=== dma_ch_xfer ===
[src/rtl/dma_ch_xfer.sv]
// Per-channel DMA burst engine with a local 2^FIFO_AW FIFO; `DMA_CH_ADDR_INC_EN selects incrementing addresses.
// Latency: en sampled in IDLE -> bus_req next cycle; ack -> GAP then next beat two cycles later, or req_done next cycle.
// Backpressure: a beat holds bus_req/addr/wdata until bus_ack; grants end early on FIFO full/empty or burst limit.
module dma_ch_xfer #(
    parameter int AW      = 32,
    parameter int DW      = 32,
    parameter int CNT_W   = 16,
    parameter int BURST   = 4,
    parameter int FIFO_AW = 3
) (
    input  logic             i_clk,
    input  logic             i_rst,
    input  logic             i_ch_en,
    input  logic             i_target,
    input  logic [AW-1:0]    i_src_addr,
    input  logic [AW-1:0]    i_dst_addr,
    input  logic [CNT_W-1:0] i_xfer_len,
    input  logic             i_en,
    output logic             o_req_done,
    output logic             o_t0_done,
    output logic             o_fifo_empty,
    output logic             o_fifo_full,
    output logic             o_busy,
    output logic             o_bus_req,
    output logic             o_bus_we,
    output logic [AW-1:0]    o_bus_addr,
    output logic [DW-1:0]    o_bus_wdata,
    input  logic [DW-1:0]    i_bus_rdata,
    input  logic             i_bus_ack,
    input  logic             i_ext_push,
    input  logic [DW-1:0]    i_ext_wdata,
    input  logic             i_ext_pop,
    output logic [DW-1:0]    o_ext_rdata
);

    localparam int DEPTH  = 1 << FIFO_AW;
    localparam int BEAT_W = $clog2(BURST + 1);
    localparam logic [FIFO_AW:0] DEPTH_C = (FIFO_AW+1)'(DEPTH);
    localparam logic [BEAT_W-1:0] BURST_C = BEAT_W'(BURST);

    typedef enum logic [1:0] {S_IDLE, S_BEAT, S_GAP, S_DONE} state_t;

    state_t              r_state;
    logic                r_bus_req;
    logic                r_bus_we;
    logic [DW-1:0]       r_bus_wdata;
    logic                r_req_done;
    logic [BEAT_W-1:0]   r_beats;
    logic                r_en_block;

    logic                r_ch_en_d;
    logic [AW-1:0]       r_cur_addr;
    logic [CNT_W-1:0]    r_remain;
    logic                r_t0_done;

    logic [DW-1:0]       r_mem [DEPTH];
    logic [FIFO_AW-1:0]  r_wptr;
    logic [FIFO_AW-1:0]  r_rptr;
    logic [FIFO_AW:0]    r_count;
    logic                r_fifo_empty;
    logic                r_fifo_full;
    logic [DW-1:0]       r_ext_rdata;

    logic                w_ch_start;
    logic                w_ack;
    logic                w_bus_push;
    logic                w_bus_pop;
    logic                w_ext_push;
    logic                w_ext_pop;
    logic                w_push;
    logic                w_pop;
    logic [DW-1:0]       w_push_dat;
    logic [DW-1:0]       w_head;
    logic [FIFO_AW:0]    w_count_nxt;
    logic [CNT_W-1:0]    w_remain_nxt;
    logic [BEAT_W-1:0]   w_beats_nxt;
    logic                w_work;
    logic                w_more;
    logic                w_start;

    assign w_ch_start   = i_ch_en & ~r_ch_en_d;
    assign w_ack        = (r_state == S_BEAT) & i_bus_ack;
    assign w_bus_push   = w_ack & ~r_bus_we;
    assign w_bus_pop    = w_ack & r_bus_we;
    // Peripheral side only gets the FIFO port that matches the configured direction.
    assign w_ext_push   = i_ext_push & i_target & ~r_fifo_full & ~w_bus_push;
    assign w_ext_pop    = i_ext_pop & ~i_target & ~r_fifo_empty & ~w_bus_pop;
    assign w_push       = w_bus_push | w_ext_push;
    assign w_pop        = w_bus_pop | w_ext_pop;
    assign w_push_dat   = w_bus_push ? i_bus_rdata : i_ext_wdata;
    assign w_head       = r_mem[r_rptr];
    assign w_count_nxt  = r_count + (FIFO_AW+1)'(w_push) - (FIFO_AW+1)'(w_pop);
    assign w_remain_nxt = (r_remain != '0) ? r_remain - CNT_W'(1) : '0;
    assign w_beats_nxt  = r_beats + BEAT_W'(1);

    assign w_work  = i_target ? ~r_fifo_empty : (~r_t0_done & ~r_fifo_full);
    assign w_start = i_en & i_ch_en & ~r_en_block;
    assign w_more  = (w_beats_nxt < BURST_C) &&
                     (r_bus_we ? (w_count_nxt != '0)
                               : ((w_remain_nxt != '0) && (w_count_nxt != DEPTH_C)));

    // r_en_block stops the still-high grant after DONE from starting a second burst.
    always_ff @(posedge i_clk or negedge i_rst) begin
        if (!i_rst) begin
            r_state     <= S_IDLE;
            r_bus_req   <= 1'b0;
            r_bus_we    <= 1'b0;
            r_bus_wdata <= '0;
            r_req_done  <= 1'b0;
            r_beats     <= '0;
            r_en_block  <= 1'b0;
        end else begin
            r_req_done <= 1'b0;
            if (!i_en)
                r_en_block <= 1'b0;
            case (r_state)
                S_IDLE: begin
                    if (w_start) begin
                        if (w_work) begin
                            r_state     <= S_BEAT;
                            r_bus_req   <= 1'b1;
                            r_bus_we    <= i_target;
                            r_bus_wdata <= i_target ? w_head : '0;
                        end else begin
                            r_state    <= S_DONE;
                            r_req_done <= 1'b1;
                        end
                    end
                end
                S_BEAT: begin
                    if (i_bus_ack) begin
                        r_bus_req <= 1'b0;
                        r_beats   <= w_beats_nxt;
                        if (!i_en) begin
                            r_state <= S_IDLE;
                            r_beats <= '0;
                        end else if (w_more) begin
                            r_state <= S_GAP;
                        end else begin
                            r_state    <= S_DONE;
                            r_req_done <= 1'b1;
                        end
                    end
                end
                S_GAP: begin
                    if (!i_en) begin
                        r_state <= S_IDLE;
                        r_beats <= '0;
                    end else if (w_work) begin
                        r_state     <= S_BEAT;
                        r_bus_req   <= 1'b1;
                        r_bus_wdata <= r_bus_we ? w_head : '0;
                    end else begin
                        r_state    <= S_DONE;
                        r_req_done <= 1'b1;
                    end
                end
                S_DONE: begin
                    r_state    <= S_IDLE;
                    r_beats    <= '0;
                    r_en_block <= 1'b1;
                end
                default: r_state <= S_IDLE;
            endcase
        end
    end

    always_ff @(posedge i_clk or negedge i_rst) begin
        if (!i_rst) begin
            r_ch_en_d <= 1'b0;
            r_remain  <= '0;
            r_t0_done <= 1'b0;
        end else begin
            r_ch_en_d <= i_ch_en;
            if (w_ch_start) begin
                r_remain  <= i_xfer_len;
                r_t0_done <= (i_xfer_len == '0);
            end else if (!i_ch_en) begin
                r_t0_done <= 1'b0;
            end else if (w_bus_push) begin
                r_remain <= w_remain_nxt;
                if (w_remain_nxt == '0)
                    r_t0_done <= 1'b1;
            end
        end
    end

    always_ff @(posedge i_clk or negedge i_rst) begin
        if (!i_rst) begin
            r_cur_addr <= '0;
        end else if (w_ch_start) begin
            r_cur_addr <= i_target ? i_dst_addr : i_src_addr;
`ifdef DMA_CH_ADDR_INC_EN
        end else if (w_ack) begin
            r_cur_addr <= r_cur_addr + AW'(DW / 8);
`endif
        end
    end

    always_ff @(posedge i_clk) begin
        if (w_push)
            r_mem[r_wptr] <= w_push_dat;
    end

    always_ff @(posedge i_clk or negedge i_rst) begin
        if (!i_rst) begin
            r_wptr       <= '0;
            r_rptr       <= '0;
            r_count      <= '0;
            r_fifo_empty <= 1'b1;
            r_fifo_full  <= 1'b0;
            r_ext_rdata  <= '0;
        end else begin
            if (w_push)
                r_wptr <= r_wptr + FIFO_AW'(1);
            if (w_pop)
                r_rptr <= r_rptr + FIFO_AW'(1);
            if (w_ext_pop)
                r_ext_rdata <= w_head;
            r_count      <= w_count_nxt;
            r_fifo_empty <= (w_count_nxt == '0);
            r_fifo_full  <= (w_count_nxt == DEPTH_C);
        end
    end

    assign o_req_done   = r_req_done;
    assign o_t0_done    = r_t0_done;
    assign o_fifo_empty = r_fifo_empty;
    assign o_fifo_full  = r_fifo_full;
    assign o_busy       = (r_state != S_IDLE);
    assign o_bus_req    = r_bus_req;
    assign o_bus_we     = r_bus_we;
    assign o_bus_addr   = r_cur_addr;
    assign o_bus_wdata  = r_bus_wdata;
    assign o_ext_rdata  = r_ext_rdata;

endmodule
[config.mk]
export PLATFORM = sky130hd
export DESIGN_NAME = dma_ch_xfer
export DESIGN_NICKNAME = d
export VERILOG_FILES = /design/src/rtl/dma_ch_xfer.sv
export SDC_FILE = /design/constraint.sdc
export NUM_CORES = 1
export LEC_CHECK = 0
export ABC_CLOCK_PERIOD_IN_PS = 5200
export CORE_UTILIZATION = 54
export CTS_CLUSTER_DIAMETER = 80
export DETAILED_ROUTE_END_ITERATION = 16
export HOLD_SLACK_MARGIN = 0.08
export PLACE_DENSITY = 0.91
export SYNTH_ARGS = -nofsm -noshare
export SYNTH_HDL_FRONTEND = slang
export SYNTH_SLANG_ARGS = --single-unit
[constraint.sdc]
create_clock -name i_clk -period 5.2 [get_ports i_clk]
set_input_delay 1.56 -clock i_clk [delete_from_list [all_inputs] [get_ports i_clk]]
set_output_delay 1.56 -clock i_clk [all_outputs]
set_load 0.01 [all_outputs]
=== l2_arbiter ===
$ cat src/rtl/l2_arbiter.sv
// l2_arbiter: round-robin two-master to one-slave Wishbone arbiter with grant watchdog.
module l2_arbiter #(
  parameter int ADDR_W  = 32,
  parameter int DATA_W  = 256,
  parameter int TIMEOUT = 1024
) (
  input  logic              clk,
  input  logic              rst_n,
  input  logic              m0_cyc,
  input  logic              m0_stb,
  input  logic              m0_we,
  input  logic [ADDR_W-1:0] m0_adr,
  input  logic [DATA_W-1:0] m0_dat_w,
  output logic [DATA_W-1:0] m0_dat_r,
  output logic              m0_ack,
  output logic              m0_err,
  input  logic              m1_cyc,
  input  logic              m1_stb,
  input  logic              m1_we,
  input  logic [ADDR_W-1:0] m1_adr,
  input  logic [DATA_W-1:0] m1_dat_w,
  output logic [DATA_W-1:0] m1_dat_r,
  output logic              m1_ack,
  output logic              m1_err,
  output logic              s_cyc,
  output logic              s_stb,
  output logic              s_we,
  output logic [ADDR_W-1:0] s_adr,
  output logic [DATA_W-1:0] s_dat_w,
  input  logic [DATA_W-1:0] s_dat_r,
  input  logic              s_ack,
  output logic [1:0]        grant
);
  typedef enum logic [1:0] {IDLE, GRANT0, GRANT1} state_t;
  localparam int WD_W = $clog2(TIMEOUT + 1);
  localparam logic [WD_W-1:0] WD_MAX = WD_W'(TIMEOUT - 1);
  state_t state, state_nx;
  logic rr_last, rr_nx;
  logic [WD_W-1:0] wd_cnt, wd_nx;
  logic req0, req1, sel1, gnt, cyc_g, expire;
  always_ff @(posedge clk or negedge rst_n)
    if (!rst_n) begin
      state   <= IDLE;
      rr_last <= 1'b1;
      wd_cnt  <= '0;
    end else begin
      state   <= state_nx;
      rr_last <= rr_nx;
      wd_cnt  <= wd_nx;
    end
  // ack beats abort beats watchdog; expiry only counts while the master still holds cyc
  always_comb begin
    req0     = m0_cyc & m0_stb;
    req1     = m1_cyc & m1_stb;
    sel1     = state == GRANT1;
    gnt      = state != IDLE;
    cyc_g    = sel1 ? m1_cyc : m0_cyc;
    expire   = gnt & ~s_ack & cyc_g & (wd_cnt == WD_MAX);
    state_nx = state;
    rr_nx    = rr_last;
    wd_nx    = '0;
    if (!gnt)
      state_nx = req0 & req1 ? (rr_last ? GRANT0 : GRANT1) : req0 ? GRANT0 : req1 ? GRANT1 : IDLE;
    else if (s_ack | expire) begin
      state_nx = IDLE;
      rr_nx    = sel1;
    end else if (!cyc_g)
      state_nx = IDLE;
    else
      wd_nx = wd_cnt + 1'b1;
  end
  assign s_cyc    = gnt & cyc_g;
  assign s_stb    = gnt & (sel1 ? m1_stb : m0_stb);
  assign s_we     = gnt & (sel1 ? m1_we : m0_we);
  assign s_adr    = rst_n ? (sel1 ? m1_adr : m0_adr) : '0;
  assign s_dat_w  = rst_n ? (sel1 ? m1_dat_w : m0_dat_w) : '0;
  assign m0_dat_r = rst_n ? s_dat_r : '0;
  assign m1_dat_r = rst_n ? s_dat_r : '0;
  assign m0_ack   = s_ack & (state == GRANT0);
  assign m1_ack   = s_ack & sel1;
  assign m0_err   = expire & ~sel1;
  assign m1_err   = expire & sel1;
  assign grant    = {sel1, state == GRANT0};
endmodule

$ cat config.mk
export PLATFORM = sky130hd
export DESIGN_NAME = l2_arbiter
export DESIGN_NICKNAME = d
export VERILOG_FILES = /design/src/rtl/l2_arbiter.sv
export SDC_FILE = /design/constraint.sdc
export NUM_CORES = 1
export LEC_CHECK = 0
export CAP_MARGIN = 30
export CORE_AREA = 2 2 634 636
export DETAILED_ROUTE_END_ITERATION = 8
export DIE_AREA = 0 0 636 638
export PLACE_DENSITY_LB_ADDON = 0.12
export SETUP_SLACK_MARGIN = 0.4
export SKIP_CTS_REPAIR_TIMING = 1
export SYNTH_ARGS = -nofsm -noshare
export SYNTH_HDL_FRONTEND = slang
export SYNTH_SLANG_ARGS = --single-unit
$ cat constraint.sdc
create_clock -name clk -period 1.7 [get_ports clk]
set_input_delay 0.255 -clock clk [delete_from_list [all_inputs] [get_ports clk]]
set_output_delay 0.255 -clock clk [all_outputs]
set_load 0.005 [all_outputs]
**dma_ch_xfer: met2 routing**

(1.5 px per µm)
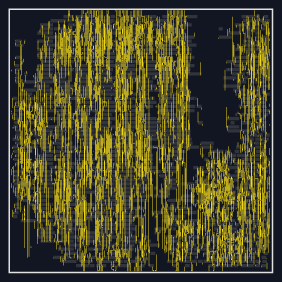
- wire length on this layer: 20.9 mm
- main direction: vertical
- nets with wire on the layer: 1339
- share of all routed wire: 50%
- longest straight run: 85.3 µm
DR vias: 10.7k
total wirelength of the detailed-routed design: 41600 µm
global-route met2 utilization: 47.5%

==> run summary, dma_ch_xfer <==
Physical implementation status

Per the OpenROAD floorplan log, the width of the die is 174 µm. Global routing consumed, on the met1 layer, 34.2% of the routing resources. Sorting the synthesized cells by how often they occur yields 256 x sky130_fd_sc_hd__edfxtp_1, 182 x sky130_fd_sc_hd__nand2_1, 134 x sky130_fd_sc_hd__dfrtp_1. Row generation in the floorplan step produced 62 rows. The instance count on the critical path stands at 14. From synthesis to final layout, the design area changed by 27.7%. The largest net degree at the start of global routing stands at 78. sky130_fd_sc_hd__edfxtp_1 is the most common cell in the netlist. The post-synth area from yosys stat stands at 16100 µm². The share of flip-flops with an asynchronous set or reset stands at 34.5%. In the final layout, the fill cell count is 1787. The run finished with clean final reports.

Each instance of the synthesized netlist takes up on average 14.8 µm². The pre-placement core utilization stands at 55.4%. The top fanout value on the critical path stands at 5. For the final database, setup skew stands at 0.0220 ns. The placed wire-length estimate stands at 26500 µm. The capture point of the worst register-to-register path is recorded as r_state[0].

The cell area after technology mapping stands at 16100 µm². Among all stages on the critical path, the largest delay is contributed by sky130_fd_sc_hd__clkdlybuf4s50_1. The final timing report derives a shortest allowable period of 4.37 ns. Per the timing report, the achievable frequency comes out to 229 MHz. Per the synthesis report, the XOR/XNOR share of the synthesized area is 0.958%.

The initial antenna violation count is 0. The worst slew margin relative to its limit stands at 36.9%. Looking at the global route congestion table, the highest-usage layer is met2. The number of nets in the finished design stands at 1510. The met3 track utilization from global routing stands at 5.36%. The number of global-route vias before repair stands at 11.0k. The worst setup path is of the in -> reg kind. The data required time reported for the critical path is 5.64 ns. The top cell type by area accounts for 47.9% of the synthesized area. The cell count of the worst hold path stands at 2. The power per unit of standard cell area stands at 503 nW/µm².

Nets still carrying antenna violations after routing amount to 0. The Yosys step of the flow raised 0 warnings. The switching power stands at 3160 µW.
==> dma_ch_xfer: power by group through the flow <==
stage	logic, µW	clock network, µW	registers [µW]
2_1_floorplan	1700	0	4340
3_3_place_gp	2800	0	4430
3_5_place_dp	2940	0	4480
4_1_cts	2980	2940	4440
5_1_grt	3170	3050	4500
6_report	2970	2910	4440
==> dma_ch_xfer: per-stage QoR <==
step,utilization [%],setup slack (ns),instances,power (µW),cell area [µm²]
4_1_cts,70.7,0.868,1764,10400,20500
3_3_place_gp,66.1,0.466,1691,7230,19200
3_5_place_dp,66.1,0.360,1691,7420,19200
6_report,70.7,0.831,1764,10300,20500
2_1_floorplan,-,0.109,1083,6040,16100
5_1_grt,70.7,0.681,1764,10700,20500
==> dma_ch_xfer: area by class of cell <==
type,instances,area share (%)
inverter,14,0.256
timing repair buffer,281,13.6
tap,384,2.34
multi-input combinational,621,23.4
sequential,391,54.0
clock buffer,53,5.27
clock inverter,20,1.21
==> dma_ch_xfer: worst min-delay path: stages, from the launching register on <==
cell and delay, ns:
sky130_fd_sc_hd__dfrtp_1 0.34, sky130_fd_sc_hd__nand2_1 0.05, sky130_fd_sc_hd__o21ai_0 0.06
**l2_arbiter: met2 routing**

(1 px per µm)
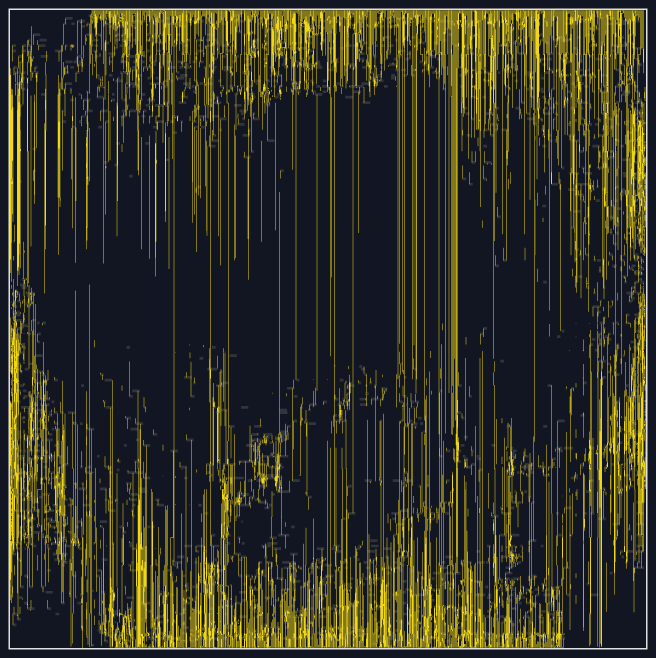
- longest straight run: 563 µm
- main direction: vertical
- share of all routed wire: 50%
global-route met2 utilization: 21.9%
DR vias: 18.4k

==> run summary, l2_arbiter <==
Physical implementation status

The run finished, with violations left. The final reports fail on setup timing. The number of setup violations in the final report stands at 735. The flop and latch count out of synthesis stands at 14. The clock-pin slew on the worst setup and hold paths stands at 0.05 ns.

Wire segments on met2 add up to 129000 µm in the final route. The filler-free cell count of the finished design stands at 8524. Counting instances in the post-synthesis netlist gives the leading cell types as 582 x sky130_fd_sc_hd__nand2_1, 268 x sky130_fd_sc_hd__buf_4, 256 x sky130_fd_sc_hd__and2_1. The total die area stands at 406000 µm². Per the placement report, the placed cell count is 8472. The tree is rooted in a sky130_fd_sc_hd__clkbuf_16. The number of standard cells reported by yosys stands at 1588. The number of port buffers stands at 1649.

In the routed design, unresolved DRC markers number 0. Power attributed to sequential cells is 347 µW. The number of global-route vias before repair stands at 18.6k. The post-route report lists met1 wire length as 104000 µm. After synthesis, the largest area contributor takes up 23.6% of total cell area. The total area inside the core boundary comes to 399000 µm².

Looking at the setup timing report, the critical path kind is reg -> out. The number of nets in the finished design stands at 4082. For this run, asynchronously set or reset flops after synthesis account for 100%. The power in combinational cells stands at 10400 µW.

The number of flip-flops under the largest register name stands at 11. The power consumed by the clock network stands at 511 µW. The final worst setup slack stands at -0.881 ns. The iteration count of the initial detailed-routing pass stands at 5.

The critical path endpoint has a required time of 1.44 ns. Summed over all layers, the global routing overflow is 0.
[l2_arbiter: cell families (layout without fill, tap and decap cells)]
| kind of cell | count (synthesis) | in the layout | share of synthesized area, % |
|---|---|---|---|
| AOI/OAI and AO/OA | 309 | 309 | 25.2 |
| DFF | 14 | 14 | 3.80 |
| buffers and inverters | 389 | 2040 | 27.4 |
| adders and majority gates | 1 | 1 | 0.135 |
| xor gates and xnor gates | 3 | 3 | 0.284 |
| and+or+nand+nor | 872 | 872 | 43.2 |
| other | 0 | 20 | 0 |
[l2_arbiter: worst paths after layout]
| check | startpoint | end |
|---|---|---|
| max | state[1] | s_dat_w[134] |
| max in group asynchronous | rst_n | rr_last |
| min | rst_n | wd_cnt[0] |
| min in group clk | wd_cnt[0] | wd_cnt[0] |
| min reg2reg | wd_cnt[0] | wd_cnt[0] |
| max reg2reg | state[1] | state[0] |
[l2_arbiter: final cells by class]
type                       count  share of cell area (%)
timing repair buffer        2032                    60.3
multi-input combinational   1185                    19.8
tap                         5265                    18.4
sequential                    14                   0.981
clock buffer                   4                   0.248
antenna                       20                   0.140
inverter                       4                   0.115

==> notes/layouts.md <==
Pictures saved along the way, in no particular order.

Sequential cells grouped by signal name.
Plate I
(1 px per µm) Other sequential cells in the stronger grey, the rest of the logic in the fainter grey.
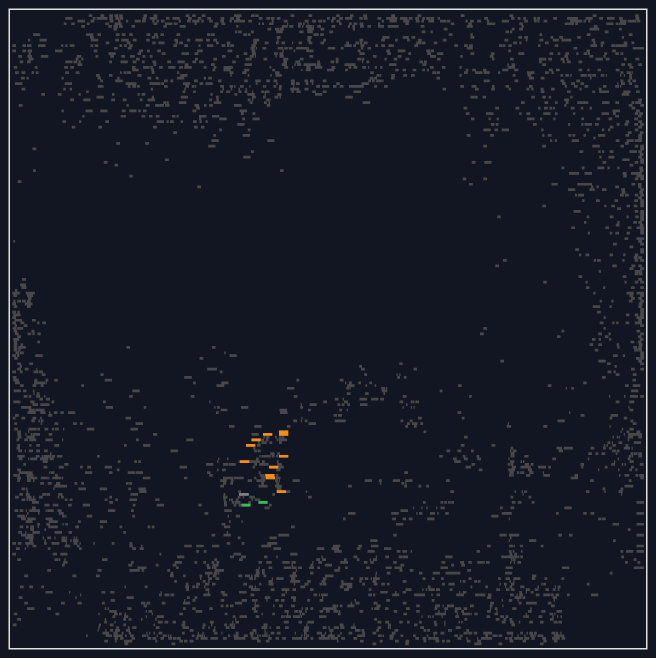
Plate II
(3 px per µm) Other sequential cells in the stronger grey, the rest of the logic in the fainter grey.
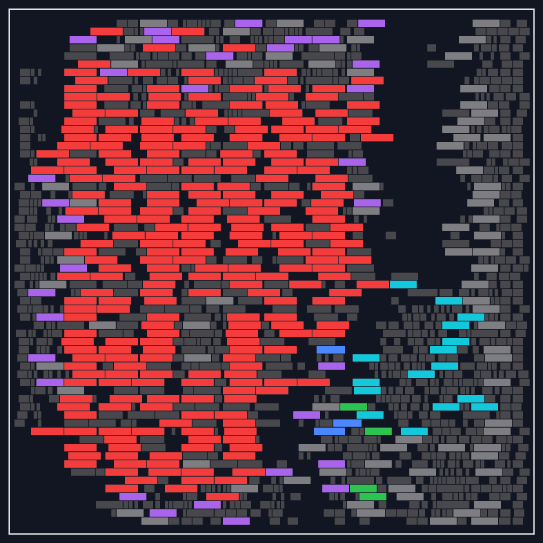
- dma_ch_xfer = Plate II
- l2_arbiter = Plate I


=== sdram_burst_reader ===
[src/rtl/sdram_burst_reader.sv]
// sdram_burst_reader: Avalon-MM burst read master for self-test of the SDRAM path.
// Reads word_count words starting at base_address in row-bounded bursts (one outstanding),
// compares each beat to an incrementing pattern starting at pattern_seed, and reports the
// mismatch count, the byte address of the first mismatch and a sticky watchdog timeout.
//
// Ports:
//   clk, rst               clock, asynchronous active-high reset
//   start                  run request, honoured only while idle
//   base_address           first byte address (bit 0 ignored)
//   word_count             words to read (0 = finish without bus traffic)
//   pattern_seed           expected value of the first word
//   busy, done             run in progress / one-cycle end-of-run pulse
//   timeout                sticky watchdog flag, cleared by the next start
//   error_count            saturating mismatch count
//   first_err_addr         byte address of the first mismatching word
//   dbus_*                 Avalon-MM read master towards the SDRAM controller
module sdram_burst_reader #(
    parameter int unsigned ADDR_W    = 25,
    parameter int unsigned DATA_W    = 16,
    parameter int unsigned BURST_W   = 7,
    parameter int unsigned MAX_BURST = 16,
    parameter int unsigned COL_W     = 9,
    parameter int unsigned TIMEOUT   = 1023
) (
    input  logic               clk,
    input  logic               rst,
    input  logic               start,
    input  logic [ADDR_W-1:0]  base_address,
    input  logic [23:0]        word_count,
    input  logic [DATA_W-1:0]  pattern_seed,
    output logic               busy,
    output logic               done,
    output logic               timeout,
    output logic [15:0]        error_count,
    output logic [ADDR_W-1:0]  first_err_addr,
    output logic [ADDR_W-1:0]  dbus_address,
    output logic [BURST_W-1:0] dbus_burstcount,
    output logic [1:0]         dbus_byteenable,
    output logic               dbus_read,
    output logic               dbus_write,
    input  logic               dbus_waitrequest,
    input  logic [DATA_W-1:0]  dbus_readdata,
    input  logic               dbus_readdatavalid
);

    localparam int unsigned WdW = $clog2(TIMEOUT + 1);

    typedef enum logic [1:0] {StIdle, StReq, StData, StFin} state_e;

    state_e              state_q, state_d;
    logic [ADDR_W-1:0]   cur_addr_q, cur_addr_d;     // start byte address of current burst
    logic [ADDR_W-1:0]   word_addr_q, word_addr_d;   // byte address of the next beat
    logic [23:0]         remaining_q, remaining_d;
    logic [DATA_W-1:0]   expected_q, expected_d;
    logic [BURST_W-1:0]  beats_left_q, beats_left_d;
    logic [WdW-1:0]      wd_q, wd_d;
    logic                busy_q, busy_d;
    logic                done_q, done_d;
    logic                timeout_q, timeout_d;
    logic [15:0]         err_cnt_q, err_cnt_d;
    logic [ADDR_W-1:0]   first_err_q, first_err_d;

    // Burst length: limited by MAX_BURST, the words still to read and the room left in the row.
    logic [COL_W-1:0]    col;
    logic [COL_W:0]      room;
    logic [BURST_W-1:0]  len;

    assign col  = cur_addr_q[COL_W:1];
    assign room = {1'b1, {COL_W{1'b0}}} - {1'b0, col};

    always_comb begin
        len = BURST_W'(MAX_BURST);
        if (remaining_q < 24'(MAX_BURST)) begin
            len = remaining_q[BURST_W-1:0];
        end
        if (room < (COL_W + 1)'(len)) begin
            len = room[BURST_W-1:0];
        end
    end

    logic wd_expired;
    assign wd_expired = (wd_q == WdW'(TIMEOUT - 1));

    always_comb begin
        state_d      = state_q;
        cur_addr_d   = cur_addr_q;
        word_addr_d  = word_addr_q;
        remaining_d  = remaining_q;
        expected_d   = expected_q;
        beats_left_d = beats_left_q;
        wd_d         = wd_q;
        busy_d       = busy_q;
        done_d       = 1'b0;
        timeout_d    = timeout_q;
        err_cnt_d    = err_cnt_q;
        first_err_d  = first_err_q;

        unique case (state_q)
            StIdle: begin
                if (start) begin
                    cur_addr_d  = base_address & ~ADDR_W'(1);
                    word_addr_d = base_address & ~ADDR_W'(1);
                    remaining_d = word_count;
                    expected_d  = pattern_seed;
                    err_cnt_d   = '0;
                    first_err_d = '0;
                    timeout_d   = 1'b0;
                    busy_d      = 1'b1;
                    wd_d        = '0;
                    state_d     = (word_count == 24'd0) ? StFin : StReq;
                end
            end
            StReq: begin
                if (!dbus_waitrequest) begin
                    beats_left_d = len;
                    wd_d         = '0;
                    state_d      = StData;
                end else if (wd_expired) begin
                    timeout_d = 1'b1;
                    state_d   = StFin;
                end else begin
                    wd_d = wd_q + WdW'(1);
                end
            end
            StData: begin
                if (dbus_readdatavalid) begin
                    if (dbus_readdata != expected_q) begin
                        if (err_cnt_q == 16'd0) begin
                            first_err_d = word_addr_q;
                        end
                        if (err_cnt_q != 16'hFFFF) begin
                            err_cnt_d = err_cnt_q + 16'd1;
                        end
                    end
                    expected_d   = expected_q + DATA_W'(1);
                    word_addr_d  = word_addr_q + ADDR_W'(2);
                    remaining_d  = remaining_q - 24'd1;
                    beats_left_d = beats_left_q - BURST_W'(1);
                    wd_d         = '0;
                    if (beats_left_q == BURST_W'(1)) begin
                        if (remaining_q == 24'd1) begin
                            state_d = StFin;
                        end else begin
                            // Next burst starts right after the last word of this one.
                            cur_addr_d = word_addr_q + ADDR_W'(2);
                            state_d    = StReq;
                        end
                    end
                end else if (wd_expired) begin
                    timeout_d = 1'b1;
                    state_d   = StFin;
                end else begin
                    wd_d = wd_q + WdW'(1);
                end
            end
            StFin: begin
                done_d  = 1'b1;
                busy_d  = 1'b0;
                state_d = StIdle;
            end
            default: begin
                state_d = StIdle;
            end
        endcase
    end

    always_ff @(posedge clk or posedge rst) begin
        if (rst) begin
            state_q      <= StIdle;
            cur_addr_q   <= '0;
            word_addr_q  <= '0;
            remaining_q  <= '0;
            expected_q   <= '0;
            beats_left_q <= '0;
            wd_q         <= '0;
            busy_q       <= 1'b0;
            done_q       <= 1'b0;
            timeout_q    <= 1'b0;
            err_cnt_q    <= '0;
            first_err_q  <= '0;
        end else begin
            state_q      <= state_d;
            cur_addr_q   <= cur_addr_d;
            word_addr_q  <= word_addr_d;
            remaining_q  <= remaining_d;
            expected_q   <= expected_d;
            beats_left_q <= beats_left_d;
            wd_q         <= wd_d;
            busy_q       <= busy_d;
            done_q       <= done_d;
            timeout_q    <= timeout_d;
            err_cnt_q    <= err_cnt_d;
            first_err_q  <= first_err_d;
        end
    end

    // Request is decoded from state so reset drops it without waiting for a clock edge.
    assign dbus_read       = (state_q == StReq);
    assign dbus_address    = cur_addr_q;
    assign dbus_burstcount = (state_q == StReq) ? len : BURST_W'(1);
    assign dbus_byteenable = 2'b11;
    assign dbus_write      = 1'b0;

    assign busy           = busy_q;
    assign done           = done_q;
    assign timeout        = timeout_q;
    assign error_count    = err_cnt_q;
    assign first_err_addr = first_err_q;

endmodule

[config.mk]
export PLATFORM = sky130hd
export DESIGN_NAME = sdram_burst_reader
export DESIGN_NICKNAME = d
export VERILOG_FILES = /design/src/rtl/sdram_burst_reader.sv
export SDC_FILE = /design/constraint.sdc
export NUM_CORES = 1
export LEC_CHECK = 0
export CORE_MARGIN = 10
export CORE_UTILIZATION = 54
export DETAILED_ROUTE_END_ITERATION = 10
export PLACE_DENSITY = 0.82
export SLEW_MARGIN = 5
export SYNTH_ARGS = -nofsm -noshare
export SYNTH_HDL_FRONTEND = slang
export SYNTH_SLANG_ARGS = --single-unit
export TNS_END_PERCENT = 20
[constraint.sdc]
create_clock -name clk -period 6.3 [get_ports clk]
set_input_delay 0.63 -clock clk [delete_from_list [all_inputs] [get_ports clk]]
set_output_delay 0.63 -clock clk [all_outputs]
set_load 0.03 [all_outputs]
=== range_frame_sequencer ===
## src/rtl/range_frame_sequencer.sv

```systemverilog
// range_frame_sequencer: frames a valid/ready sample stream into one range-finder
// measurement (data_out/go/finish) and holds the returned range until acked.
// Latency: finder outputs are registered, 1 cycle after sample acceptance.
// Backpressure: sample_ready is high in ARMED/RUN only and depends on state alone.
//
// Ports:
//   clock, reset           rising-edge clock, async active-high reset
//   sample_in/_valid/_ready  input sample stream (valid/ready)
//   start, frame_len       begin a frame of frame_len samples (sampled in IDLE)
//   abort                  terminate the current frame, result discarded
//   data_out, go, finish   drive the range finder's data_in/go/finish
//   range_in, error_in     range finder outputs, captured during finish
//   result, result_err, result_valid, result_ack  held result with ack handshake
//   busy, cfg_err, aborted, timeout  status and one-cycle event pulses
//
// Build option: define RFS_TIMEOUT_EN to add an idle watchdog in RUN that forces
// a finish after TIMEOUT_CYC cycles without an accepted sample.
module range_frame_sequencer #(
  parameter int WIDTH       = 8,
  parameter int LEN_W       = 4,
  parameter int TIMEOUT_CYC = 16
) (
  input  logic             clock,
  input  logic             reset,
  input  logic [WIDTH-1:0] sample_in,
  input  logic             sample_valid,
  output logic             sample_ready,
  input  logic             start,
  input  logic [LEN_W-1:0] frame_len,
  input  logic             abort,
  output logic [WIDTH-1:0] data_out,
  output logic             go,
  output logic             finish,
  input  logic [WIDTH-1:0] range_in,
  input  logic             error_in,
  output logic [WIDTH-1:0] result,
  output logic             result_err,
  output logic             result_valid,
  input  logic             result_ack,
  output logic             busy,
  output logic             cfg_err,
  output logic             aborted,
  output logic             timeout
);

  typedef enum logic [1:0] {IDLE, ARMED, RUN, TERM} state_t;

  localparam logic [LEN_W-1:0] LEN_ONE = LEN_W'(1);
  localparam logic [LEN_W-1:0] LEN_MIN = LEN_W'(2);

  state_t           state, state_n;
  logic [LEN_W-1:0] len_q, len_n;
  logic [LEN_W-1:0] count, count_n;
  // cap_q travels with finish: it says whether the finish now on the wire
  // ends a frame whose range should be kept (clear for aborted frames).
  logic             cap_q, cap_n;
  // ferr_q marks a watchdog-forced finish; its captured error is forced to 1.
  logic             ferr_q, ferr_n;
  logic             ld_data, go_n, fin_n, cfg_n, abt_n, to_n;
  logic             accept, last, to_hit;

  assign sample_ready = (state == ARMED) || (state == RUN);
  assign busy         = (state != IDLE);
  assign accept       = sample_valid && sample_ready;
  assign last         = (state == RUN) && accept && (count == len_q - LEN_ONE);

`ifdef RFS_TIMEOUT_EN
  localparam int IDLE_W = $clog2(TIMEOUT_CYC + 1);
  logic [IDLE_W-1:0] idle_cnt;

  // Fires on the TIMEOUT_CYC-th consecutive RUN cycle without an accept.
  assign to_hit = (state == RUN) && !accept &&
                  (idle_cnt == IDLE_W'(TIMEOUT_CYC - 1));

  always_ff @(posedge clock or posedge reset) begin
    if (reset) begin
      idle_cnt <= '0;
    end else if ((state != RUN) || accept || to_hit) begin
      idle_cnt <= '0;
    end else begin
      idle_cnt <= idle_cnt + IDLE_W'(1);
    end
  end
`else
  // No watchdog: RUN waits for samples indefinitely. The limit is inert here
  // and a negative limit is meaningless, so this is constant 0.
  assign to_hit = (TIMEOUT_CYC < 0);
`endif

  always_comb begin
    state_n = state;
    len_n   = len_q;
    count_n = count;
    ld_data = 1'b0;
    go_n    = 1'b0;
    fin_n   = 1'b0;
    cap_n   = 1'b0;
    ferr_n  = 1'b0;
    cfg_n   = 1'b0;
    abt_n   = 1'b0;
    to_n    = 1'b0;
    unique case (state)
      IDLE: begin
        if (start) begin
          // A 1-sample frame would need go and finish in the same cycle.
          if (frame_len < LEN_MIN) begin
            cfg_n = 1'b1;
          end else begin
            len_n   = frame_len;
            count_n = '0;
            state_n = ARMED;
          end
        end
      end
      ARMED: begin
        if (abort) begin
          abt_n   = 1'b1;
          state_n = IDLE;
        end else if (accept) begin
          ld_data = 1'b1;
          go_n    = 1'b1;
          count_n = LEN_ONE;
          state_n = RUN;
        end
      end
      RUN: begin
        // Last-sample acceptance beats a simultaneous abort.
        if (last) begin
          ld_data = 1'b1;
          fin_n   = 1'b1;
          cap_n   = 1'b1;
          state_n = IDLE;
        end else if (abort) begin
          // Close the finder with a finish on the held data rather than
          // letting the next frame's go arrive mid-measurement.
          fin_n   = 1'b1;
          abt_n   = 1'b1;
          state_n = TERM;
        end else if (accept) begin
          ld_data = 1'b1;
          count_n = count + LEN_ONE;
        end else if (to_hit) begin
          fin_n   = 1'b1;
          cap_n   = 1'b1;
          ferr_n  = 1'b1;
          to_n    = 1'b1;
          state_n = TERM;
        end
      end
      TERM: begin
        state_n = IDLE;
      end
      default: begin
        state_n = IDLE;
      end
    endcase
  end

  always_ff @(posedge clock or posedge reset) begin
    if (reset) begin
      state        <= IDLE;
      len_q        <= '0;
      count        <= '0;
      data_out     <= '0;
      go           <= 1'b0;
      finish       <= 1'b0;
      cap_q        <= 1'b0;
      ferr_q       <= 1'b0;
      cfg_err      <= 1'b0;
      aborted      <= 1'b0;
      timeout      <= 1'b0;
      result       <= '0;
      result_err   <= 1'b0;
      result_valid <= 1'b0;
    end else begin
      state   <= state_n;
      len_q   <= len_n;
      count   <= count_n;
      go      <= go_n;
      finish  <= fin_n;
      cap_q   <= cap_n;
      ferr_q  <= ferr_n;
      cfg_err <= cfg_n;
      aborted <= abt_n;
      timeout <= to_n;
      // Without a load, data_out keeps its last sample; a repeat is harmless
      // to the finder's min/max tracking.
      if (ld_data) begin
        data_out <= sample_in;
      end
      // A capture overwrites any unacked result and wins over a same-cycle ack.
      if (finish && cap_q) begin
        result       <= range_in;
        result_err   <= error_in | ferr_q;
        result_valid <= 1'b1;
      end else if (result_ack) begin
        result_valid <= 1'b0;
      end
    end
  end

endmodule

```

## config.mk

```make
export PLATFORM = sky130hd
export DESIGN_NAME = range_frame_sequencer
export DESIGN_NICKNAME = d
export VERILOG_FILES = /design/src/rtl/range_frame_sequencer.sv
export SDC_FILE = /design/constraint.sdc
export NUM_CORES = 1
export LEC_CHECK = 0
export ABC_AREA = 1
export CAP_MARGIN = 20
export CORE_UTILIZATION = 30
export CTS_CLUSTER_DIAMETER = 80
export CTS_CLUSTER_SIZE = 40
export DETAILED_ROUTE_END_ITERATION = 12
export MAX_ROUTING_LAYER = met4
export PLACE_DENSITY = 0.67
export SLEW_MARGIN = 10
export SYNTH_ARGS = -nofsm -noshare
export SYNTH_HDL_FRONTEND = slang
export SYNTH_SLANG_ARGS = --single-unit
```

## constraint.sdc

```tcl
create_clock -name clock -period 1.8 [get_ports clock]
set_input_delay 0.36 -clock clock [delete_from_list [all_inputs] [get_ports clock]]
set_output_delay 0.36 -clock clock [all_outputs]
set_load 0.05 [all_outputs]
```

=== lock_ctrl ===
`src/rtl/lock_ctrl.sv`:
```
`default_nettype none
// ============================================================================
// Module   : lock_ctrl
// Purpose  : Password controller for the 4-slot lock register file; scans
//            slots for verify/enroll, strobes save/delete, drives unlock.
//            Optional lockout alarm: define LOCK_CTRL_LOCKOUT_EN.
// Revision : 1.0  initial release
// ============================================================================
module lock_ctrl #(
   parameter int UNLOCK_CYCLES  = 1000,
   parameter int MAX_FAILS      = 3,
   parameter int LOCKOUT_CYCLES = 5000
) (
   input  logic        clk,
   input  logic        reset_n,
   input  logic [15:0] i_code_in,
   input  logic        i_code_valid,
   input  logic [1:0]  i_cmd,
   input  logic [1:0]  i_slot_sel,
   input  logic [16:0] i_rf_data_out,
   output logic [15:0] o_rf_data_in,
   output logic        o_rf_save,
   output logic [1:0]  o_rf_save_addr,
   output logic        o_rf_delete,
   output logic [1:0]  o_rf_del_addr,
   output logic [1:0]  o_rf_read_addr,
   output logic        o_busy,
   output logic        o_done,
   output logic [2:0]  o_status,
   output logic        o_unlocked,
   output logic        o_alarm
);

   localparam logic [1:0] c_CMD_VERIFY = 2'd0;
   localparam logic [1:0] c_CMD_DELETE = 2'd2;
   localparam logic [1:0] c_CMD_RSVD   = 2'd3;

   localparam logic [2:0] c_ST_OK      = 3'd0;
   localparam logic [2:0] c_ST_NOMATCH = 3'd1;
   localparam logic [2:0] c_ST_FULL    = 3'd2;
   localparam logic [2:0] c_ST_DUP     = 3'd3;
   localparam logic [2:0] c_ST_AUTH    = 3'd4;

   localparam int c_UW = $clog2(UNLOCK_CYCLES + 1);

   typedef enum logic [2:0] {
      S_IDLE,
      S_SCAN,
      S_SAVE,
      S_DEL,
      S_DONE
`ifdef LOCK_CTRL_LOCKOUT_EN
      , S_LOCKOUT
`endif
   } state_t;

   state_t          r_state;
   logic [15:0]     r_code;
   logic [1:0]      r_cmd;
   logic            r_auth;
   logic [1:0]      r_idx;
   logic            r_match;
   logic            r_any_valid;
   logic            r_free_vld;
   logic [1:0]      r_free_addr;
   logic [c_UW-1:0] r_unlock_tmr;

   logic            w_slot_valid;
   logic            w_slot_match;
   logic            w_match;
   logic            w_any_valid;
   logic            w_free_vld;
   logic [1:0]      w_free_addr;
   logic            w_scan_last;
   logic            w_verify_ok;
   logic            w_verify_fail;

   // Scan results fold in the slot currently on the read port, so the last
   // slot is decided in the same cycle it is read.
   assign w_slot_valid   = i_rf_data_out[16];
   assign w_slot_match   = w_slot_valid && (i_rf_data_out[15:0] == r_code);
   assign w_match        = r_match | w_slot_match;
   assign w_any_valid    = r_any_valid | w_slot_valid;
   assign w_free_vld     = r_free_vld | ~w_slot_valid;
   assign w_free_addr    = r_free_vld ? r_free_addr : r_idx;
   assign w_scan_last    = (r_state == S_SCAN) && (r_idx == 2'd3);
   assign w_verify_ok    = w_scan_last && (r_cmd == c_CMD_VERIFY) && w_match;
   assign w_verify_fail  = w_scan_last && (r_cmd == c_CMD_VERIFY) && !w_match;
   assign o_rf_read_addr = r_idx;
   assign o_unlocked     = (r_unlock_tmr != '0);

`ifdef LOCK_CTRL_LOCKOUT_EN
   localparam logic [2:0] c_ST_LOCKED = 3'd5;
   localparam int c_FW = $clog2(MAX_FAILS + 1);
   localparam int c_LW = $clog2(LOCKOUT_CYCLES + 1);

   logic [c_FW-1:0] r_fail_cnt;
   logic [c_LW-1:0] r_lock_tmr;
   logic            r_go_lock;
   logic [c_FW-1:0] w_fail_next;
   logic            w_lock_trip;

   assign w_fail_next = (r_fail_cnt == c_FW'(MAX_FAILS)) ? r_fail_cnt
                                                         : r_fail_cnt + c_FW'(1);
   assign w_lock_trip = w_verify_fail && (w_fail_next == c_FW'(MAX_FAILS));
`else
   logic w_unused_cfg;
   assign w_unused_cfg = ^{32'(MAX_FAILS), 32'(LOCKOUT_CYCLES), w_verify_fail};
   assign o_alarm      = 1'b0;
`endif

   always_ff @(posedge clk or negedge reset_n) begin
      if (!reset_n) begin
         r_unlock_tmr <= '0;
      end else if (w_verify_ok) begin
         r_unlock_tmr <= c_UW'(UNLOCK_CYCLES);
      end else if (r_unlock_tmr != '0) begin
         r_unlock_tmr <= r_unlock_tmr - c_UW'(1);
      end
   end

   always_ff @(posedge clk or negedge reset_n) begin
      if (!reset_n) begin
         r_state        <= S_IDLE;
         r_code         <= '0;
         r_cmd          <= '0;
         r_auth         <= 1'b0;
         r_idx          <= '0;
         r_match        <= 1'b0;
         r_any_valid    <= 1'b0;
         r_free_vld     <= 1'b0;
         r_free_addr    <= '0;
         o_rf_data_in   <= '0;
         o_rf_save      <= 1'b0;
         o_rf_save_addr <= '0;
         o_rf_delete    <= 1'b0;
         o_rf_del_addr  <= '0;
         o_busy         <= 1'b0;
         o_done         <= 1'b0;
         o_status       <= '0;
`ifdef LOCK_CTRL_LOCKOUT_EN
         r_fail_cnt     <= '0;
         r_lock_tmr     <= '0;
         r_go_lock      <= 1'b0;
         o_alarm        <= 1'b0;
`endif
      end else begin
         o_rf_save   <= 1'b0;
         o_rf_delete <= 1'b0;
         o_done      <= 1'b0;
         case (r_state)
            S_IDLE: begin
               if (i_code_valid && (i_cmd != c_CMD_RSVD)) begin
                  r_code <= i_code_in;
                  r_cmd  <= i_cmd;
                  r_auth <= o_unlocked;
                  o_busy <= 1'b1;
                  if (i_cmd == c_CMD_DELETE) begin
                     if (!o_unlocked) begin
                        r_state  <= S_DONE;
                        o_done   <= 1'b1;
                        o_status <= c_ST_AUTH;
                     end else begin
                        r_state       <= S_DEL;
                        o_rf_delete   <= 1'b1;
                        o_rf_del_addr <= i_slot_sel;
                     end
                  end else begin
                     r_state     <= S_SCAN;
                     r_idx       <= '0;
                     r_match     <= 1'b0;
                     r_any_valid <= 1'b0;
                     r_free_vld  <= 1'b0;
                     r_free_addr <= '0;
                  end
               end
            end
            S_SCAN: begin
               r_match     <= w_match;
               r_any_valid <= w_any_valid;
               r_free_vld  <= w_free_vld;
               r_free_addr <= w_free_addr;
               r_idx       <= r_idx + 2'd1;
               if (r_idx == 2'd3) begin
                  if (r_cmd == c_CMD_VERIFY) begin
                     r_state  <= S_DONE;
                     o_done   <= 1'b1;
                     o_status <= w_match ? c_ST_OK : c_ST_NOMATCH;
`ifdef LOCK_CTRL_LOCKOUT_EN
                     if (w_match) begin
                        r_fail_cnt <= '0;
                     end else begin
                        r_fail_cnt <= w_fail_next;
                        r_go_lock  <= w_lock_trip;
                     end
`endif
                  end else if (!r_auth && w_any_valid) begin
                     r_state  <= S_DONE;
                     o_done   <= 1'b1;
                     o_status <= c_ST_AUTH;
                  end else if (w_match) begin
                     r_state  <= S_DONE;
                     o_done   <= 1'b1;
                     o_status <= c_ST_DUP;
                  end else if (!w_free_vld) begin
                     r_state  <= S_DONE;
                     o_done   <= 1'b1;
                     o_status <= c_ST_FULL;
                  end else begin
                     r_state        <= S_SAVE;
                     o_rf_save      <= 1'b1;
                     o_rf_save_addr <= w_free_addr;
                     o_rf_data_in   <= r_code;
                  end
               end
            end
            S_SAVE, S_DEL: begin
               r_state  <= S_DONE;
               o_done   <= 1'b1;
               o_status <= c_ST_OK;
            end
            S_DONE: begin
               o_busy  <= 1'b0;
               r_state <= S_IDLE;
`ifdef LOCK_CTRL_LOCKOUT_EN
               if (r_go_lock) begin
                  r_state    <= S_LOCKOUT;
                  r_go_lock  <= 1'b0;
                  o_alarm    <= 1'b1;
                  r_lock_tmr <= c_LW'(LOCKOUT_CYCLES);
               end
`endif
            end
`ifdef LOCK_CTRL_LOCKOUT_EN
            S_LOCKOUT: begin
               if (i_code_valid) begin
                  o_done   <= 1'b1;
                  o_status <= c_ST_LOCKED;
               end
               if (r_lock_tmr <= c_LW'(1)) begin
                  r_state    <= S_IDLE;
                  o_alarm    <= 1'b0;
                  r_fail_cnt <= '0;
               end else begin
                  r_lock_tmr <= r_lock_tmr - c_LW'(1);
               end
            end
`endif
            default: r_state <= S_IDLE;
         endcase
      end
   end

endmodule
`default_nettype wire

```
`config.mk`:
```
export PLATFORM = sky130hd
export DESIGN_NAME = lock_ctrl
export DESIGN_NICKNAME = d
export VERILOG_FILES = /design/src/rtl/lock_ctrl.sv
export SDC_FILE = /design/constraint.sdc
export NUM_CORES = 1
export LEC_CHECK = 0
export ABC_AREA = 1
export CAP_MARGIN = 25
export CORE_UTILIZATION = 51
export CTS_CLUSTER_SIZE = 28
export DETAILED_ROUTE_END_ITERATION = 6
export PLACE_DENSITY = 0.8
export RECOVER_POWER = 100
export SLEW_MARGIN = 20
export SYNTH_ARGS = -nofsm -noshare
export SYNTH_HDL_FRONTEND = slang
export SYNTH_SLANG_ARGS = --single-unit
```
`constraint.sdc`:
```
create_clock -name clk -period 1.8 [get_ports clk]
set_input_delay 0.27 -clock clk [delete_from_list [all_inputs] [get_ports clk]]
set_output_delay 0.27 -clock clk [all_outputs]
set_load 0.02 [all_outputs]
```
=== mmio_uart_tx_responder_flat ===
`src/rtl/mmio_uart_tx_responder_if.sv`:
```
// MMIO peripheral bus bundle between the CPU-side decoder and the UART TX responder.
interface mmio_uart_tx_responder_if;
  logic        psel;
  logic        penable;
  logic        pwrite;
  logic [3:0]  paddr;
  logic [31:0] pwdata;
  logic [31:0] prdata;
  logic        pready;

  modport master (
    output psel,
    output penable,
    output pwrite,
    output paddr,
    output pwdata,
    input  prdata,
    input  pready
  );

  modport slave (
    input  psel,
    input  penable,
    input  pwrite,
    input  paddr,
    input  pwdata,
    output prdata,
    output pready
  );
endinterface

```
`src/rtl/mmio_uart_tx_responder.sv`:
```
// UART 8N1 transmitter behind the MMIO bus: TXDATA pushes into a small FIFO, STATUS polls it.
module mmio_uart_tx_responder #(
  parameter int unsigned CLKS_PER_BIT = 868,
  parameter int unsigned FIFO_DEPTH   = 4
) (
  input  logic                        clk,
  input  logic                        reset,
  mmio_uart_tx_responder_if.slave     bus,
  output logic                        tx
);

  localparam int unsigned PW = $clog2(FIFO_DEPTH);
  localparam int unsigned CW = PW + 1;
  localparam int unsigned BW = $clog2(CLKS_PER_BIT);

  localparam logic [1:0] ST_IDLE  = 2'd0;
  localparam logic [1:0] ST_START = 2'd1;
  localparam logic [1:0] ST_DATA  = 2'd2;
  localparam logic [1:0] ST_STOP  = 2'd3;

  localparam logic [1:0] REG_TXDATA = 2'd0;
  localparam logic [1:0] REG_STATUS = 2'd1;

  // FIFO state
  logic [7:0]    mem_q [FIFO_DEPTH];
  logic [PW-1:0] wr_ptr_q, wr_ptr_d;
  logic [PW-1:0] rd_ptr_q, rd_ptr_d;
  logic [CW-1:0] count_q, count_d;
  logic          full, empty;

  // Serialiser state
  logic [1:0]    state_q, state_d;
  logic [BW-1:0] baud_q, baud_d;
  logic [2:0]    bit_q, bit_d;
  logic [7:0]    shift_q, shift_d;
  logic          tx_q, tx_d;
  logic          baud_end;
  logic [2:0]    bit_nxt;

  // Bus decode
  logic          access;
  logic          wr_txdata;
  logic          rd_status;
  logic          push, pop;
  logic [31:0]   count_ext;
  logic [31:0]   status;

  logic          unused_bits;
  assign unused_bits = ^{bus.pwdata[31:8], bus.paddr[1:0]};

  assign full  = (count_q == CW'(FIFO_DEPTH));
  assign empty = (count_q == '0);

  assign access    = bus.psel & bus.penable;
  assign wr_txdata = access & bus.pwrite & (bus.paddr[3:2] == REG_TXDATA);
  assign rd_status = access & ~bus.pwrite & (bus.paddr[3:2] == REG_STATUS);
  assign push      = wr_txdata & ~full;

  // Only a TXDATA write can stall; full is registered so a freed slot shows up a cycle later.
  assign bus.pready = access & (~wr_txdata | ~full);

  assign count_ext = 32'(count_q);
  assign status    = {25'd0, count_ext[2:0], 1'b0, (state_q != ST_IDLE), empty, full};

  always_comb begin
    bus.prdata = 32'd0;
    if (rd_status) begin
      bus.prdata = status;
    end
  end

  always_comb begin
    wr_ptr_d = wr_ptr_q;
    rd_ptr_d = rd_ptr_q;
    count_d  = count_q;
    if (push) begin
      wr_ptr_d = wr_ptr_q + 1'b1;
    end
    if (pop) begin
      rd_ptr_d = rd_ptr_q + 1'b1;
    end
    unique case ({push, pop})
      2'b10:   count_d = count_q + 1'b1;
      2'b01:   count_d = count_q - 1'b1;
      default: count_d = count_q;
    endcase
  end

  always_ff @(posedge clk) begin
    if (push) begin
      mem_q[wr_ptr_q] <= bus.pwdata[7:0];
    end
  end

  always_ff @(posedge clk) begin
    if (reset) begin
      wr_ptr_q <= '0;
      rd_ptr_q <= '0;
      count_q  <= '0;
    end else begin
      wr_ptr_q <= wr_ptr_d;
      rd_ptr_q <= rd_ptr_d;
      count_q  <= count_d;
    end
  end

  assign baud_end = (baud_q == BW'(CLKS_PER_BIT - 1));
  assign bit_nxt  = bit_q + 3'd1;

  always_comb begin
    state_d = state_q;
    baud_d  = baud_q;
    bit_d   = bit_q;
    shift_d = shift_q;
    tx_d    = tx_q;
    pop     = 1'b0;
    case (state_q)
      ST_IDLE: begin
        tx_d = 1'b1;
        if (!empty) begin
          pop     = 1'b1;
          shift_d = mem_q[rd_ptr_q];
          baud_d  = '0;
          tx_d    = 1'b0;
          state_d = ST_START;
        end
      end
      ST_START: begin
        if (baud_end) begin
          baud_d  = '0;
          bit_d   = 3'd0;
          tx_d    = shift_q[0];
          state_d = ST_DATA;
        end else begin
          baud_d = baud_q + 1'b1;
        end
      end
      ST_DATA: begin
        if (baud_end) begin
          baud_d = '0;
          if (bit_q == 3'd7) begin
            tx_d    = 1'b1;
            state_d = ST_STOP;
          end else begin
            bit_d = bit_nxt;
            tx_d  = shift_q[bit_nxt];
          end
        end else begin
          baud_d = baud_q + 1'b1;
        end
      end
      ST_STOP: begin
        if (baud_end) begin
          baud_d  = '0;
          state_d = ST_IDLE;
        end else begin
          baud_d = baud_q + 1'b1;
        end
      end
      default: begin
        tx_d    = 1'b1;
        state_d = ST_IDLE;
      end
    endcase
  end

  always_ff @(posedge clk) begin
    if (reset) begin
      state_q <= ST_IDLE;
      baud_q  <= '0;
      bit_q   <= 3'd0;
      shift_q <= 8'd0;
      tx_q    <= 1'b1;
    end else begin
      state_q <= state_d;
      baud_q  <= baud_d;
      bit_q   <= bit_d;
      shift_q <= shift_d;
      tx_q    <= tx_d;
    end
  end

  assign tx = tx_q;

endmodule

```
`src/flat_wrapper.sv`:
```
// flat-port wrapper written by rule: the top's interface ports become plain ports
module mmio_uart_tx_responder_flat 
#(
  parameter int unsigned CLKS_PER_BIT = 868,
  parameter int unsigned FIFO_DEPTH   = 4
)
  (clk, reset, tx, bus_psel, bus_penable, bus_pwrite, bus_paddr, bus_pwdata, bus_prdata, bus_pready);
  mmio_uart_tx_responder_if bus_i ();
  input  logic clk;
  input  logic reset;
  output logic tx;
  input wire logic [$bits(bus_i.psel)-1:0] bus_psel;
  input wire logic [$bits(bus_i.penable)-1:0] bus_penable;
  input wire logic [$bits(bus_i.pwrite)-1:0] bus_pwrite;
  input wire logic [$bits(bus_i.paddr)-1:0] bus_paddr;
  input wire logic [$bits(bus_i.pwdata)-1:0] bus_pwdata;
  output wire logic [$bits(bus_i.prdata)-1:0] bus_prdata;
  output wire logic [$bits(bus_i.pready)-1:0] bus_pready;
  assign bus_i.psel = bus_psel;
  assign bus_i.penable = bus_penable;
  assign bus_i.pwrite = bus_pwrite;
  assign bus_i.paddr = bus_paddr;
  assign bus_i.pwdata = bus_pwdata;
  assign bus_prdata = bus_i.prdata;
  assign bus_pready = bus_i.pready;
  mmio_uart_tx_responder #(.CLKS_PER_BIT(CLKS_PER_BIT), .FIFO_DEPTH(FIFO_DEPTH)) u_core (.clk(clk), .reset(reset), .bus(bus_i), .tx(tx));
endmodule
```
`config.mk`:
```
export PLATFORM = sky130hd
export DESIGN_NAME = mmio_uart_tx_responder_flat
export DESIGN_NICKNAME = d
export VERILOG_FILES = /design/src/rtl/mmio_uart_tx_responder_if.sv /design/src/rtl/mmio_uart_tx_responder.sv /design/src/flat_wrapper.sv
export SDC_FILE = /design/constraint.sdc
export NUM_CORES = 1
export LEC_CHECK = 0
export CAP_MARGIN = 30
export CORE_UTILIZATION = 36
export DETAILED_ROUTE_END_ITERATION = 7
export GPL_ROUTABILITY_DRIVEN = 0
export PLACE_DENSITY = 0.63
export RECOVER_POWER = 25
export SLEW_MARGIN = 20
export SYNTH_ARGS = -nofsm -noshare
export SYNTH_HDL_FRONTEND = slang
export SYNTH_SLANG_ARGS = --single-unit
```
`constraint.sdc`:
```
create_clock -name clk -period 2.71 [get_ports clk]
set_input_delay 0.542 -clock clk [delete_from_list [all_inputs] [get_ports clk]]
set_output_delay 0.542 -clock clk [all_outputs]
set_load 0.01 [all_outputs]
```
**lock_ctrl: close-up of the layout**

Region (21, 37) to (61, 77) µm. Cells in grey, sequential cells in the stronger grey; small squares are vias.
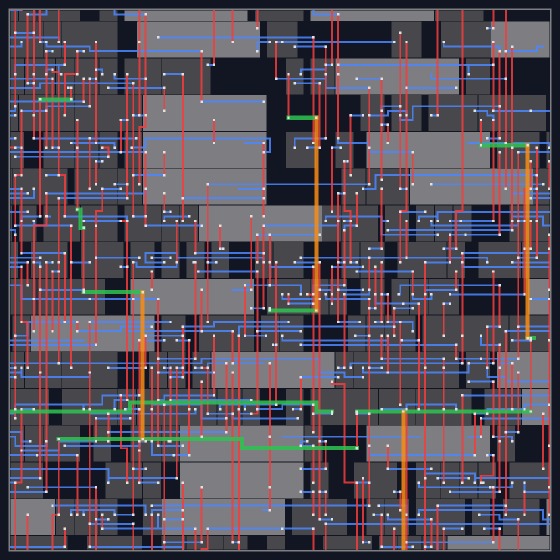
- metal 4: orange
- metal 1: blue
- metal 2: red
- metal 3: green
- sequential cells in the window: 15
- most frequent: nand2_1 (19), inv_1 (16), dfrtp_1 (15)
- cells with their middle in the window: 140
- netlist names of flops here include: o_status (3), r_state (3), r_unlock_tmr (3)

==> run summary, lock_ctrl <==
Physical implementation status

The worst setup path is captured at an output pin. The final reports fail on setup timing. The worst path in the final design needs a cycle of 1.88 ns, including I/O delays and setup. The floorplan step set the die height to 81.6 µm. Setup repair after global routing could not meet its margin everywhere. The number of setup violations in the final report stands at 3. The detailed router reported a total wirelength of 7410 µm.

In this run the mean area of a mapped cell was 8.71 µm². The library cells used most frequently in the layout, excluding fill and tap cells, are 86 x sky130_fd_sc_hd__nand2_1, 66 x sky130_fd_sc_hd__dfrtp_1, 61 x sky130_fd_sc_hd__clkdlybuf4s50_1. The initial antenna violation count stands at 0.

For reference, the most critical setup path is categorized as reg -> out. Entering global routing, the biggest net connects 43 pins. The buffer_ports step reported a buffer count of 69. The sequential logic power stands at 2470 µW.

The flow ran to the end, but the final reports show violations. The share of synthesized cell area in and, or, nand and nor gates stands at 24.0%. The final worst setup slack stands at -0.0769 ns. Per the summary, power density relative to cell area is 1520 nW/µm².
[lock_ctrl: routing by layer]
| layer | share of wire, % | global-route usage, % | wire [µm] |
|---|---|---|---|
| met5 | 0 | 0 | 0 |
| met4 | 1.7 | 9.65 | 129 |
| met3 | 3.8 | 4.56 | 280 |
| met2 | 49 | 38.8 | 3630 |
| met1 | 45 | 30.7 | 3370 |
[lock_ctrl: layout make-up]
| cell class | instances | area, µm² |
|---|---|---|
| well taps | 75 | 93.8 |
| clock inverters | 7 | 93.8 |
| repair buffers | 98 | 920 |
| clock buffers | 9 | 124 |
| fillers | 437 | 1550 |
| multi-input cells | 240 | 1360 |
| inverters | 58 | 229 |
| flip-flops and latches | 66 | 1650 |
[lock_ctrl: metrics by stage]
stage	util (%)	power, µW	setup TNS (ns)	setup slack [ns]
3_5_place_dp	69.4	5410	-3.86	-0.212
5_1_grt	74.3	7280	-0.792	-0.204
4_1_cts	73.2	6790	-0.123	-0.123
3_3_place_gp	69.4	5280	-2.64	-0.179
6_report	74.3	6800	-0.105	-0.0769
2_1_floorplan	-	4240	0	0.192
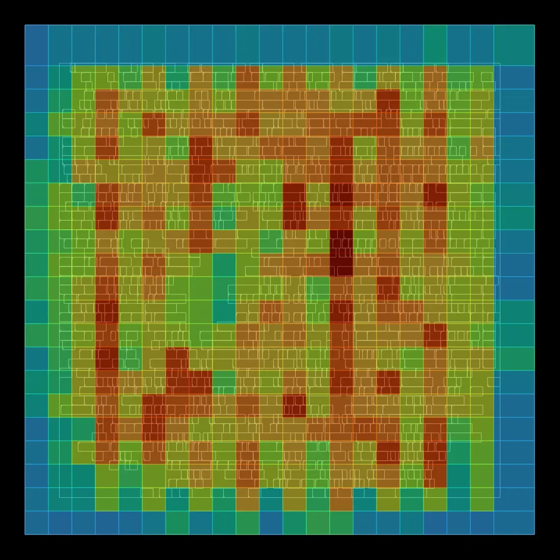
**Above:** sdram_burst_reader (track usage over the die).
utilization after layout: 68.8%
most used routing layer: met2
met1 demand-to-capacity share in global routing: 30.4%
All-Layer GR Usage: 22.6%
met3 track demand over resource: 4.44%

**sdram_burst_reader: sequential cells grouped by signal name**

(3 px per µm) Other sequential cells in the stronger grey, the rest of the logic in the fainter grey.
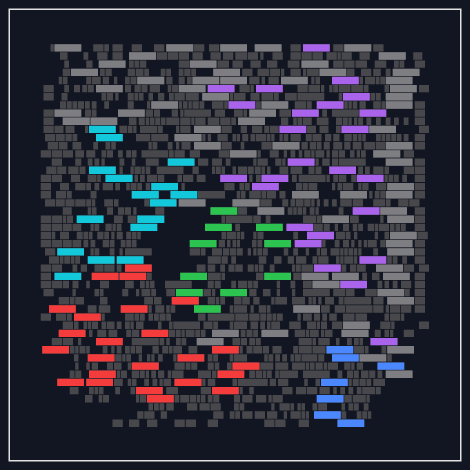
- wd_q: green (flops 10; where centre)
- expected_q: cyan (flops 16; where west)
- word_addr_q: purple (flops 25)
- beats_left_q: blue (flops 7; where south-east)
- remaining_q: red (flops 24)

==> run summary, sdram_burst_reader <==
Physical implementation status

Per the timing report, the most critical flop-to-flop path originates at remaining_q[15]. According to the hold report, the worst path is of the reg -> reg type. STA lists the endpoint of the worst register-to-register path as beats_left_q[2].

Summed over all failing endpoints, the final setup total negative slack is 0 ns. Summing all flip-flop and latch instances after layout gives 3830 µm². All stages included, the depth of the critical timing path comes to 13.

By area the synthesized netlist is led by sky130_fd_sc_hd__dfrtp_1 42%, sky130_fd_sc_hd__a21oi_1 6.7%, sky130_fd_sc_hd__o21ai_0 4.5%, sky130_fd_sc_hd__nand2_1 3.7%, sky130_fd_sc_hd__nor2_1 3.7%. The maximum clock rate stands at 179 MHz. The total via count in the routed design stands at 8513. The final critical-path share of the clock period stands at 88.5%. The flow ran to the end, and the final reports show no timing, DRC or antenna violations. The clock-pin slew on the worst setup and hold paths stands at 0.07 ns. The final antenna diode tally reported by the flow is 0.

The number of standard cells reported by yosys stands at 1058. According to the finish report, the design has a final net count of 1287. In this run the tool buffered the top-level ports with 161 buffer cells. The combined buffer and inverter count along the critical path stands at 2. The post-synth area from yosys stat stands at 9120 µm². By startpoint and endpoint, the worst setup path is classified as reg -> out. The launch point of the critical path was reported as remaining_q[15].

The H-tree was split into 4 levels. Compared with the post-synthesis result, the final layout area differs by 25.1%. The violation tally recorded at the end of detailed-routing iteration 0 is 702. The number of library cell types mapped by synthesis stands at 61. After synthesis, the most frequently instantiated cells are 153 x sky130_fd_sc_hd__dfrtp_1, 123 x sky130_fd_sc_hd__a21oi_1, 91 x sky130_fd_sc_hd__nand2_1. The power per unit of standard cell area stands at 504 nW/µm².
[sdram_burst_reader: state kept, by name (all words and copies together) (netlist names), 2 cells and up]
name	cells
error_count	16
wd_q	10
expected_q	16
word_addr_q	25
beats_left_q	7
dbus_address	25
first_err_addr	25
remaining_q	24
state_q	2
[sdram_burst_reader: per-stage QoR]
stage,instance area [µm²],utilization [%],total power (µW),std cells
floorplan,9130,-,3820,1061
global placement,10900,65.5,4680,1381
detailed placement,10900,65.5,4780,1381
CTS,11400,68.8,5750,1413
global route,11400,68.8,6160,1413
finish,11400,68.8,5750,1413
[sdram_burst_reader: cells by family after synthesis]
family	Yosys count	share of synthesized area, %
compound gates	295	18.8
flops	153	42.0
fa+ha+maj	21	2.88
xor+xnor	40	3.84
buf+inv	105	4.53
simple gates	385	21.2
mux	57	6.72
other cells	2	0.0823
[sdram_burst_reader: where the power goes]
group	total (µW)	leakage [µW]	switching, µW	internal, µW
registers	1830	0.00187	447	1390
clock network	963	0.000270	440	523
logic	2950	0.00240	1780	1170
total	5750	0.00454	2670	3080
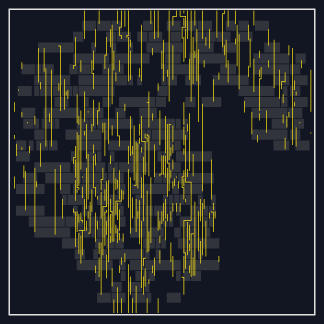
**Above:** range_frame_sequencer (met2 routing).
(4 px per µm)
- wire length on this layer: 1810 µm
- nets with wire on the layer: 235
- longest straight run: 24.1 µm
- main direction: vertical
- share of all routed wire: 52%
global-route met2 utilization: 22.6%
total wirelength of the detailed-routed design: 3450 µm

**range_frame_sequencer: track usage over the die**

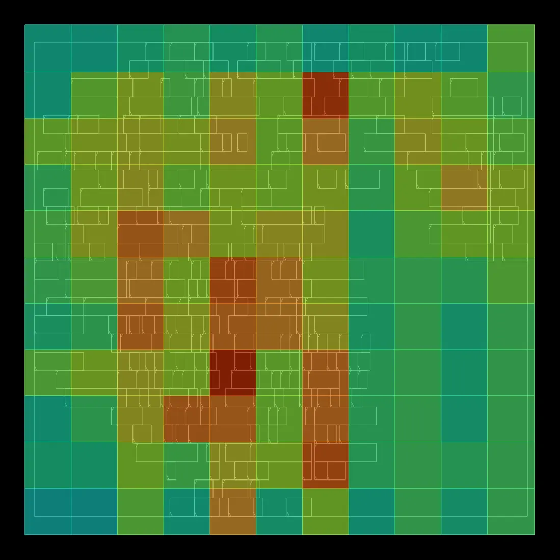
met1 demand-to-capacity share in global routing: 14.3%
All-Layer GR Usage: 13.0%
routed length per placed instance: 10.8 µm

==> run summary, range_frame_sequencer <==
Physical implementation status

The flow ran to the end, and the final reports show no timing, DRC or antenna violations. The die boundary width stands at 76.0 µm. The sequential power share stands at 30.5%. The power per unit of standard cell area stands at 1420 nW/µm².

The worst setup path is captured at a flip-flop. The max-slew violation count stands at 0. The proportion of synthesized chip area in sequential cells stands at 50.2%.

The filler-free cell count of the finished design stands at 321. Internal power comes to 1920 µW. Counting the warning lines in the Yosys log gives 0. The share of synthesized cell area in and, or, nand and nor gates stands at 17.4%.

The fraction of layout cells with a size suffix above 1 stands at 34.3%. Power attributed to combinational cells is 1870 µW. For reference, the top logic cell family by area is simple AND/OR/NAND/NOR gates. The stage-log warning count stands at 30. The synth_stat.txt file lists the number of cells as 180. The combined buffer and inverter count along the critical path stands at 1.

Among cell families on the critical path, the largest total delay comes from simple AND/OR/NAND/NOR gates. The number of hold violations in the final report stands at 0. Entering global routing, the biggest net connects 24 pins. Per the timing report, the biggest fanout along the worst path comes to 8. The floorplan net count stands at 213. In the final layout, the fill cell count is 497. For reference, full adder, half adder and majority cells occupy 4.57% of the area reported after synthesis.

Summing all non-filler instances in the final layout gives an area of 2440 µm². By instance count after routing, the leading logic cell type is sky130_fd_sc_hd__buf_4. The routability congestion estimate stands at 0.801. The number of global-route vias before repair came to 1366. The number of maximum-capacitance violations recorded for the run is 0. For this run, the chip area from Yosys synthesis comes to 1640 µm². Counting every instance in the synthesized netlist gives 180. For the worst reg-to-reg path, the startpoint reported by OpenROAD is state[0].

The total leakage power stands at 0.00121 µW. In this run the most used layer during global routing was met2.
## range_frame_sequencer: synth_stat cells (all sizes together)
cell   instances
nand4          3
a31o           1
nor2          11
ha             6
or2            1
a21oi          7
xor2           1
o21ai         20
nand2         43
buf            2
mux2           9
a22oi          1
conb           1
dfrtp         33
xnor2          1
inv           33
nand3          7
## range_frame_sequencer: worst min path at each step
stage,startpoint,slack (ns),end
after floorplan,len_q[1],0.45,len_q[1]
after global placement,len_q[1],0.47,len_q[1]
after detailed placement,data_out[4],0.47,data_out[4]
after CTS,reset,0.39,result[0]
after global routing,reset,0.38,result[0]
final,reset,0.39,result[0]
## range_frame_sequencer: final cells by class
type	instances	area [µm²]	share of cell area [%]
Sequential cell	33	826	33.9
Clock buffer	6	72.6	2.98
Tap cell	70	87.6	3.59
Clock inverter	2	10.0	0.411
Multi-Input combinational cell	113	743	30.5
Timing Repair Buffer	64	574	23.6
Inverter	33	124	5.08
## range_frame_sequencer: routing by layer
| layer | share of wire (%) | vias to the layer above |
|---|---|---|
| li1 | - | 704 |
| met1 | 42 | 657 |
| met2 | 52 | 30 |
| met3 | 4.1 | 4 |
| met4 | 1.2 | 0 |
| met5 | 0 | - |
**mmio_uart_tx_responder_flat: track usage over the die**

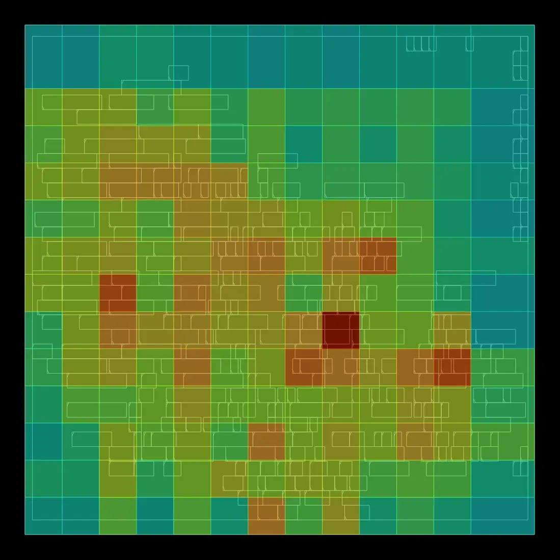
most used routing layer: met2
global-route met2 utilization: 21.5%

==> run summary, mmio_uart_tx_responder_flat <==
Physical implementation status

The largest clock skew in the final design stands at 0.0155 ns. The number of different library cells used by synthesis comes to 43. After synthesis, the most frequently instantiated cells are 32 x sky130_fd_sc_hd__edfxtp_1, 31 x sky130_fd_sc_hd__dfxtp_1, 26 x sky130_fd_sc_hd__buf_4. The met2 wire length stands at 2430 µm. The run finished with clean final reports. The maximum clock rate stands at 400 MHz. The largest part of the power goes to registers. The routed design shows a via density per instance of 4.64. The total core area stands at 8260 µm². Across all hold checks on the routed design, the worst slack comes to 0.457 ns. The timing report shows that the slowest cell on the worst path is sky130_fd_sc_hd__clkdlybuf4s50_1. The top fanout value on the critical path stands at 5.

Looking at the cell usage after synthesis, the top flip-flop cell is sky130_fd_sc_hd__edfxtp_1. The pre-placement core utilization stands at 37.4%. The number of warnings reported in the stage logs is 59. In this design, the critical path's most frequently occurring cell is sky130_fd_sc_hd__buf_4. The number of port buffers stands at 22. The maximum buffer depth of the clock tree stands at 2.

The library cell used most frequently in the layout, excluding fill and tap cells, is sky130_fd_sc_hd__edfxtp_1.
mmio_uart_tx_responder_flat: final cells by class:
| cell class | count | area [µm²] | area share, % |
|---|---|---|---|
| Multi-Input combinational cell | 188 | 1310 | 36.1 |
| Timing Repair Buffer | 34 | 310 | 8.54 |
| Tap cell | 105 | 131 | 3.62 |
| Inverter | 12 | 45.0 | 1.24 |
| Sequential cell | 63 | 1580 | 43.5 |
| Clock inverter | 7 | 128 | 3.51 |
| Clock buffer | 9 | 124 | 3.41 |
mmio_uart_tx_responder_flat: timing repair:
action,in CTS,in global routing
endpoints found under the setup margin,6,2
buffers inserted,1,0
pin swaps,0,0
resized,5,2
mmio_uart_tx_responder_flat: worst paths after layout:
check | startpoint | endpoint | slack [ns] | cells after the start
worst max register to register | u_core.count_q[2] | u_core.count_q[2] | 0.42 | 9
worst max-delay path | bus_psel | bus_prdata[0] | 0.21 | 7
worst min-delay path | u_core.shift_q[2] | u_core.shift_q[2] | 0.46 | 2
worst min register to register | u_core.shift_q[2] | u_core.shift_q[2] | 0.46 | 2

## Gallery

Selected gate families.
shot_01.png
(6 px per µm)
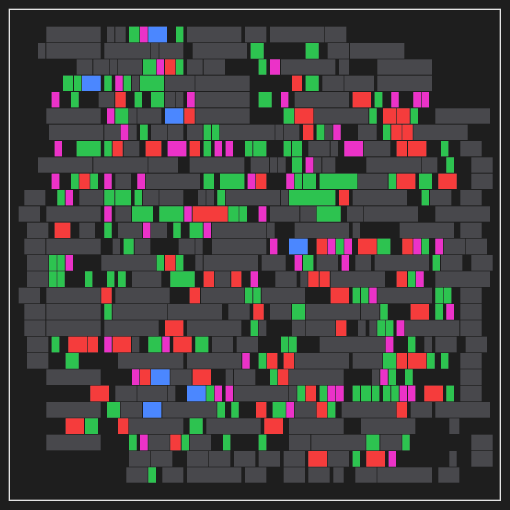
shot_02.png
(4 px per µm)
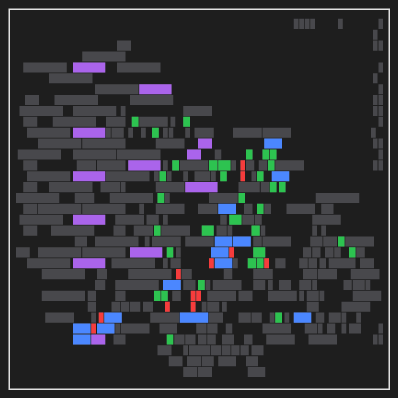
shot_03.png
(6 px per µm)
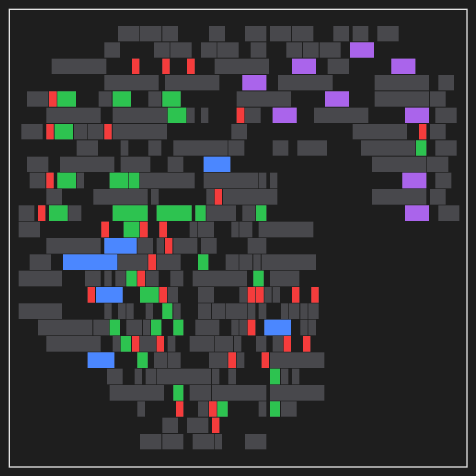
shot_04.png
(3 px per µm)
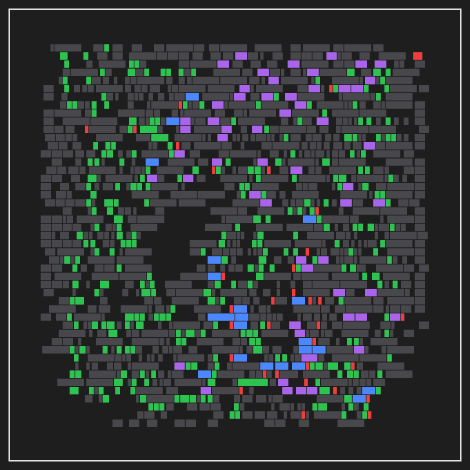
- shot_04.png = sdram_burst_reader
- shot_01.png = lock_ctrl
- shot_02.png = mmio_uart_tx_responder_flat
- shot_03.png = range_frame_sequencer
Of these, largest die: shot_04.png

Key to shot_02.png:
- adder and majority cells: blue (cells 14)
- inverters: red (cells 12)
- inverting AOI/OAI gates: green (cells 33)
- multiplexers: purple (cells 12)



==> notes/layouts.md <==
Pictures saved along the way, in no particular order.

Track usage over the die.
picture 1
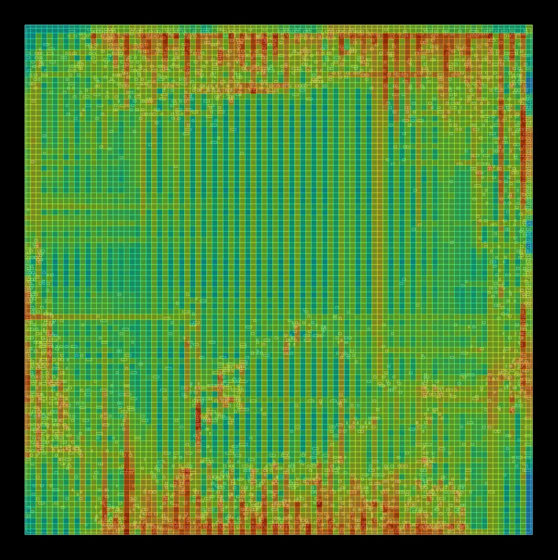
picture 2
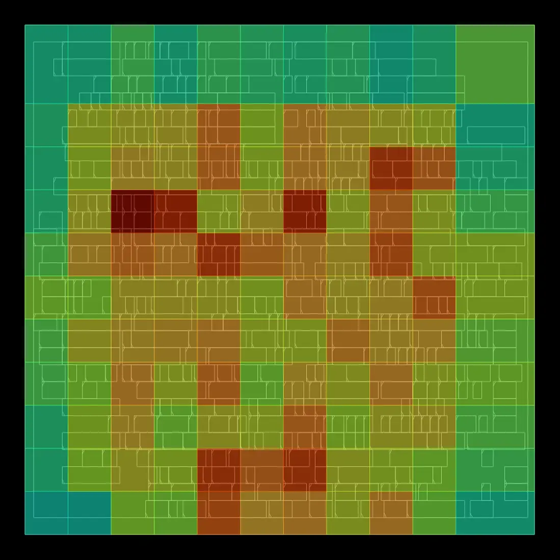
picture 3
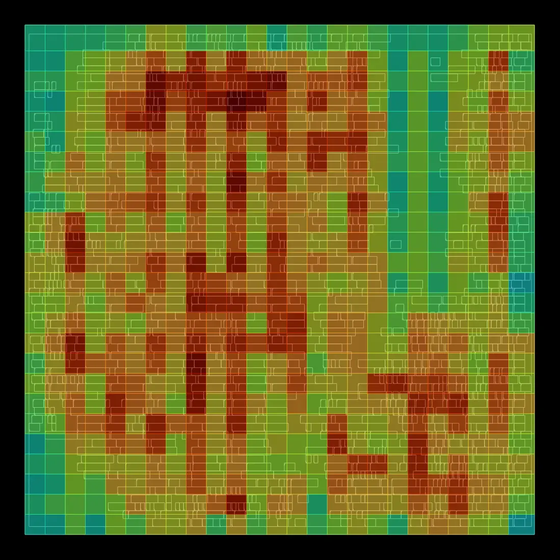
Picture 1 comes from l2_arbiter.
Picture 3 comes from dma_ch_xfer.
Picture 2 comes from lock_ctrl.
The one with the most wire per cell is picture 1.
The one with the highest track usage is picture 3.


==> screenshots <==
Sequential cells grouped by signal name.
image #1
(6 px per µm) Other sequential cells in the stronger grey, the rest of the logic in the fainter grey.
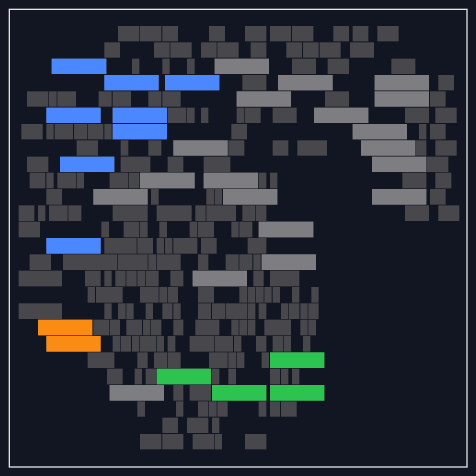
image #2
(6 px per µm) Other sequential cells in the stronger grey, the rest of the logic in the fainter grey.
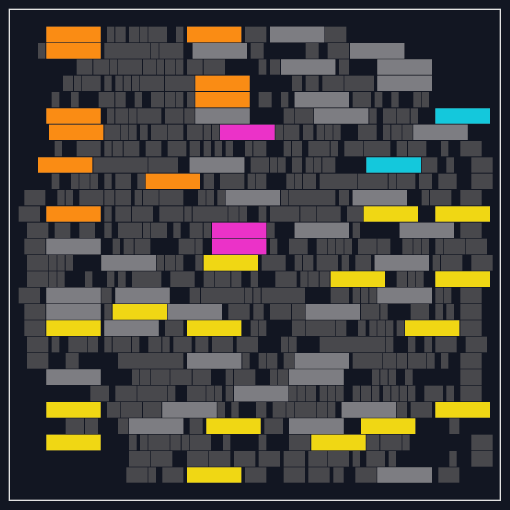
image #3
(4 px per µm) Other sequential cells in the stronger grey, the rest of the logic in the fainter grey.
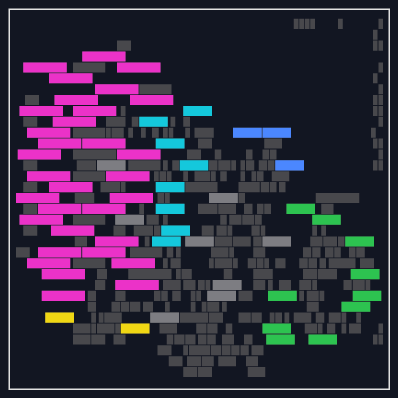
The one with the fewest cells is image #1.
The one with the most cells is image #2.
Image #3 comes from mmio_uart_tx_responder_flat.
Image #1 comes from range_frame_sequencer.
Image #2 comes from lock_ctrl.

No activity file was given, so power comes from the tool's default toggle rates.
